######## pwm_deadtime_gen_flat ########
==> pwm_deadtime_gen_flat/layer_met1.png <==
Bar = 20 um. Supply wires on this layer in grey.
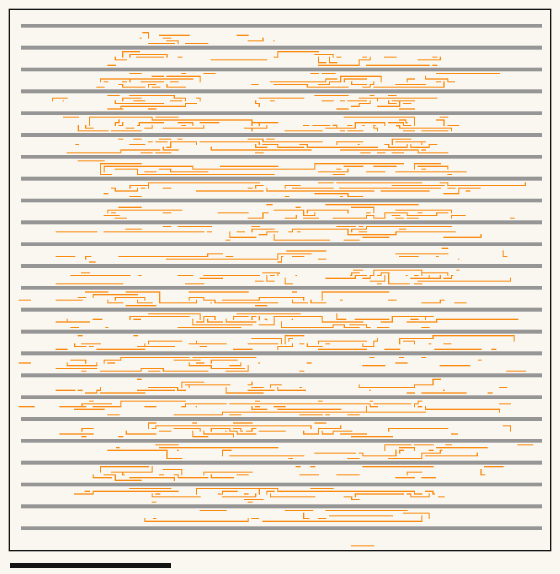

$ cat config.mk
export PLATFORM = sky130hd
export DESIGN_NAME = pwm_deadtime_gen_flat
export DESIGN_NICKNAME = d
export VERILOG_FILES = /design/src/rtl/pwm_deadtime_gen_pkg.sv /design/src/rtl/pwm_deadtime_gen_if.sv /design/src/rtl/pwm_deadtime_gen_fsm.sv /design/src/rtl/pwm_deadtime_gen.sv /design/src/flat_wrapper.sv
export SDC_FILE = /design/constraint.sdc
export NUM_CORES = 1
export LEC_CHECK = 0
export ABC_AREA = 1
export CAP_MARGIN = 20
export CORE_UTILIZATION = 45
export CTS_CLUSTER_DIAMETER = 120
export DETAILED_ROUTE_END_ITERATION = 16
export GPL_TIMING_DRIVEN = 0
export PLACE_DENSITY = 0.67
export SLEW_MARGIN = 10
export SYNTH_ARGS = -nofsm -noshare
export SYNTH_HDL_FRONTEND = slang
export SYNTH_SLANG_ARGS = --single-unit
$ cat constraint.sdc
create_clock -name clk -period 1.89 [get_ports clk]
set_clock_uncertainty 0.2 [all_clocks]
set_input_delay 0.567 -clock clk [delete_from_list [all_inputs] [get_ports clk]]
set_output_delay 0.567 -clock clk [all_outputs]
set_load 0.02 [all_outputs]
$ cat src/rtl/pwm_deadtime_gen_pkg.sv
// Shared types and default build constants for the complementary PWM generator.
package pwm_pkg;

  typedef enum logic [2:0] {
    IDLE,
    LOW_ON,
    DT_RISE,
    HIGH_ON,
    DT_FALL
  } pwm_state_t;

  localparam int DEF_CNT_MAX = 100;
  localparam int DEF_DEAD    = 4;
  localparam int DEF_W       = 8;
  localparam int DCNT_W      = 8;

endpackage

$ cat src/rtl/pwm_deadtime_gen_if.sv
// Bundles the period count, duty programming and gate-drive outputs of the PWM block.
interface pwm_deadtime_gen_if import pwm_pkg::*; #(
  parameter int W = DEF_W
) ();

  logic         en;
  logic [W-1:0] count;
  logic [W-1:0] duty_in;
  logic         duty_wr;
  logic         pwm_h;
  logic         pwm_l;
  logic         period_start;

  modport master (
    output en, count, duty_in, duty_wr,
    input  pwm_h, pwm_l, period_start
  );

  modport slave (
    input  en, count, duty_in, duty_wr,
    output pwm_h, pwm_l, period_start
  );

endinterface

$ cat src/rtl/pwm_deadtime_gen_fsm.sv
// Dead-time state machine: turns the registered compare into a non-overlapping
// high/low gate pair, refusing to emit pulses shorter than the dead time.
module pwm_deadtime_fsm import pwm_pkg::*; #(
  parameter int DEAD = DEF_DEAD
) (
  input  logic clk,
  input  logic rst,
  input  logic en,
  input  logic raw_q,
  output logic pwm_h,
  output logic pwm_l
);

  localparam bit                BYPASS  = (DEAD == 0);
  localparam logic [DCNT_W-1:0] DT_LOAD = BYPASS ? '0 : DCNT_W'(DEAD - 1);

  pwm_state_t        state, state_nx;
  logic [DCNT_W-1:0] dcnt, dcnt_nx;

  always_ff @(posedge clk) begin
    if (!rst) begin
      state <= IDLE;
      dcnt  <= '0;
    end else begin
      state <= state_nx;
      dcnt  <= dcnt_nx;
    end
  end

  always_comb begin
    state_nx = state;
    dcnt_nx  = dcnt;
    unique case (state)
      IDLE: begin
        if (en) begin
          state_nx = BYPASS ? LOW_ON : DT_FALL;
          dcnt_nx  = DT_LOAD;
        end
      end
      LOW_ON: begin
        if (raw_q) begin
          state_nx = BYPASS ? HIGH_ON : DT_RISE;
          dcnt_nx  = DT_LOAD;
        end
      end
      HIGH_ON: begin
        if (!raw_q) begin
          state_nx = BYPASS ? LOW_ON : DT_FALL;
          dcnt_nx  = DT_LOAD;
        end
      end
      // On expiry the gate only turns on if the compare still agrees; otherwise
      // the opposite dead time is restarted so no runt pulse escapes.
      DT_RISE: begin
        if (dcnt == '0) begin
          state_nx = raw_q ? HIGH_ON : DT_FALL;
          dcnt_nx  = DT_LOAD;
        end else begin
          dcnt_nx = dcnt - 1'b1;
        end
      end
      DT_FALL: begin
        if (dcnt == '0) begin
          state_nx = raw_q ? DT_RISE : LOW_ON;
          dcnt_nx  = DT_LOAD;
        end else begin
          dcnt_nx = dcnt - 1'b1;
        end
      end
      default: state_nx = IDLE;
    endcase
    if (!en) begin
      state_nx = IDLE;
      dcnt_nx  = '0;
    end
  end

  assign pwm_h = (state == HIGH_ON);
  assign pwm_l = (state == LOW_ON);

endmodule

$ cat src/rtl/pwm_deadtime_gen.sv
// Complementary PWM with double-buffered duty applied at period boundaries and
// a dead-time FSM guaranteeing the two gate drives never overlap.
module pwm_deadtime_gen import pwm_pkg::*; #(
  parameter int CNT_MAX = DEF_CNT_MAX,
  parameter int W       = DEF_W,
  parameter int DEAD    = DEF_DEAD
) (
  input logic               clk,
  input logic               rst,
  pwm_deadtime_gen_if.slave bus
);

  localparam logic [W-1:0] DUTY_MAX = W'(CNT_MAX + 1);
  localparam logic [W-1:0] CNT_LAST = W'(CNT_MAX);

  function automatic logic [W-1:0] clamp_duty(input logic [W-1:0] d);
    return (d > DUTY_MAX) ? DUTY_MAX : d;
  endfunction

  logic [W-1:0] prev_count;
  logic [W-1:0] pending;
  logic [W-1:0] active;
  logic         upd;
  logic         raw_q;
  logic         period_start_q;
  logic         bnd;

  assign bnd = (bus.count == '0) && (prev_count != '0);

  // Stage 1: boundary detect, duty double-buffer and registered compare.
  // A write coinciding with a boundary lands in pending for the next period.
  always_ff @(posedge clk) begin
    if (!rst) begin
      prev_count     <= CNT_LAST;
      pending        <= '0;
      active         <= '0;
      upd            <= 1'b0;
      raw_q          <= 1'b0;
      period_start_q <= 1'b0;
    end else begin
      prev_count     <= bus.count;
      period_start_q <= bnd;
      raw_q          <= (bus.count < active);
      if (bnd && upd)
        active <= pending;
      if (bus.duty_wr) begin
        pending <= clamp_duty(bus.duty_in);
        upd     <= 1'b1;
      end else if (bnd) begin
        upd <= 1'b0;
      end
    end
  end

  // Stage 2: dead-time state machine and gate decode.
  pwm_deadtime_fsm #(
    .DEAD (DEAD)
  ) u_fsm (
    .clk   (clk),
    .rst   (rst),
    .en    (bus.en),
    .raw_q (raw_q),
    .pwm_h (bus.pwm_h),
    .pwm_l (bus.pwm_l)
  );

  assign bus.period_start = period_start_q;

endmodule

$ cat src/flat_wrapper.sv
// flat-port wrapper written by rule: the top's interface ports become plain ports
module pwm_deadtime_gen_flat import pwm_pkg::*;
#(
  parameter int CNT_MAX = DEF_CNT_MAX,
  parameter int W       = DEF_W,
  parameter int DEAD    = DEF_DEAD
)
  (clk, rst, bus_en, bus_count, bus_duty_in, bus_duty_wr, bus_pwm_h, bus_pwm_l, bus_period_start);
  pwm_deadtime_gen_if #(.W(W)) bus_i ();
  input logic clk;
  input logic rst;
  input wire logic [$bits(bus_i.en)-1:0] bus_en;
  input wire logic [$bits(bus_i.count)-1:0] bus_count;
  input wire logic [$bits(bus_i.duty_in)-1:0] bus_duty_in;
  input wire logic [$bits(bus_i.duty_wr)-1:0] bus_duty_wr;
  output wire logic [$bits(bus_i.pwm_h)-1:0] bus_pwm_h;
  output wire logic [$bits(bus_i.pwm_l)-1:0] bus_pwm_l;
  output wire logic [$bits(bus_i.period_start)-1:0] bus_period_start;
  assign bus_i.en = bus_en;
  assign bus_i.count = bus_count;
  assign bus_i.duty_in = bus_duty_in;
  assign bus_i.duty_wr = bus_duty_wr;
  assign bus_pwm_h = bus_i.pwm_h;
  assign bus_pwm_l = bus_i.pwm_l;
  assign bus_period_start = bus_i.period_start;
  pwm_deadtime_gen #(.CNT_MAX(CNT_MAX), .W(W), .DEAD(DEAD)) u_core (.clk(clk), .rst(rst), .bus(bus_i));
endmodule
######## layer1_counter_func0 ########
## config.mk

```make
export PLATFORM = sky130hd
export DESIGN_NAME = layer1_counter_func0
export DESIGN_NICKNAME = d
export VERILOG_FILES = /design/src/rtl/layer1_counter_func0.sv
export SDC_FILE = /design/constraint.sdc
export NUM_CORES = 1
export LEC_CHECK = 0
export CAP_MARGIN = 25
export CELL_PAD_IN_SITES_DETAIL_PLACEMENT = 1
export CELL_PAD_IN_SITES_GLOBAL_PLACEMENT = 2
export CORE_ASPECT_RATIO = 1.25
export CORE_MARGIN = 2
export CORE_UTILIZATION = 25
export CTS_CLUSTER_SIZE = 24
export DETAILED_ROUTE_END_ITERATION = 8
export PLACE_DENSITY = 0.84
export REMOVE_ABC_BUFFERS = 1
export SLEW_MARGIN = 25
export SYNTH_ARGS = -nofsm -noshare
export SYNTH_HDL_FRONTEND = slang
export SYNTH_SLANG_ARGS = --single-unit
```

## constraint.sdc

```tcl
create_clock -name clk -period 2 [get_ports clk]
set_input_delay 0.4 -clock clk [delete_from_list [all_inputs] [get_ports clk]]
set_output_delay 0.4 -clock clk [all_outputs]
set_load 0.05 [all_outputs]
```

## src/rtl/layer1_counter_func0.sv

```systemverilog
// ============================================================================
// Module   : layer1_counter_func0
// Brief    : Layer-1 MAC completion counter with sticky done flag, plus a
//            combinational Q4.4 sigmoid lookup (func0).
// Revision : 1.0  initial release
// ============================================================================
`default_nettype none

module layer1_counter_func0 #(
    parameter int N_INPUTS = 2,
    parameter int DW       = 8
) (
    input  logic                 clk,
    input  logic                 rst,
    input  logic                 ack,
    output logic                 ack_mac,
    input  logic signed [DW-1:0] z_value,
    output logic signed [DW-1:0] a
);

    localparam int             CW    = $clog2(N_INPUTS + 1);
    localparam logic [CW-1:0]  c_N   = CW'(N_INPUTS);
    localparam int             c_LUT = 2 ** DW;

    // Smallest z (Q4.4 integer) whose rounded sigmoid reaches 1..16:
    // z >= 16*ln((2k-1)/(33-2k)), so a is simply the count of thresholds met.
    localparam int c_THR [16] = '{-54, -36, -26, -20, -15, -10, -6, -2,
                                    3,   7,  11,  16,  21,  27,  37, 55};

    // ------------------------------------------------------------------
    // Counter: saturating MAC completion count and sticky done flag
    // ------------------------------------------------------------------
    logic [CW-1:0] r_count;
    logic          r_ack_mac;

    always_ff @(posedge clk) begin
        if (rst) begin
            r_count   <= '0;
            r_ack_mac <= 1'b0;
        end else if (ack && (r_count < c_N)) begin
            r_count <= r_count + 1'b1;
            if (r_count == c_N - 1'b1) begin
                r_ack_mac <= 1'b1;
            end
        end
    end

    assign ack_mac = r_ack_mac;

    // ------------------------------------------------------------------
    // func0: constant 2**DW-entry sigmoid table indexed by z_value
    // ------------------------------------------------------------------
    function automatic logic [4:0] f_sigmoid(input int idx);
        int z;
        int cnt;
        z   = idx - (2 ** (DW - 1));
        cnt = 0;
        for (int k = 0; k < 16; k++) begin
            if (z >= c_THR[k]) begin
                cnt = cnt + 1;
            end
        end
        return 5'(cnt);
    endfunction

    logic [4:0]    w_lut [c_LUT];
    logic [DW-1:0] w_idx;

    generate
        for (genvar g = 0; g < c_LUT; g++) begin : g_lut
            assign w_lut[g] = f_sigmoid(g);
        end
    endgenerate

    // Offset-binary index: -2**(DW-1) maps to entry 0
    assign w_idx = {~z_value[DW-1], z_value[DW-2:0]};
    assign a     = {{(DW-5){1'b0}}, w_lut[w_idx]};

endmodule

`default_nettype wire

```


==> gallery <==
Routing congestion.
(a)
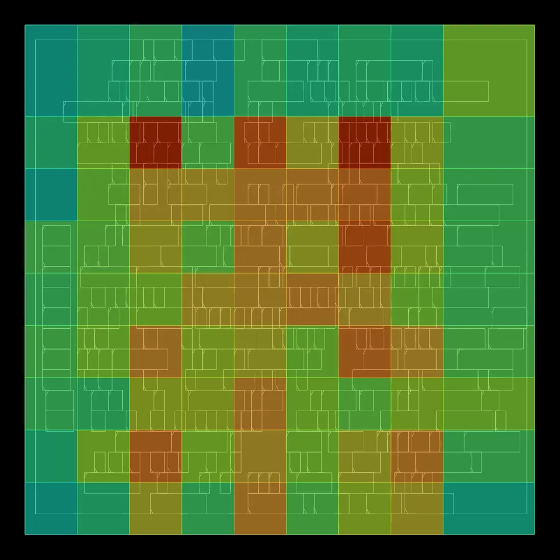
(b)
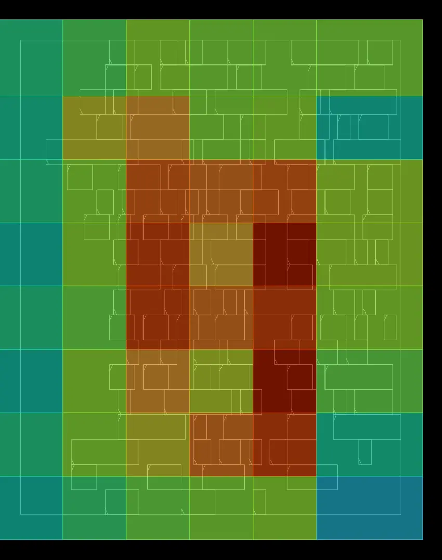
(b): layer1_counter_func0
(a): pwm_deadtime_gen_flat

==> pwm_deadtime_gen_flat/layer_met3.png <==
Cells faint in the background.
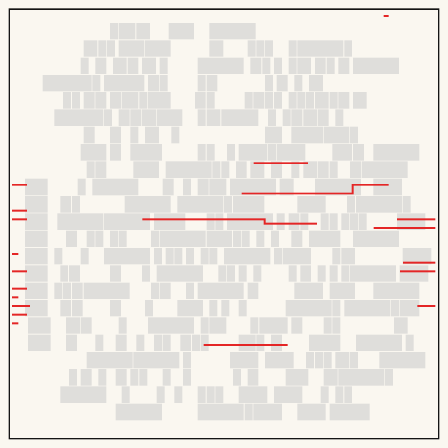
wire length on this layer	118 um
nets with wire on the layer	18
longest straight run	19.1 um
routed vias: 1,683
final wirelength: 3.787 mm
met3 GRT Util: 4.054%

## Picture notes: pwm_deadtime_gen_flat/layer_met1.png
wire length on this layer	2,000 um
nets with wire on the layer	300
main direction	horizontal
met1 Use GR: 26.05%

==> impl_metrics.json, pwm_deadtime_gen_flat <==
{
  "worstSkewPairLatency_ns": 0.28,
  "dp_slack_ns": -0.3225,
  "buffers": 30,
  "synthesis.nets": 298,
  "ys_seq_share_pct": 39.71,
  "ctsHoldBuffers": 0,
  "synthDistinctLibCells": 27,
  "num_io_pins": 23,
  "syn_to_final_growth_pct": 22.99,
  "cts_tree": "yes",
  "dieHeight_um": 67.25,
  "status": "completed",
  "vdd_drop_max_mv": 0.3756,
  "final_hold_viol_count": 0,
  "grt_pass1_wl_mm": 6.520,
  "drive_gt1_share_pct": 14.90,
  "warnings": 27,
  "cts_root_buf": "clkbuf_8"
}
pwm_deadtime_gen_flat: worst max-delay path: stages (launching register included):
cell,delay [ns]
dfxtp_1,0.31
buf_6,0.12
inv_2,0.07
nand3_4,0.10
inv_2,0.07
buf_6,0.11
pwm_deadtime_gen_flat: report_power, final:
group          total [uW]  internal (uW)  switching (uW)
clock network         571            294             277
logic                 256            109             147
registers             853            832            21.3
pwm_deadtime_gen_flat: through the flow:
| step | total power (uW) | instances |
|---|---|---|
| 6_report | 1680 | 352 |
| 5_1_grt | 1772 | 352 |
| 4_1_cts | 1693 | 348 |
| 3_5_place_dp | 1121 | 340 |
| 3_3_place_gp | 1117 | 340 |
| 2_1_floorplan | 1035 | 269 |
pwm_deadtime_gen_flat: sequential cells by signal, summed over array words and instances, names as in the netlist:
name                     flops
u_core.pending               8
u_core.u_fsm.state           3
u_core.bus.period_start      1
u_core.active                8
u_core.u_fsm.dcnt            8
u_core.raw_q                 1
u_core.prev_count            8
u_core.upd                   1
pwm_deadtime_gen_flat: layer usage:
layer  part of all wire (%)  track usage, %
met5                      0               0
met4                   0.69           7.447
met3                    3.1           4.054
met2                     43           29.00
met1                     53           26.05
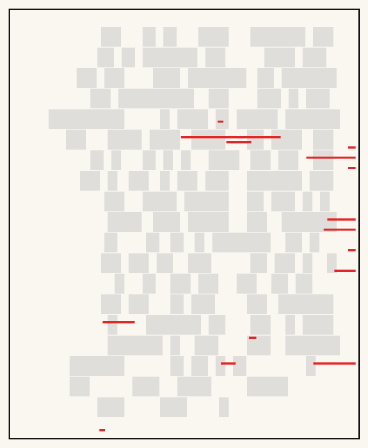
(layer1_counter_func0/layer_met3.png)
Cells faint in the background.
wire length on this layer	46.0 um
share of all routed wire	1.8%
nets with wire on the layer	12
routed vias: 744
met3 GRT Util: 3.859%
final wirelength: 2.581 mm

==> impl_metrics.json, layer1_counter_func0 <==
{
  "status": "complete, but fails checks",
  "failed_checks": "negative setup slack",
  "dr.max_layer_used": "met4",
  "ys_ff": 3,
  "seq_share_pct": 5.442,
  "comb_area_um2": 491.7,
  "cap_violations": 0,
  "grtUsageMet2_pct": 34.52,
  "end_kind": "output pin",
  "post_dp_cell_area_um2": 883.3,
  "fin_ws_ns": -0.01931,
  "min_path_type": "flip-flop to flip-flop",
  "cts_root_buf": "clkbuf_4",
  "busiest_layer": "met2",
  "path_buffers": 4,
  "dp_slack_ns": -0.5611,
  "final_hold_viol_count": 0,
  "finalSetupViolations": 2
}
layer1_counter_func0: timing repair:
action                     in CTS  in global routing
buffers inserted               10                  0
hold endpoints to repair        0                  0
resized                        41                 14
setup endpoints to repair       5                  3
pin swaps                       9                  5
layer1_counter_func0: synth_stat cells:
master	number	area share, %
a21bo_2	1	1.8
inv_2	1	0.68
o21ai_1	2	1.8
conb_1	1	0.68
a2111oi_2	1	2.7
o211ai_1	1	1.4
dfxtp_1	3	11
nor3b_1	1	1.4
and3_1	1	1.1
nand4_1	1	1.1
or2b_1	1	1.4
o31a_1	1	1.6
o21ai_2	2	3.2
nand2_1	6	4.1
nand2b_1	3	3.4
a41o_1	1	1.8
a31oi_4	1	3.8
inv_1	4	2.7
nor2_1	7	4.8
and3b_1	1	1.6
buf_2	1	0.90
nor3_1	2	1.8
o2bb2ai_1	1	1.6
nand3_1	3	2.7
nor2b_1	2	2.3
a21oi_1	6	5.4
a211o_1	1	1.6
o21ai_0	1	0.90
o32ai_2	1	2.9
a31oi_1	4	4.5
xnor2_1	1	1.6
o21bai_1	1	1.4
buf_4	4	5.4
buf_6	3	6.1
ha_1	4	9.1

######## dma_stream_tester_flat ########
==> dma_stream_tester_flat/layer_met1.png <==
Bar = 50 um. Supply wires on this layer in grey.
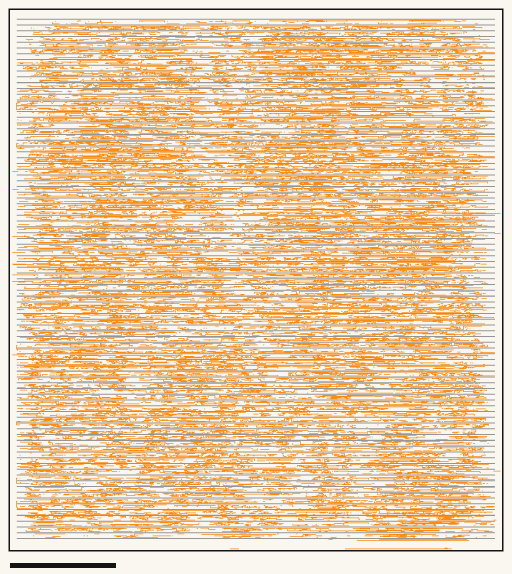

[src/rtl/dma_stream_tester_if.sv]
// AXI-Stream bundle used for both the generator (master) and checker (slave) sides
// of dma_stream_tester.
interface dma_stream_tester_if #(
  parameter int DW = 32
);
  logic            tvalid;
  logic            tready;
  logic [DW-1:0]   tdata;
  logic [DW/8-1:0] tkeep;
  logic [3:0]      tdest;
  logic            tlast;

  modport master (output tvalid, tdata, tkeep, tdest, tlast, input tready);
  modport slave  (input tvalid, tdata, tkeep, tdest, tlast, output tready);
endinterface

[src/rtl/dma_stream_tester.sv]
// Multi-channel AXI-Stream DMA loopback tester: round-robin tdest packet generator plus checker.
// Optional DMA_STREAM_TESTER_THROTTLE_EN adds LFSR-driven gen gaps and chk_tready backpressure.
module dma_stream_tester_lane #(
  parameter int L = 1,
  parameter int J = 0
) (
  input  logic        mode,
  input  logic [3:0]  ch,
  input  logic [31:0] seq,
  input  logic [31:0] lfsr,
  output logic [31:0] lane
);
  localparam logic [31:0] LJ = 32'(J);
  localparam logic [31:0] LL = 32'(L);

  always_comb begin
    if (mode) lane = lfsr ^ (32'h1111_1111 * LJ);
    else      lane = (seq * LL + LJ) ^ {ch, 28'b0};
  end
endmodule

module dma_stream_tester #(
  parameter int DW   = 32,
  parameter int NCH  = 4,
  parameter int LENW = 16,
  parameter int ERRW = 16
) (
  input  logic             clk,
  input  logic             reset,
  input  logic             cfg_start,
  input  logic             cfg_mode,
  input  logic [LENW-1:0]  cfg_pkt_len,
  input  logic [15:0]      cfg_pkt_cnt,
  dma_stream_tester_if.master gen,
  dma_stream_tester_if.slave  chk,
  output logic             sts_busy,
  output logic             sts_done,
  output logic [ERRW-1:0]  sts_err_cnt,
  output logic [3:0]       sts_err_flags,
  output logic [15:0]      sts_tx_pkts,
  output logic [15:0]      sts_rx_pkts
);
  localparam int L = DW / 32;
  localparam logic [1:0] S_IDLE = 2'd0, S_RUN = 2'd1, S_DONE = 2'd2;
  localparam logic [31:0] LFSR_POLY = 32'h8020_0003;
  localparam logic [31:0] LFSR_SEED = 32'hACE1_0000;

  function automatic logic [31:0] lfsr_step(input logic [31:0] x);
    return x[0] ? ((x >> 1) ^ LFSR_POLY) : (x >> 1);
  endfunction

  logic [1:0]            state;
  logic                  mode;
  logic [LENW-1:0]       len_m1;
  logic [15:0]           pkt_cnt;
  logic                  gen_vld, rdy_en, gap;
  logic [LENW-1:0]       gen_beat;
  logic [3:0]            gen_ch;
  logic [NCH-1:0][31:0]  gen_seq, gen_lfsr, chk_seq, chk_lfsr;
  logic [NCH-1:0][LENW-1:0] chk_beat;
  logic [31:0]           g_seq, g_lfsr, c_seq, c_lfsr;
  logic [LENW-1:0]       c_beat;
  logic                  c_in;
  logic [L-1:0][31:0]    g_lane, c_lane;

  wire run      = (state == S_RUN);
  wire start_ok = cfg_start && !run;
  wire gen_hs   = gen_vld && gen.tready;
  wire gen_last = (gen_beat == len_m1);
  wire tx_fin   = gen_last && (sts_tx_pkts + 16'd1 == pkt_cnt);
  wire chk_hs   = run && chk.tvalid && chk.tready;
  wire c_last   = (c_beat == len_m1);
  wire e_data   = c_in && (c_lane != chk.tdata);
  wire e_keep   = (chk.tkeep != '1);
  wire e_last   = c_in && (chk.tlast != c_last);
  wire e_dest   = !c_in;
  wire beat_err = e_data | e_keep | e_last | e_dest;

  assign sts_busy = run;

  // Per-channel state selected by the generator's channel and by the incoming tdest.
  always_comb begin
    g_seq = '0; g_lfsr = '0; c_seq = '0; c_lfsr = '0; c_beat = '0; c_in = 1'b0;
    for (int c = 0; c < NCH; c++) begin
      if (gen_ch == 4'(c)) begin
        g_seq  = gen_seq[c];
        g_lfsr = gen_lfsr[c];
      end
      if (chk.tdest == 4'(c)) begin
        c_seq  = chk_seq[c];
        c_lfsr = chk_lfsr[c];
        c_beat = chk_beat[c];
        c_in   = 1'b1;
      end
    end
  end

  for (genvar j = 0; j < L; j++) begin : g_lanes
    dma_stream_tester_lane #(.L(L), .J(j)) u_gen (
      .mode(mode), .ch(gen_ch), .seq(g_seq), .lfsr(g_lfsr), .lane(g_lane[j]));
    dma_stream_tester_lane #(.L(L), .J(j)) u_chk (
      .mode(mode), .ch(chk.tdest), .seq(c_seq), .lfsr(c_lfsr), .lane(c_lane[j]));
  end

  // Payload is zeroed while idle so all outputs read 0 in and after reset.
  assign gen.tvalid = gen_vld;
  assign gen.tdata  = gen_vld ? g_lane : '0;
  assign gen.tkeep  = {(DW/8){gen_vld}};
  assign gen.tdest  = gen_vld ? gen_ch : 4'd0;
  assign gen.tlast  = gen_vld & gen_last;

`ifdef DMA_STREAM_TESTER_THROTTLE_EN
  logic [15:0] thr_lfsr;
  always_ff @(posedge clk) begin
    if (reset) thr_lfsr <= 16'hBEEF;
    else       thr_lfsr <= thr_lfsr[0] ? ((thr_lfsr >> 1) ^ 16'hB400) : (thr_lfsr >> 1);
  end
  assign gap        = thr_lfsr[5];
  assign chk.tready = rdy_en & (thr_lfsr[0] | thr_lfsr[3]);
`else
  assign gap        = 1'b0;
  assign chk.tready = rdy_en;
`endif

  always_ff @(posedge clk) begin
    if (reset) begin
      state    <= S_IDLE;
      mode     <= 1'b0;
      len_m1   <= '0;
      pkt_cnt  <= '0;
      gen_vld  <= 1'b0;
      sts_done <= 1'b0;
      rdy_en   <= 1'b0;
    end else begin
      rdy_en <= 1'b1;
      if (run) begin
        if (sts_tx_pkts == pkt_cnt && sts_rx_pkts == pkt_cnt) begin
          state    <= S_DONE;
          sts_done <= 1'b1;
        end
        // A raised tvalid is only re-evaluated at its handshake, so it never drops early.
        if (!gen_vld || gen_hs)
          gen_vld <= !gap && (gen_hs ? !tx_fin : (sts_tx_pkts != pkt_cnt));
      end else if (cfg_start) begin
        state    <= S_RUN;
        mode     <= cfg_mode;
        len_m1   <= (cfg_pkt_len == '0) ? '0 : cfg_pkt_len - 1'b1;
        pkt_cnt  <= cfg_pkt_cnt;
        sts_done <= 1'b0;
        gen_vld  <= (cfg_pkt_cnt != '0) && !gap;
      end else if (state == S_DONE) begin
        state <= S_IDLE;
      end
    end
  end

  always_ff @(posedge clk) begin
    if (reset || start_ok) begin
      gen_beat      <= '0;
      gen_ch        <= '0;
      sts_tx_pkts   <= '0;
      sts_rx_pkts   <= '0;
      sts_err_cnt   <= '0;
      sts_err_flags <= '0;
      for (int c = 0; c < NCH; c++) begin
        gen_seq[c]  <= '0;
        gen_lfsr[c] <= LFSR_SEED | 32'(c);
        chk_seq[c]  <= '0;
        chk_lfsr[c] <= LFSR_SEED | 32'(c);
        chk_beat[c] <= '0;
      end
    end else begin
      if (gen_hs) begin
        gen_beat <= gen_last ? '0 : gen_beat + 1'b1;
        if (gen_last) begin
          sts_tx_pkts <= sts_tx_pkts + 16'd1;
          gen_ch      <= (gen_ch == 4'(NCH - 1)) ? 4'd0 : gen_ch + 4'd1;
        end
        for (int c = 0; c < NCH; c++) begin
          if (gen_ch == 4'(c)) begin
            gen_seq[c]  <= g_seq + 32'd1;
            gen_lfsr[c] <= lfsr_step(g_lfsr);
          end
        end
      end
      if (chk_hs) begin
        if (beat_err) begin
          sts_err_flags <= sts_err_flags | {e_dest, e_keep, e_last, e_data};
          if (sts_err_cnt != '1) sts_err_cnt <= sts_err_cnt + 1'b1;
        end
        // Expected state follows every in-range beat, good or bad, so one bad beat costs one error.
        for (int c = 0; c < NCH; c++) begin
          if (chk.tdest == 4'(c)) begin
            chk_seq[c]  <= c_seq + 32'd1;
            chk_lfsr[c] <= lfsr_step(c_lfsr);
            chk_beat[c] <= c_last ? '0 : c_beat + 1'b1;
          end
        end
        if (c_in && c_last) sts_rx_pkts <= sts_rx_pkts + 16'd1;
      end
    end
  end
endmodule

[src/flat_wrapper.sv]
// flat-port wrapper written by rule: the top's interface ports become plain ports
module dma_stream_tester_flat 
#(
  parameter int DW   = 32,
  parameter int NCH  = 4,
  parameter int LENW = 16,
  parameter int ERRW = 16
)
  (clk, reset, cfg_start, cfg_mode, cfg_pkt_len, cfg_pkt_cnt, sts_busy, sts_done, sts_err_cnt, sts_err_flags, sts_tx_pkts, sts_rx_pkts, gen_tvalid, gen_tdata, gen_tkeep, gen_tdest, gen_tlast, gen_tready, chk_tvalid, chk_tdata, chk_tkeep, chk_tdest, chk_tlast, chk_tready);
  dma_stream_tester_if #(.DW(DW)) gen_i ();
  dma_stream_tester_if #(.DW(DW)) chk_i ();
  input  logic clk;
  input  logic reset;
  input  logic cfg_start;
  input  logic cfg_mode;
  input  logic [LENW-1:0] cfg_pkt_len;
  input  logic [15:0] cfg_pkt_cnt;
  output logic sts_busy;
  output logic sts_done;
  output logic [ERRW-1:0] sts_err_cnt;
  output logic [3:0] sts_err_flags;
  output logic [15:0] sts_tx_pkts;
  output logic [15:0] sts_rx_pkts;
  output wire logic [$bits(gen_i.tvalid)-1:0] gen_tvalid;
  output wire logic [$bits(gen_i.tdata)-1:0] gen_tdata;
  output wire logic [$bits(gen_i.tkeep)-1:0] gen_tkeep;
  output wire logic [$bits(gen_i.tdest)-1:0] gen_tdest;
  output wire logic [$bits(gen_i.tlast)-1:0] gen_tlast;
  input wire logic [$bits(gen_i.tready)-1:0] gen_tready;
  input wire logic [$bits(chk_i.tvalid)-1:0] chk_tvalid;
  input wire logic [$bits(chk_i.tdata)-1:0] chk_tdata;
  input wire logic [$bits(chk_i.tkeep)-1:0] chk_tkeep;
  input wire logic [$bits(chk_i.tdest)-1:0] chk_tdest;
  input wire logic [$bits(chk_i.tlast)-1:0] chk_tlast;
  output wire logic [$bits(chk_i.tready)-1:0] chk_tready;
  assign gen_tvalid = gen_i.tvalid;
  assign gen_tdata = gen_i.tdata;
  assign gen_tkeep = gen_i.tkeep;
  assign gen_tdest = gen_i.tdest;
  assign gen_tlast = gen_i.tlast;
  assign gen_i.tready = gen_tready;
  assign chk_i.tvalid = chk_tvalid;
  assign chk_i.tdata = chk_tdata;
  assign chk_i.tkeep = chk_tkeep;
  assign chk_i.tdest = chk_tdest;
  assign chk_i.tlast = chk_tlast;
  assign chk_tready = chk_i.tready;
  dma_stream_tester #(.DW(DW), .NCH(NCH), .LENW(LENW), .ERRW(ERRW)) u_core (.clk(clk), .reset(reset), .cfg_start(cfg_start), .cfg_mode(cfg_mode), .cfg_pkt_len(cfg_pkt_len), .cfg_pkt_cnt(cfg_pkt_cnt), .gen(gen_i), .chk(chk_i), .sts_busy(sts_busy), .sts_done(sts_done), .sts_err_cnt(sts_err_cnt), .sts_err_flags(sts_err_flags), .sts_tx_pkts(sts_tx_pkts), .sts_rx_pkts(sts_rx_pkts));
endmodule
[config.mk]
export PLATFORM = sky130hd
export DESIGN_NAME = dma_stream_tester_flat
export DESIGN_NICKNAME = d
export VERILOG_FILES = /design/src/rtl/dma_stream_tester_if.sv /design/src/rtl/dma_stream_tester.sv /design/src/flat_wrapper.sv
export SDC_FILE = /design/constraint.sdc
export NUM_CORES = 2
export LEC_CHECK = 0
export ABC_AREA = 1
export ABC_CLOCK_PERIOD_IN_PS = 5600
export CAP_MARGIN = 10
export CORE_ASPECT_RATIO = 1.1
export CORE_MARGIN = 3
export CORE_UTILIZATION = 63
export CTS_BUF_LIST = sky130_fd_sc_hd__clkbuf_8
export DETAILED_ROUTE_END_ITERATION = 8
export GPL_TIMING_DRIVEN = 0
export PLACE_DENSITY_LB_ADDON = 0.1
export SYNTH_ARGS = -nofsm -noshare
export SYNTH_HDL_FRONTEND = slang
export SYNTH_HIERARCHICAL = 1
export SYNTH_SLANG_ARGS = --single-unit
[constraint.sdc]
create_clock -name clk -period 5.6 [get_ports clk]
set_input_delay 1.12 -clock clk [delete_from_list [all_inputs] [get_ports clk]]
set_output_delay 1.12 -clock clk [all_outputs]
set_load 0.01 [all_outputs]
######## alu_datapath ########
<file path="config.mk">
export PLATFORM = sky130hd
export DESIGN_NAME = alu_datapath
export DESIGN_NICKNAME = d
export VERILOG_FILES = /design/src/rtl/alu_pkg.sv /design/src/rtl/alu_adder9.sv /design/src/rtl/alu_datapath.sv
export SDC_FILE = /design/constraint.sdc
export NUM_CORES = 1
export LEC_CHECK = 0
export CAP_MARGIN = 20
export CORE_ASPECT_RATIO = 0.9
export CORE_MARGIN = 2
export CORE_UTILIZATION = 35
export CTS_CLUSTER_SIZE = 30
export DETAILED_ROUTE_END_ITERATION = 10
export GPL_ROUTABILITY_DRIVEN = 0
export GPL_TIMING_DRIVEN = 0
export MAX_ROUTING_LAYER = met4
export PLACE_DENSITY = 0.68
export SLEW_MARGIN = 5
export SYNTH_ARGS = -nofsm -noshare
export SYNTH_HDL_FRONTEND = slang
export SYNTH_SLANG_ARGS = --single-unit
</file>
<file path="constraint.sdc">
create_clock -name clk -period 3.7 [get_ports clk]
set_clock_uncertainty 0.1 [all_clocks]
set_input_delay 0.74 -clock clk [delete_from_list [all_inputs] [get_ports clk]]
set_output_delay 0.74 -clock clk [all_outputs]
set_load 0.01 [all_outputs]
</file>
<file path="src/rtl/alu_pkg.sv">
// rtl/alu_pkg.sv - shared ALU constants, control-word bit indices and op-select encoding
package alu_pkg;

  localparam int W     = 8;
  localparam int CNT_W = $clog2(W);

  localparam int C_LD_M    = 0;
  localparam int C_LD_Q    = 1;
  localparam int C_ADD     = 2;
  localparam int C_SUB     = 3;
  localparam int C_RSH     = 4;
  localparam int C_LSH     = 5;
  localparam int C_SETQ0   = 6;
  localparam int C_CNT_INC = 7;
  localparam int C_OUT_A   = 8;
  localparam int C_OUT_Q   = 9;
  localparam int C_LD_A    = 10;
  localparam int C_WIDTH   = 11;

  // Operation select driven by the control unit's s input.
  typedef enum logic [1:0] {
    OP_ADD = 2'b00,
    OP_SUB = 2'b01,
    OP_MUL = 2'b10,
    OP_DIV = 2'b11
  } alu_op_e;

endpackage

</file>
<file path="src/rtl/alu_adder9.sv">
// rtl/alu_adder9.sv - A +/- M adder; subtraction as invert plus carry-in
module alu_adder9 #(
  parameter int WA = 9
) (
  input  logic [WA-1:0] a_i,
  input  logic [WA-1:0] b_i,
  input  logic          sub_i,
  output logic [WA-1:0] sum_o
);

  logic [WA-1:0] b_eff;
  logic [WA-1:0] cin;

  assign b_eff = b_i ^ {WA{sub_i}};
  assign cin   = {{(WA-1){1'b0}}, sub_i};
  assign sum_o = a_i + b_eff + cin;

endmodule

</file>
<file path="src/rtl/alu_datapath.sv">
// rtl/alu_datapath.sv - A/Q/M operand datapath executing one control word per cycle
module alu_datapath
  import alu_pkg::*;
#(
  parameter int W = alu_pkg::W
) (
  input  logic                  clk,
  input  logic                  rst,
  input  logic [C_WIDTH-1:0]    c,
  input  logic [W-1:0]          inbus,
  output logic [W-1:0]          outbus,
  output logic                  out_valid,
  output logic                  q0,
  output logic                  q_1,
  output logic                  a_8,
  output logic [$clog2(W)-1:0]  cnt
);

  localparam int CW = $clog2(W);

  logic [W:0]    a_q, a_d, m_q, m_d, sum;
  logic [W-1:0]  q_q, q_d, out_q, out_d;
  logic          q1_q, q1_d, ov_q, ov_d;
  logic [CW-1:0] cnt_q, cnt_d;

  alu_adder9 #(.WA(W + 1)) u_adder (
    .a_i   (a_q),
    .b_i   (m_q),
    .sub_i (c[C_SUB]),
    .sum_o (sum)
  );

  always_comb begin
    a_d   = a_q;
    q_d   = q_q;
    q1_d  = q1_q;
    m_d   = m_q;
    cnt_d = cnt_q;
    out_d = out_q;
    ov_d  = c[C_OUT_A] | c[C_OUT_Q];

    if (c[C_LD_M]) m_d = {inbus[W-1], inbus};
    // Arithmetic result feeds a same-cycle shift (Booth/divide step).
    if (c[C_ADD] | c[C_SUB]) a_d = sum;
    if (c[C_RSH] & ~c[C_LSH]) {a_d, q_d, q1_d} = {a_d[W], a_d, q_d};
    if (c[C_LSH] & ~c[C_RSH]) {a_d, q_d} = {a_d[W-1:0], q_d, 1'b0};
    if (c[C_SETQ0]) q_d[0] = 1'b1;

    if (c[C_LD_Q]) begin
      a_d  = '0;
      q_d  = inbus;
      q1_d = 1'b0;
    end else if (c[C_LD_A]) begin
      a_d = {inbus[W-1], inbus};
    end

    if (c[C_LD_Q])         cnt_d = '0;
    else if (c[C_CNT_INC]) cnt_d = cnt_q + CW'(1);

    if (c[C_OUT_Q])        out_d = q_q;
    else if (c[C_OUT_A])   out_d = a_q[W-1:0];
  end

  always_ff @(posedge clk) begin
    if (rst) begin
      a_q   <= '0;
      q_q   <= '0;
      m_q   <= '0;
      q1_q  <= 1'b0;
      cnt_q <= '0;
      out_q <= '0;
      ov_q  <= 1'b0;
    end else begin
      a_q   <= a_d;
      q_q   <= q_d;
      m_q   <= m_d;
      q1_q  <= q1_d;
      cnt_q <= cnt_d;
      out_q <= out_d;
      ov_q  <= ov_d;
    end
  end

  assign outbus    = out_q;
  assign out_valid = ov_q;
  assign q0        = q_q[0];
  assign q_1       = q1_q;
  assign a_8       = a_q[W];
  assign cnt       = cnt_q;

endmodule
</file>
######## fpmul_seq ########
File: src/rtl/fpmul_seq.sv
// Sequential floating-point multiplier with generic exponent/fraction widths,
// round-to-nearest-even, flush-to-zero of denormals, start/done handshake.
module fpmul_seq #(
  parameter int EXP_W = 8,
  parameter int MAN_W = 23,
  localparam int W = 1 + EXP_W + MAN_W
) (
  input  logic         clk,
  input  logic         rst,
  input  logic         start,
  input  logic [W-1:0] a,
  input  logic [W-1:0] b,
  output logic         ready,
  output logic         done,
  output logic [W-1:0] p,
  output logic         nan_f,
  output logic         inf_f,
  output logic         zero_f,
  output logic         dnf_f,
  output logic         of_f,
  output logic         uf_f
);

  localparam int M  = MAN_W + 1;
  localparam int PW = 2 * M;
  localparam int EW = EXP_W + 2;
  localparam logic signed [EW-1:0] BIAS_S  = EW'(2**(EXP_W-1) - 1);
  localparam logic signed [EW-1:0] EXP_MAX = EW'(2**EXP_W - 1);
  localparam logic signed [EW-1:0] ONE_S   = EW'(1);
  localparam logic [EXP_W-1:0]     EXP_ONES = '1;
  localparam logic [W-1:0] QNAN = {1'b0, EXP_ONES, 1'b1, {(MAN_W-1){1'b0}}};

  typedef enum logic [2:0] {
    S_IDLE, S_CLASS, S_MUL, S_NORM, S_RND, S_FIN
  } state_t;

  state_t                state_q, state_d;
  logic [W-1:0]          a_q, a_d, b_q, b_d, p_q, p_d;
  logic signed [EW-1:0]  exp_q, exp_d;
  logic [PW-1:0]         prod_q, prod_d;
  logic [M-1:0]          mant_q, mant_d;
  logic                  g_q, g_d, s_q, s_d;
  // {nan, inf, zero, dnf, of, uf}
  logic [5:0]            flags_q, flags_d;

  logic [EXP_W-1:0]      ea, eb;
  logic [MAN_W-1:0]      fa, fb, frac_r;
  logic                  sgn, nan_a, nan_b, inf_a, inf_b, zero_a, zero_b, dn_a, dn_b;
  logic signed [EW-1:0]  ea_s, eb_s, exp_r;
  logic [M:0]            sum;
  logic                  rnd_up;

  always_ff @(posedge clk or negedge rst) begin
    if (!rst) begin
      state_q <= S_IDLE;
      a_q     <= '0;
      b_q     <= '0;
      p_q     <= '0;
      exp_q   <= '0;
      prod_q  <= '0;
      mant_q  <= '0;
      g_q     <= 1'b0;
      s_q     <= 1'b0;
      flags_q <= '0;
    end else begin
      state_q <= state_d;
      a_q     <= a_d;
      b_q     <= b_d;
      p_q     <= p_d;
      exp_q   <= exp_d;
      prod_q  <= prod_d;
      mant_q  <= mant_d;
      g_q     <= g_d;
      s_q     <= s_d;
      flags_q <= flags_d;
    end
  end

  always_comb begin
    state_d = state_q;
    a_d     = a_q;
    b_d     = b_q;
    p_d     = p_q;
    exp_d   = exp_q;
    prod_d  = prod_q;
    mant_d  = mant_q;
    g_d     = g_q;
    s_d     = s_q;
    flags_d = flags_q;
    ready   = (state_q == S_IDLE);
    done    = (state_q == S_FIN);

    ea     = a_q[W-2:MAN_W];
    eb     = b_q[W-2:MAN_W];
    fa     = a_q[MAN_W-1:0];
    fb     = b_q[MAN_W-1:0];
    sgn    = a_q[W-1] ^ b_q[W-1];
    nan_a  = (ea == EXP_ONES) && (fa != '0);
    nan_b  = (eb == EXP_ONES) && (fb != '0);
    inf_a  = (ea == EXP_ONES) && (fa == '0);
    inf_b  = (eb == EXP_ONES) && (fb == '0);
    zero_a = (ea == '0);
    zero_b = (eb == '0);
    dn_a   = zero_a && (fa != '0);
    dn_b   = zero_b && (fb != '0);
    ea_s   = {2'b00, ea};
    eb_s   = {2'b00, eb};

    rnd_up = g_q & (s_q | mant_q[0]);
    sum    = {1'b0, mant_q} + {{M{1'b0}}, rnd_up};
    exp_r  = sum[M] ? exp_q + ONE_S : exp_q;
    frac_r = sum[M] ? sum[MAN_W:1] : sum[MAN_W-1:0];

    case (state_q)
      S_IDLE: begin
        if (start) begin
          a_d     = a;
          b_d     = b;
          flags_d = '0;
          state_d = S_CLASS;
        end
      end
      S_CLASS: begin
        state_d = S_FIN;
        if (nan_a || nan_b || (inf_a && zero_b) || (inf_b && zero_a)) begin
          p_d     = QNAN;
          flags_d = {3'b100, dn_a | dn_b, 2'b00};
        end else if (inf_a || inf_b) begin
          p_d     = {sgn, EXP_ONES, {MAN_W{1'b0}}};
          flags_d = {3'b010, dn_a | dn_b, 2'b00};
        end else if (zero_a || zero_b) begin
          p_d     = {sgn, {(W-1){1'b0}}};
          flags_d = {3'b001, dn_a | dn_b, 2'b00};
        end else begin
          state_d = S_MUL;
        end
      end
      S_MUL: begin
        prod_d  = PW'({1'b1, fa}) * PW'({1'b1, fb});
        exp_d   = ea_s + eb_s - BIAS_S;
        state_d = S_NORM;
      end
      S_NORM: begin
        // On the right shift the bit below guard joins the sticky OR.
        if (prod_q[PW-1]) begin
          mant_d = prod_q[PW-1 -: M];
          g_d    = prod_q[PW-1-M];
          s_d    = |prod_q[PW-2-M:0];
          exp_d  = exp_q + ONE_S;
        end else begin
          mant_d = prod_q[PW-2 -: M];
          g_d    = prod_q[PW-2-M];
          s_d    = |prod_q[PW-3-M:0];
        end
        state_d = S_RND;
      end
      S_RND: begin
        if (exp_r >= EXP_MAX) begin
          p_d     = {sgn, EXP_ONES, {MAN_W{1'b0}}};
          flags_d = 6'b010010;
        end else if (exp_r[EW-1] || (exp_r == '0)) begin
          p_d     = {sgn, {(W-1){1'b0}}};
          flags_d = 6'b001001;
        end else begin
          p_d     = {sgn, exp_r[EXP_W-1:0], frac_r};
          flags_d = '0;
        end
        state_d = S_FIN;
      end
      S_FIN:   state_d = S_IDLE;
      default: state_d = S_IDLE;
    endcase
  end

  assign p      = p_q;
  assign nan_f  = flags_q[5];
  assign inf_f  = flags_q[4];
  assign zero_f = flags_q[3];
  assign dnf_f  = flags_q[2];
  assign of_f   = flags_q[1];
  assign uf_f   = flags_q[0];

endmodule
File: config.mk
export PLATFORM = sky130hd
export DESIGN_NAME = fpmul_seq
export DESIGN_NICKNAME = d
export VERILOG_FILES = /design/src/rtl/fpmul_seq.sv
export SDC_FILE = /design/constraint.sdc
export NUM_CORES = 2
export LEC_CHECK = 0
export ABC_AREA = 1
export CORE_MARGIN = 10
export CORE_UTILIZATION = 50
export DETAILED_ROUTE_END_ITERATION = 10
export PLACE_DENSITY = 0.69
export SLEW_MARGIN = 20
export SYNTH_ARGS = -nofsm -noshare
export SYNTH_HDL_FRONTEND = slang
export SYNTH_SLANG_ARGS = --single-unit
File: constraint.sdc
create_clock -name clk -period 12.8 [get_ports clk]
set_input_delay 3.84 -clock clk [delete_from_list [all_inputs] [get_ports clk]]
set_output_delay 3.84 -clock clk [all_outputs]
set_load 0.005 [all_outputs]
######## multicycle_controller ########
$ cat config.mk
export PLATFORM = sky130hd
export DESIGN_NAME = multicycle_controller
export DESIGN_NICKNAME = d
export VERILOG_FILES = /design/src/rtl/riscv_ctrl_pkg.sv /design/src/rtl/alu_decoder.sv /design/src/rtl/multicycle_controller.sv
export SDC_FILE = /design/constraint.sdc
export NUM_CORES = 1
export LEC_CHECK = 0
export CAP_MARGIN = 20
export CORE_UTILIZATION = 41
export CTS_BUF_LIST = sky130_fd_sc_hd__clkbuf_4 sky130_fd_sc_hd__clkbuf_8
export CTS_CLUSTER_DIAMETER = 150
export DETAILED_ROUTE_END_ITERATION = 10
export PLACE_DENSITY = 0.74
export SYNTH_ARGS = -nofsm -noshare
export SYNTH_HDL_FRONTEND = slang
export SYNTH_HIERARCHICAL = 1
export SYNTH_SLANG_ARGS = --single-unit
$ cat constraint.sdc
create_clock -name clk -period 1.49 [get_ports clk]
set_input_delay 0.149 -clock clk [delete_from_list [all_inputs] [get_ports clk]]
set_output_delay 0.149 -clock clk [all_outputs]
set_load 0.02 [all_outputs]
$ cat src/rtl/riscv_ctrl_pkg.sv
// Shared definitions for the multicycle RISC-V controller: state encoding,
// opcodes, ALU operation classes, ALUControl codes and the Moore output table.
package riscv_ctrl_pkg;

  typedef enum logic [3:0] {
    S_FETCH    = 4'd0,
    S_DECODE   = 4'd1,
    S_MEMADR   = 4'd2,
    S_MEMREAD  = 4'd3,
    S_MEMWB    = 4'd4,
    S_MEMWRITE = 4'd5,
    S_EXECR    = 4'd6,
    S_EXECI    = 4'd7,
    S_ALUWB    = 4'd8,
    S_JAL      = 4'd9,
    S_BEQ      = 4'd10
  } state_t;

  typedef enum logic [1:0] {
    ALUOP_ADD  = 2'd0,
    ALUOP_SUB  = 2'd1,
    ALUOP_FUNC = 2'd2
  } aluop_t;

  localparam logic [6:0] OP_LW    = 7'b0000011;
  localparam logic [6:0] OP_SW    = 7'b0100011;
  localparam logic [6:0] OP_RTYPE = 7'b0110011;
  localparam logic [6:0] OP_ITYPE = 7'b0010011;
  localparam logic [6:0] OP_JAL   = 7'b1101111;
  localparam logic [6:0] OP_BEQ   = 7'b1100011;

  localparam logic [2:0] ALUCTL_ADD = 3'b000;
  localparam logic [2:0] ALUCTL_SUB = 3'b001;
  localparam logic [2:0] ALUCTL_AND = 3'b010;
  localparam logic [2:0] ALUCTL_OR  = 3'b011;
  localparam logic [2:0] ALUCTL_SLT = 3'b101;

  localparam logic [1:0] IMM_I = 2'b00;
  localparam logic [1:0] IMM_S = 2'b01;
  localparam logic [1:0] IMM_B = 2'b10;
  localparam logic [1:0] IMM_J = 2'b11;

  // Unconditional per-state outputs; mem_ready/zero gated ones are built in the top.
  typedef struct packed {
    logic       adr_src;
    logic       mem_write;
    logic       reg_write;
    logic       branch;
    logic       pc_update;
    logic       done;
    logic [1:0] result_src;
    logic [1:0] alu_src_a;
    logic [1:0] alu_src_b;
    aluop_t     alu_op;
  } ctrl_t;

  function automatic ctrl_t moore_ctrl(input state_t s);
    ctrl_t c;
    c = '0;
    case (s)
      S_FETCH: begin
        c.alu_src_b  = 2'b10;
        c.result_src = 2'b10;
      end
      S_DECODE: begin
        c.alu_src_a = 2'b01;
        c.alu_src_b = 2'b01;
      end
      S_MEMADR: begin
        c.alu_src_a = 2'b10;
        c.alu_src_b = 2'b01;
      end
      S_MEMREAD:  c.adr_src = 1'b1;
      S_MEMWB: begin
        c.result_src = 2'b01;
        c.reg_write  = 1'b1;
        c.done       = 1'b1;
      end
      S_MEMWRITE: begin
        c.adr_src   = 1'b1;
        c.mem_write = 1'b1;
      end
      S_EXECR: begin
        c.alu_src_a = 2'b10;
        c.alu_op    = ALUOP_FUNC;
      end
      S_EXECI: begin
        c.alu_src_a = 2'b10;
        c.alu_src_b = 2'b01;
        c.alu_op    = ALUOP_FUNC;
      end
      S_JAL: begin
        c.alu_src_a = 2'b01;
        c.alu_src_b = 2'b10;
        c.pc_update = 1'b1;
      end
      S_ALUWB: begin
        c.reg_write = 1'b1;
        c.done      = 1'b1;
      end
      S_BEQ: begin
        c.alu_src_a = 2'b10;
        c.alu_op    = ALUOP_SUB;
        c.branch    = 1'b1;
        c.done      = 1'b1;
      end
      default: c = '0;
    endcase
    return c;
  endfunction

endpackage

$ cat src/rtl/alu_decoder.sv
// Maps the ALU operation class plus instruction fields to the ALUControl code.
module alu_decoder
  import riscv_ctrl_pkg::*;
(
  input  aluop_t     alu_op_i,
  input  logic [2:0] funct3_i,
  input  logic       op5_i,
  input  logic       funct7b5_i,
  output logic [2:0] alu_control_o
);

  always_comb begin
    alu_control_o = ALUCTL_ADD;
    case (alu_op_i)
      ALUOP_ADD: alu_control_o = ALUCTL_ADD;
      ALUOP_SUB: alu_control_o = ALUCTL_SUB;
      ALUOP_FUNC: begin
        case (funct3_i)
          // Only R-type with funct7b5 set subtracts; addi never does.
          3'b000:  alu_control_o = (op5_i && funct7b5_i) ? ALUCTL_SUB : ALUCTL_ADD;
          3'b010:  alu_control_o = ALUCTL_SLT;
          3'b110:  alu_control_o = ALUCTL_OR;
          3'b111:  alu_control_o = ALUCTL_AND;
          default: alu_control_o = ALUCTL_ADD;
        endcase
      end
      default: alu_control_o = ALUCTL_ADD;
    endcase
  end

endmodule

$ cat src/rtl/multicycle_controller.sv
// Multicycle RISC-V control FSM: registered Moore outputs, with PCWrite, IRWrite
// and the MEMWRITE completion gated combinationally by mem_ready and zero.
module multicycle_controller
  import riscv_ctrl_pkg::*;
#(
  parameter bit MEM_WAIT_EN = 1'b1
)(
  input  logic       clk,
  input  logic       reset,
  input  logic [6:0] op,
  input  logic [2:0] funct3,
  input  logic       funct7b5,
  input  logic       zero,
  input  logic       mem_ready,
  output logic       PCWrite,
  output logic       AdrSrc,
  output logic       MemWrite,
  output logic       IRWrite,
  output logic       RegWrite,
  output logic [1:0] ResultSrc,
  output logic [1:0] ALUSrcA,
  output logic [1:0] ALUSrcB,
  output logic [1:0] ImmSrc,
  output logic [2:0] ALUControl,
  output logic       instr_done,
  output logic       illegal_op,
  output state_t     dbg_state
);

  state_t state_q, state_d;
  ctrl_t  ctrl_q;
  logic   mem_rdy;
  logic   in_fetch;
  logic   legal_op;

  assign mem_rdy  = MEM_WAIT_EN ? mem_ready : 1'b1;
  assign in_fetch = (state_q == S_FETCH);
  assign legal_op = (op == OP_LW) || (op == OP_SW) || (op == OP_RTYPE) ||
                    (op == OP_ITYPE) || (op == OP_JAL) || (op == OP_BEQ);

  always_comb begin
    state_d = S_FETCH;
    case (state_q)
      S_FETCH:   state_d = mem_rdy ? S_DECODE : S_FETCH;
      S_DECODE: begin
        case (op)
          OP_LW, OP_SW: state_d = S_MEMADR;
          OP_RTYPE:     state_d = S_EXECR;
          OP_ITYPE:     state_d = S_EXECI;
          OP_JAL:       state_d = S_JAL;
          OP_BEQ:       state_d = S_BEQ;
          default:      state_d = S_FETCH;
        endcase
      end
      // op[5] separates sw from lw.
      S_MEMADR:   state_d = op[5] ? S_MEMWRITE : S_MEMREAD;
      S_MEMREAD:  state_d = mem_rdy ? S_MEMWB : S_MEMREAD;
      S_MEMWB:    state_d = S_FETCH;
      S_MEMWRITE: state_d = mem_rdy ? S_FETCH : S_MEMWRITE;
      S_EXECR:    state_d = S_ALUWB;
      S_EXECI:    state_d = S_ALUWB;
      S_JAL:      state_d = S_ALUWB;
      S_ALUWB:    state_d = S_FETCH;
      S_BEQ:      state_d = S_FETCH;
      default:    state_d = S_FETCH;
    endcase
  end

  // Output register is loaded with the table entry of the state being entered,
  // so ctrl_q always matches state_q.
  always_ff @(posedge clk or negedge reset) begin
    if (!reset) begin
      state_q <= S_FETCH;
      ctrl_q  <= moore_ctrl(S_FETCH);
    end else begin
      state_q <= state_d;
      ctrl_q  <= moore_ctrl(state_d);
    end
  end

  // FETCH is also the reset state, so its gated enables must see reset directly.
  assign IRWrite    = reset & in_fetch & mem_rdy;
  assign PCWrite    = reset & ((in_fetch & mem_rdy) | ctrl_q.pc_update |
                               (ctrl_q.branch & zero));
  assign AdrSrc     = ctrl_q.adr_src;
  assign MemWrite   = ctrl_q.mem_write;
  assign RegWrite   = ctrl_q.reg_write;
  assign ResultSrc  = ctrl_q.result_src;
  assign ALUSrcA    = ctrl_q.alu_src_a;
  assign ALUSrcB    = ctrl_q.alu_src_b;
  assign instr_done = ctrl_q.done | ((state_q == S_MEMWRITE) & mem_rdy);
  assign illegal_op = (state_q == S_DECODE) & ~legal_op;
  assign dbg_state  = state_q;

  always_comb begin
    ImmSrc = IMM_I;
    case (op)
      OP_SW:   ImmSrc = IMM_S;
      OP_BEQ:  ImmSrc = IMM_B;
      OP_JAL:  ImmSrc = IMM_J;
      default: ImmSrc = IMM_I;
    endcase
  end

  alu_decoder u_alu_decoder (
    .alu_op_i      (ctrl_q.alu_op),
    .funct3_i      (funct3),
    .op5_i         (op[5]),
    .funct7b5_i    (funct7b5),
    .alu_control_o (ALUControl)
  );

endmodule


## Gallery

Met3 routing.
Cells faint in the background.
image #1
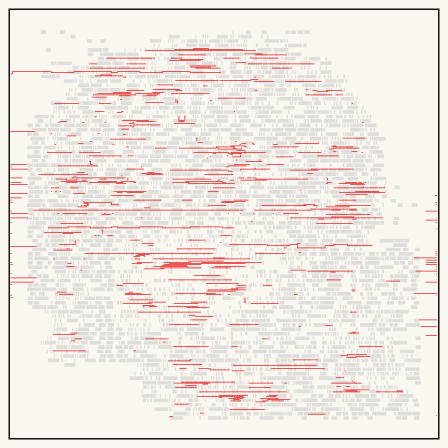
image #2
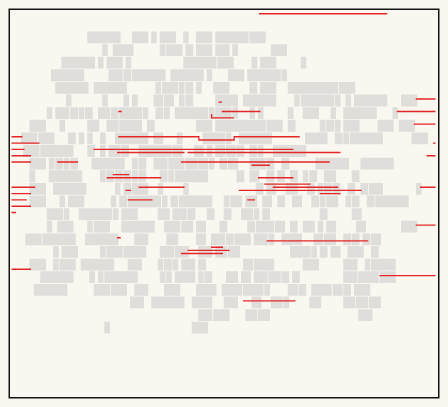
image #3
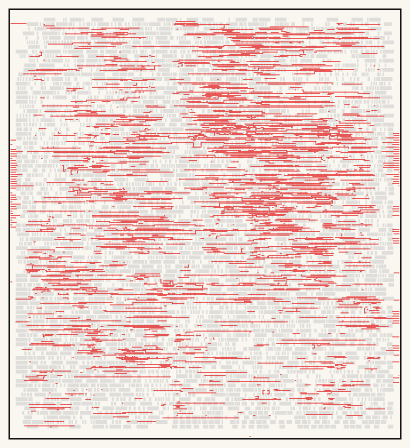
image #4
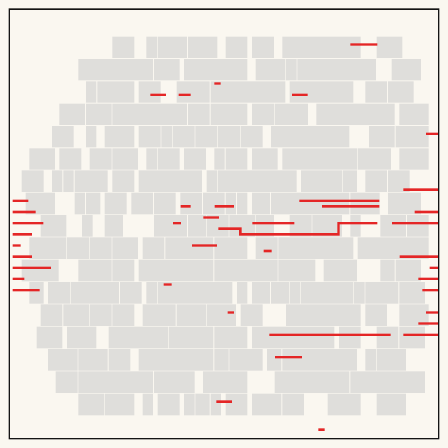
dma_stream_tester_flat -> image #3
alu_datapath -> image #2
fpmul_seq -> image #1
multicycle_controller -> image #4

Key to image #4:
main direction	horizontal
nets with wire on the layer	31
wire length on this layer	128 um

==> alu_datapath/congestion.png <==
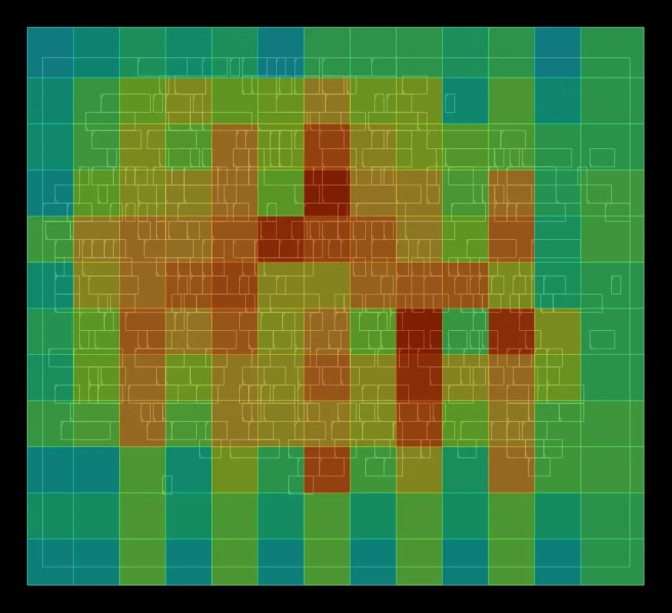
Global Route met2 Usage: 27.01%
met1 Use GR: 26.17%
met3 GRT Util: 4.900%
total track usage: 18.59%
grt peak-use layer: met2

==> impl_metrics.json, alu_datapath <==
{
  "ys_cells": 312,
  "clock_area_share_pct": 4.760,
  "inverters": 5,
  "cp_top_family": "buffers and inverters",
  "warnings": 28,
  "period_minus_slack_ns": 3.512,
  "fin_crit_sh_pct": 94.91,
  "drtAntennaViolNets": 0,
  "yosys_most_used_dff": "dfxtp_1",
  "synth_top_area_share_pct": 31.00,
  "clock_path_buffers": 2,
  "status": "completed",
  "comb_area_share_pct": 53.36,
  "seq_cells": 38,
  "ys_seq_share_pct": 31.00,
  "post_cts_resized": 0,
  "insertedDiodeCount": 0,
  "grt_max_degree": 13,
  "ctsHoldBuffers": 0,
  "post_cts_buffers": 0,
  "dr_wl_met3_um": 431,
  "initCoreUtil_pct": 36.67,
  "cp.required_ns": 3.76,
  "cts_tree": "yes",
  "crit_chain": "clkdlybuf4s50_1, clkbuf_4, xor2_1, inv_1, fa_1, nand3b_1, a211oi_2, mux2i_1, or3_1, a31oi_1, a21oi_1",
  "finalSetupViolations": 0,
  "numCtsBuffers": 5,
  "core_area_um2": 6691,
  "cpPeakStageDelay_ns": 0.58,
  "cp_data_arrival_time_ns": 3.57,
  "synth.largest_area_cell": "dfxtp_1",
  "fillers": 696,
  "wl_per_cell_um": 15.37,
  "async_flop_share_pct": 0,
  "syn_avg_cell_area_um2": 7.864
}
alu_datapath: per-stage QoR:
stage                     area, um2  std cells
after floorplan                2454        312
after global placement         2846        430
after detailed placement       2846        430
after CTS                      2989        438
after global routing           2997        438
final                          2997        438
alu_datapath: worst max path at each step:
stage / startpoint / depth (start not counted) / end
2_1_floorplan: c[3] / 10 / a_q[7]
3_3_place_gp: c[3] / 11 / a_q[7]
6_report: c[3] / 11 / a_q[7]
4_1_cts: c[3] / 11 / a_q[7]
3_5_place_dp: c[3] / 11 / a_q[7]
5_1_grt: c[3] / 11 / a_q[7]
alu_datapath: cell usage in the layout (no fill, tap or decap), drive strengths merged, types with 2 or more instances in the layout:
cell type      instances
o22ai                  4
or2                    3
nand2                 18
nor2                  49
nand2b                 4
and2                   2
mux2                   2
or3                    2
nand3b                 2
clkdlybuf4s50         28
xnor2                  4
xor2                   8
mux2i                 26
nor3b                  5
a21oi                 35
dfxtp                 38
ha                    10
nand3                  5
inv                    5
buf                    3
a211o                  2
nor2b                  4
nor3                  11
a22oi                  5
a211oi                 7
clkbuf                23
o21ai                 15
bufinv                 2
a31oi                  5
o211ai                 3
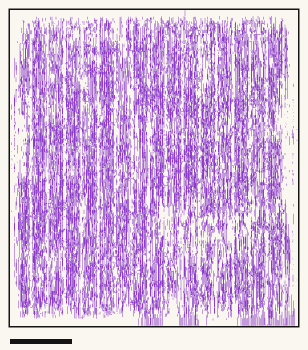
(dma_stream_tester_flat/layer_met2.png)
Bar = 50 um.
longest straight run	82.6 um
share of all routed wire	43%
final wirelength: 129.7 mm
routed vias: 38.01k
Global Route met2 Usage: 66.42%

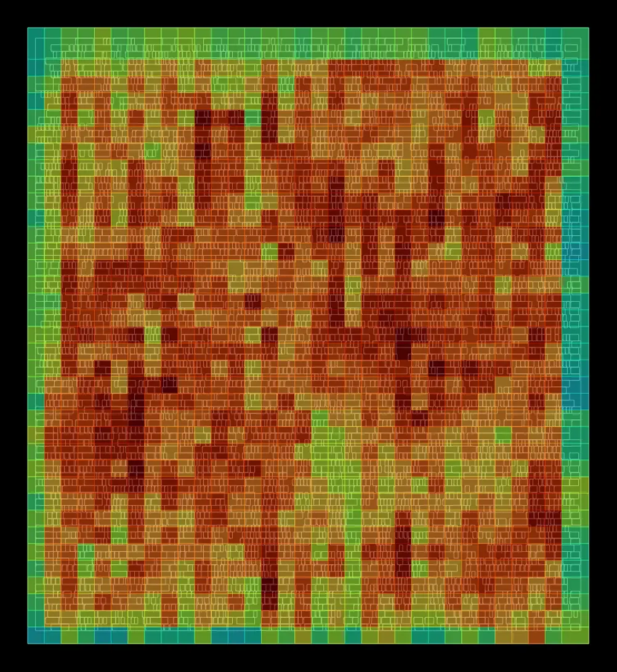
(dma_stream_tester_flat/congestion.png)
total track usage: 42.52%
grt peak-use layer: met2
met1 Use GR: 52.83%
met3 GRT Util: 9.495%
Post-Route Utilization: 73.59%

Notes on dma_stream_tester_flat/layer_met1.png above:
longest straight run	61.2 um
main direction	horizontal
share of all routed wire	37%
nets with wire on the layer	5,347

==> impl_metrics.json, dma_stream_tester_flat <==
{
  "grt_max_degree": 20,
  "period_minus_slack_ns": 5.524,
  "syn_avg_cell_area_um2": 6.782,
  "ff2ff_path_depth": 16,
  "ys_seq_share_pct": 38.81,
  "crit_slowest_cell": "clkdlybuf4s50_1",
  "finalInstanceArea_um2": 40610,
  "cp_data_arrival_time_ns": 4.40,
  "reg2reg_slack_ns": 1.26,
  "row_count": 90,
  "cp_top_family": "buffers and inverters",
  "status": "completed",
  "hold_depth": 2,
  "wl_per_cell_um": 20.50,
  "finalSetupViolations": 0,
  "cts_max_level": 3,
  "drive_gt1_share_pct": 6.963,
  "post_cts_buffers": 0,
  "synthMuxAreaShare_pct": 0,
  "cp.required_ns": 4.48,
  "whs_ns": 0.4571,
  "min_path_type": "flip-flop to flip-flop",
  "rsz0062_at_grt": "no",
  "drt_iter0_drc": 5430,
  "fin_ws_ns": 0.07605,
  "fin_skew_ns": 0.04296
}
==> dma_stream_tester_flat: synthesized netlist by cell type (all sizes together), types with 57 or more instances <==
library cell	n	area share [%]
o21ai	448	6.4
o211ai	72	1.5
nor2	388	4.3
dfxtp	686	39
inv	697	7.4
a21oi	417	5.9
clkbuf	221	2.5
nand2	1236	13
buf	85	1.5
nor3	57	0.85
xor2	77	1.9
nand3	391	5.6
==> dma_stream_tester_flat: repair_timing <==
action	CTS	global route
resized	30	34
gates cloned	0	0
endpoints found under the setup margin	41	37
==> dma_stream_tester_flat: cell type report <==
class	instances	area (um2)
Antenna cell	2	5.005
Buffer	301	1433
Clock buffer	149	2051
Clock inverter	51	297.8
Fill cell	4712	14570
Inverter	705	2668
Multi-Input combinational cell	3520	17740
Sequential cell	686	13740
Tap cell	736	920.9
Timing Repair Buffer	175	1754
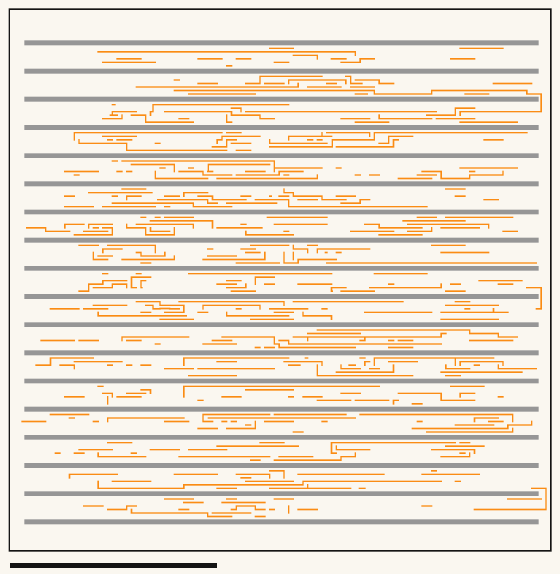
(multicycle_controller/layer_met1.png)
Bar = 20 um. Supply wires on this layer in grey.
nets with wire on the layer	167
longest straight run	24.8 um
share of all routed wire	39%
final wirelength: 3.831 mm
met1 Use GR: 30.77%

==> impl_metrics.json, multicycle_controller <==
{
  "status": "complete, but fails checks",
  "failed_checks": "negative setup slack",
  "fin_ws_ns": -0.3523,
  "whs_ns": 0.2414,
  "synth-xor-area-share_pct": 0.8495,
  "cpPeakStageDelay_ns": 0.57,
  "drt_iter0_drc": 28,
  "yosys_most_used_dff": "dfrtp_1",
  "core_area_um2": 2297,
  "final_max_slew_viol_count": 0,
  "timing.slew.headroom_pct": 76.69,
  "cts_max_level": 1,
  "final_cell_mix": "buf_4 (40), clkdlybuf4s50_1 (16), dfrtp_1 (11), nor2_1 (11), buf_6 (10)",
  "finalSetupViolations": 19,
  "crit_chain": "or4b_4, buf_6, a211oi_4, a31o_4, inv_2, and3_1",
  "grt_max_degree": 16,
  "wl_per_cell_um": 18.69,
  "syn_to_final_growth_pct": 84.95,
  "routabilityCongestion": 0.8397,
  "post_dp_cell_area_um2": 1679,
  "clk_pin_slew_ns": 0.11,
  "grtUsageTotal_pct": 28.47
}
multicycle_controller: worst paths after layout:
path                         startpoint         end  depth (start not counted)
setup / recovery           dbg_state[1]  ALUSrcA[0]                          6
hold / removal                    reset  ALUSrcB[0]                          2
setup reg to reg           dbg_state[1]  ALUSrcA[0]                          6
hold reg to reg            dbg_state[3]    MemWrite                          3
max in group asynchronous         reset  ALUSrcB[1]                          2
min in group clk                  op[6]  ALUSrcA[1]                          4
multicycle_controller: final cells by class:
class	count	area, um2
clock buffer	3	22.52
clock inverter	1	5.005
fill	130	390.4
inverter	9	33.78
multi-input combinational	68	694.4
sequential	17	432.9
tap	28	35.03
timing repair buffer	79	683.2
multicycle_controller: timing repair:
item                       in CTS  in global routing
pin swaps                       8                  8
gates resized                  76                 25
setup endpoints to repair      26                 22
hold buffers                    0                  0
buffers inserted                3                  2
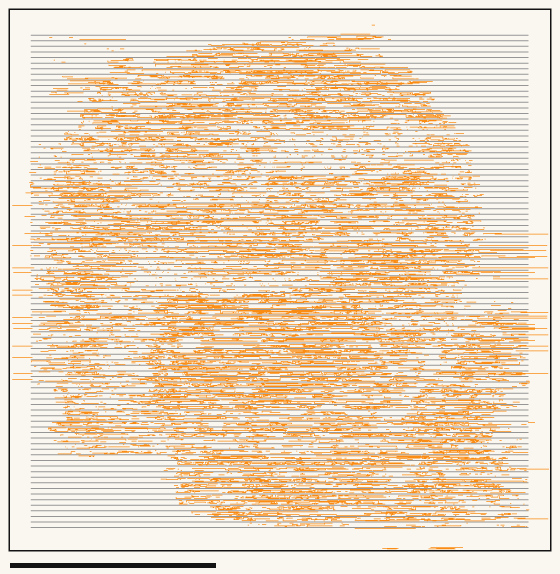
(fpmul_seq/layer_met1.png)
Bar = 100 um. Supply wires on this layer in grey.
wire length on this layer	34.0 mm
main direction	horizontal
nets with wire on the layer	4,286
routed vias: 23.91k
final wirelength: 79.41 mm
met1 Use GR: 30.88%

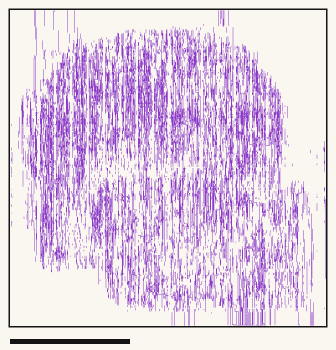
(fpmul_seq/layer_met2.png)
Bar = 100 um.
wire length on this layer	38.1 mm
main direction	vertical
Global Route met2 Usage: 38.13%

==> impl_metrics.json, fpmul_seq <==
{
  "crit_start": "a_q[10]",
  "clock-sinks": 189,
  "min_to": "p[16]",
  "grt_use_met3_pct": 3.598,
  "critPathLaunchType": "flip-flop",
  "dpl.hpwl_mm": 64.14,
  "grt_max_degree": 68,
  "crit_fanout": 26,
  "wl_per_cell_um": 17.33,
  "synthesis.nets": 4548,
  "r2r-end": "prod_q[36]",
  "status": "completed",
  "busiest_layer": "met2"
}
## fpmul_seq: final cells by class
cell class | instances | area share [%]
Tap cell | 765 | 3.024
Clock inverter | 15 | 0.5336
Inverter | 1016 | 12.06
Multi-Input combinational cell | 2431 | 63.73
Clock buffer | 17 | 1.344
Sequential cell | 189 | 14.94
Timing Repair Buffer | 148 | 4.360
## fpmul_seq: worst max-delay path, stage by stage, from the launching register on
cell      delay (ns)
dfrtp_1         1.09
nand2_1         0.19
fa_1            0.56
inv_1           0.05
fa_1            0.50
inv_1           0.07
fa_1            0.54
inv_1           0.06
fa_1            0.45
fa_1            0.48
fa_1            0.56
inv_1           0.06
fa_1            0.48
inv_1           0.06
ha_1            0.36
a21oi_1         0.21
a21boi_0        0.38
a21boi_0        0.49
o21ai_0         0.39
nand3_1         0.21
nand3_1         0.09
nand3_1         0.11
o21ai_0         0.09
## fpmul_seq: cells by family (layout without fill, tap and decap cells)
family	Yosys count	in the layout	share of synthesized area (%)
AND/OR/NAND/NOR	1380	1380	19.30
buffers and inverters	1187	1196	15.34
adder cells (fa/ha/maj)	674	674	41.02
AND-OR/OR-AND	292	292	5.380
flip-flops	189	189	16.09
XOR/XNOR	45	45	1.341
multiplexers	40	40	1.532


==> layout pictures side by side <==
Routed clock nets over the placement.
Plate I
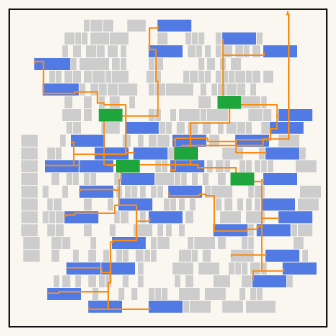
Plate II
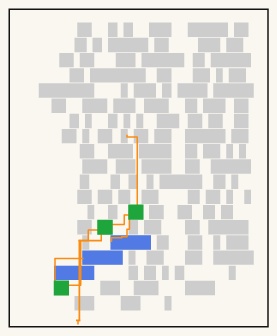
Plate III
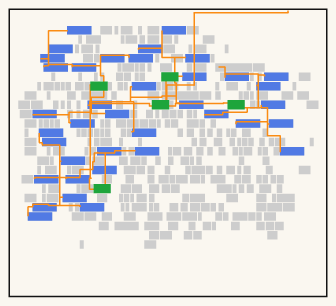
- fewest sequential cells: Plate II
- Plate I = pwm_deadtime_gen_flat
- Plate III = alu_datapath
- Plate II = layer1_counter_func0


==> gallery <==
The metal 2 layer.
picture 1
Bar = 10 um.
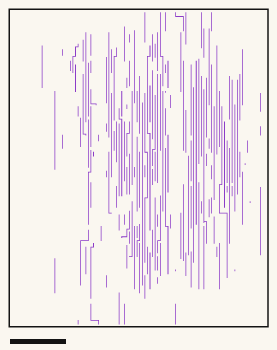
picture 2
Bar = 20 um.
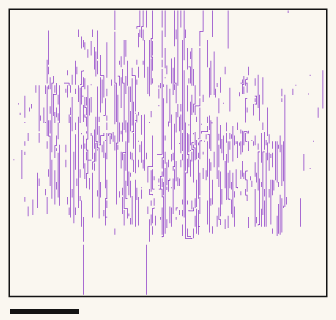
picture 3
Bar = 20 um.
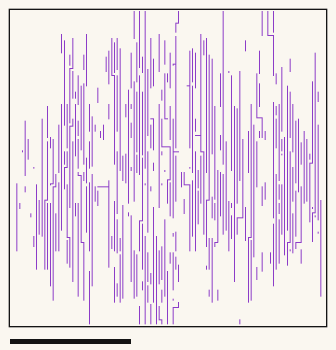
picture 4
Bar = 20 um.
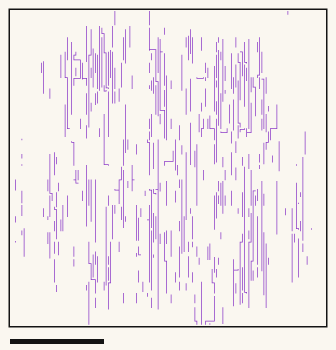
- largest die: picture 2
For multicycle_controller, see picture 3.
For pwm_deadtime_gen_flat, see picture 4.
For layer1_counter_func0, see picture 1.
For alu_datapath, see picture 2.

Key to picture 4:
main direction	vertical
longest straight run	36.0 um
nets with wire on the layer	249
wire length on this layer	1,640 um
share of all routed wire	43%

Power and IR drop assume default switching activity.
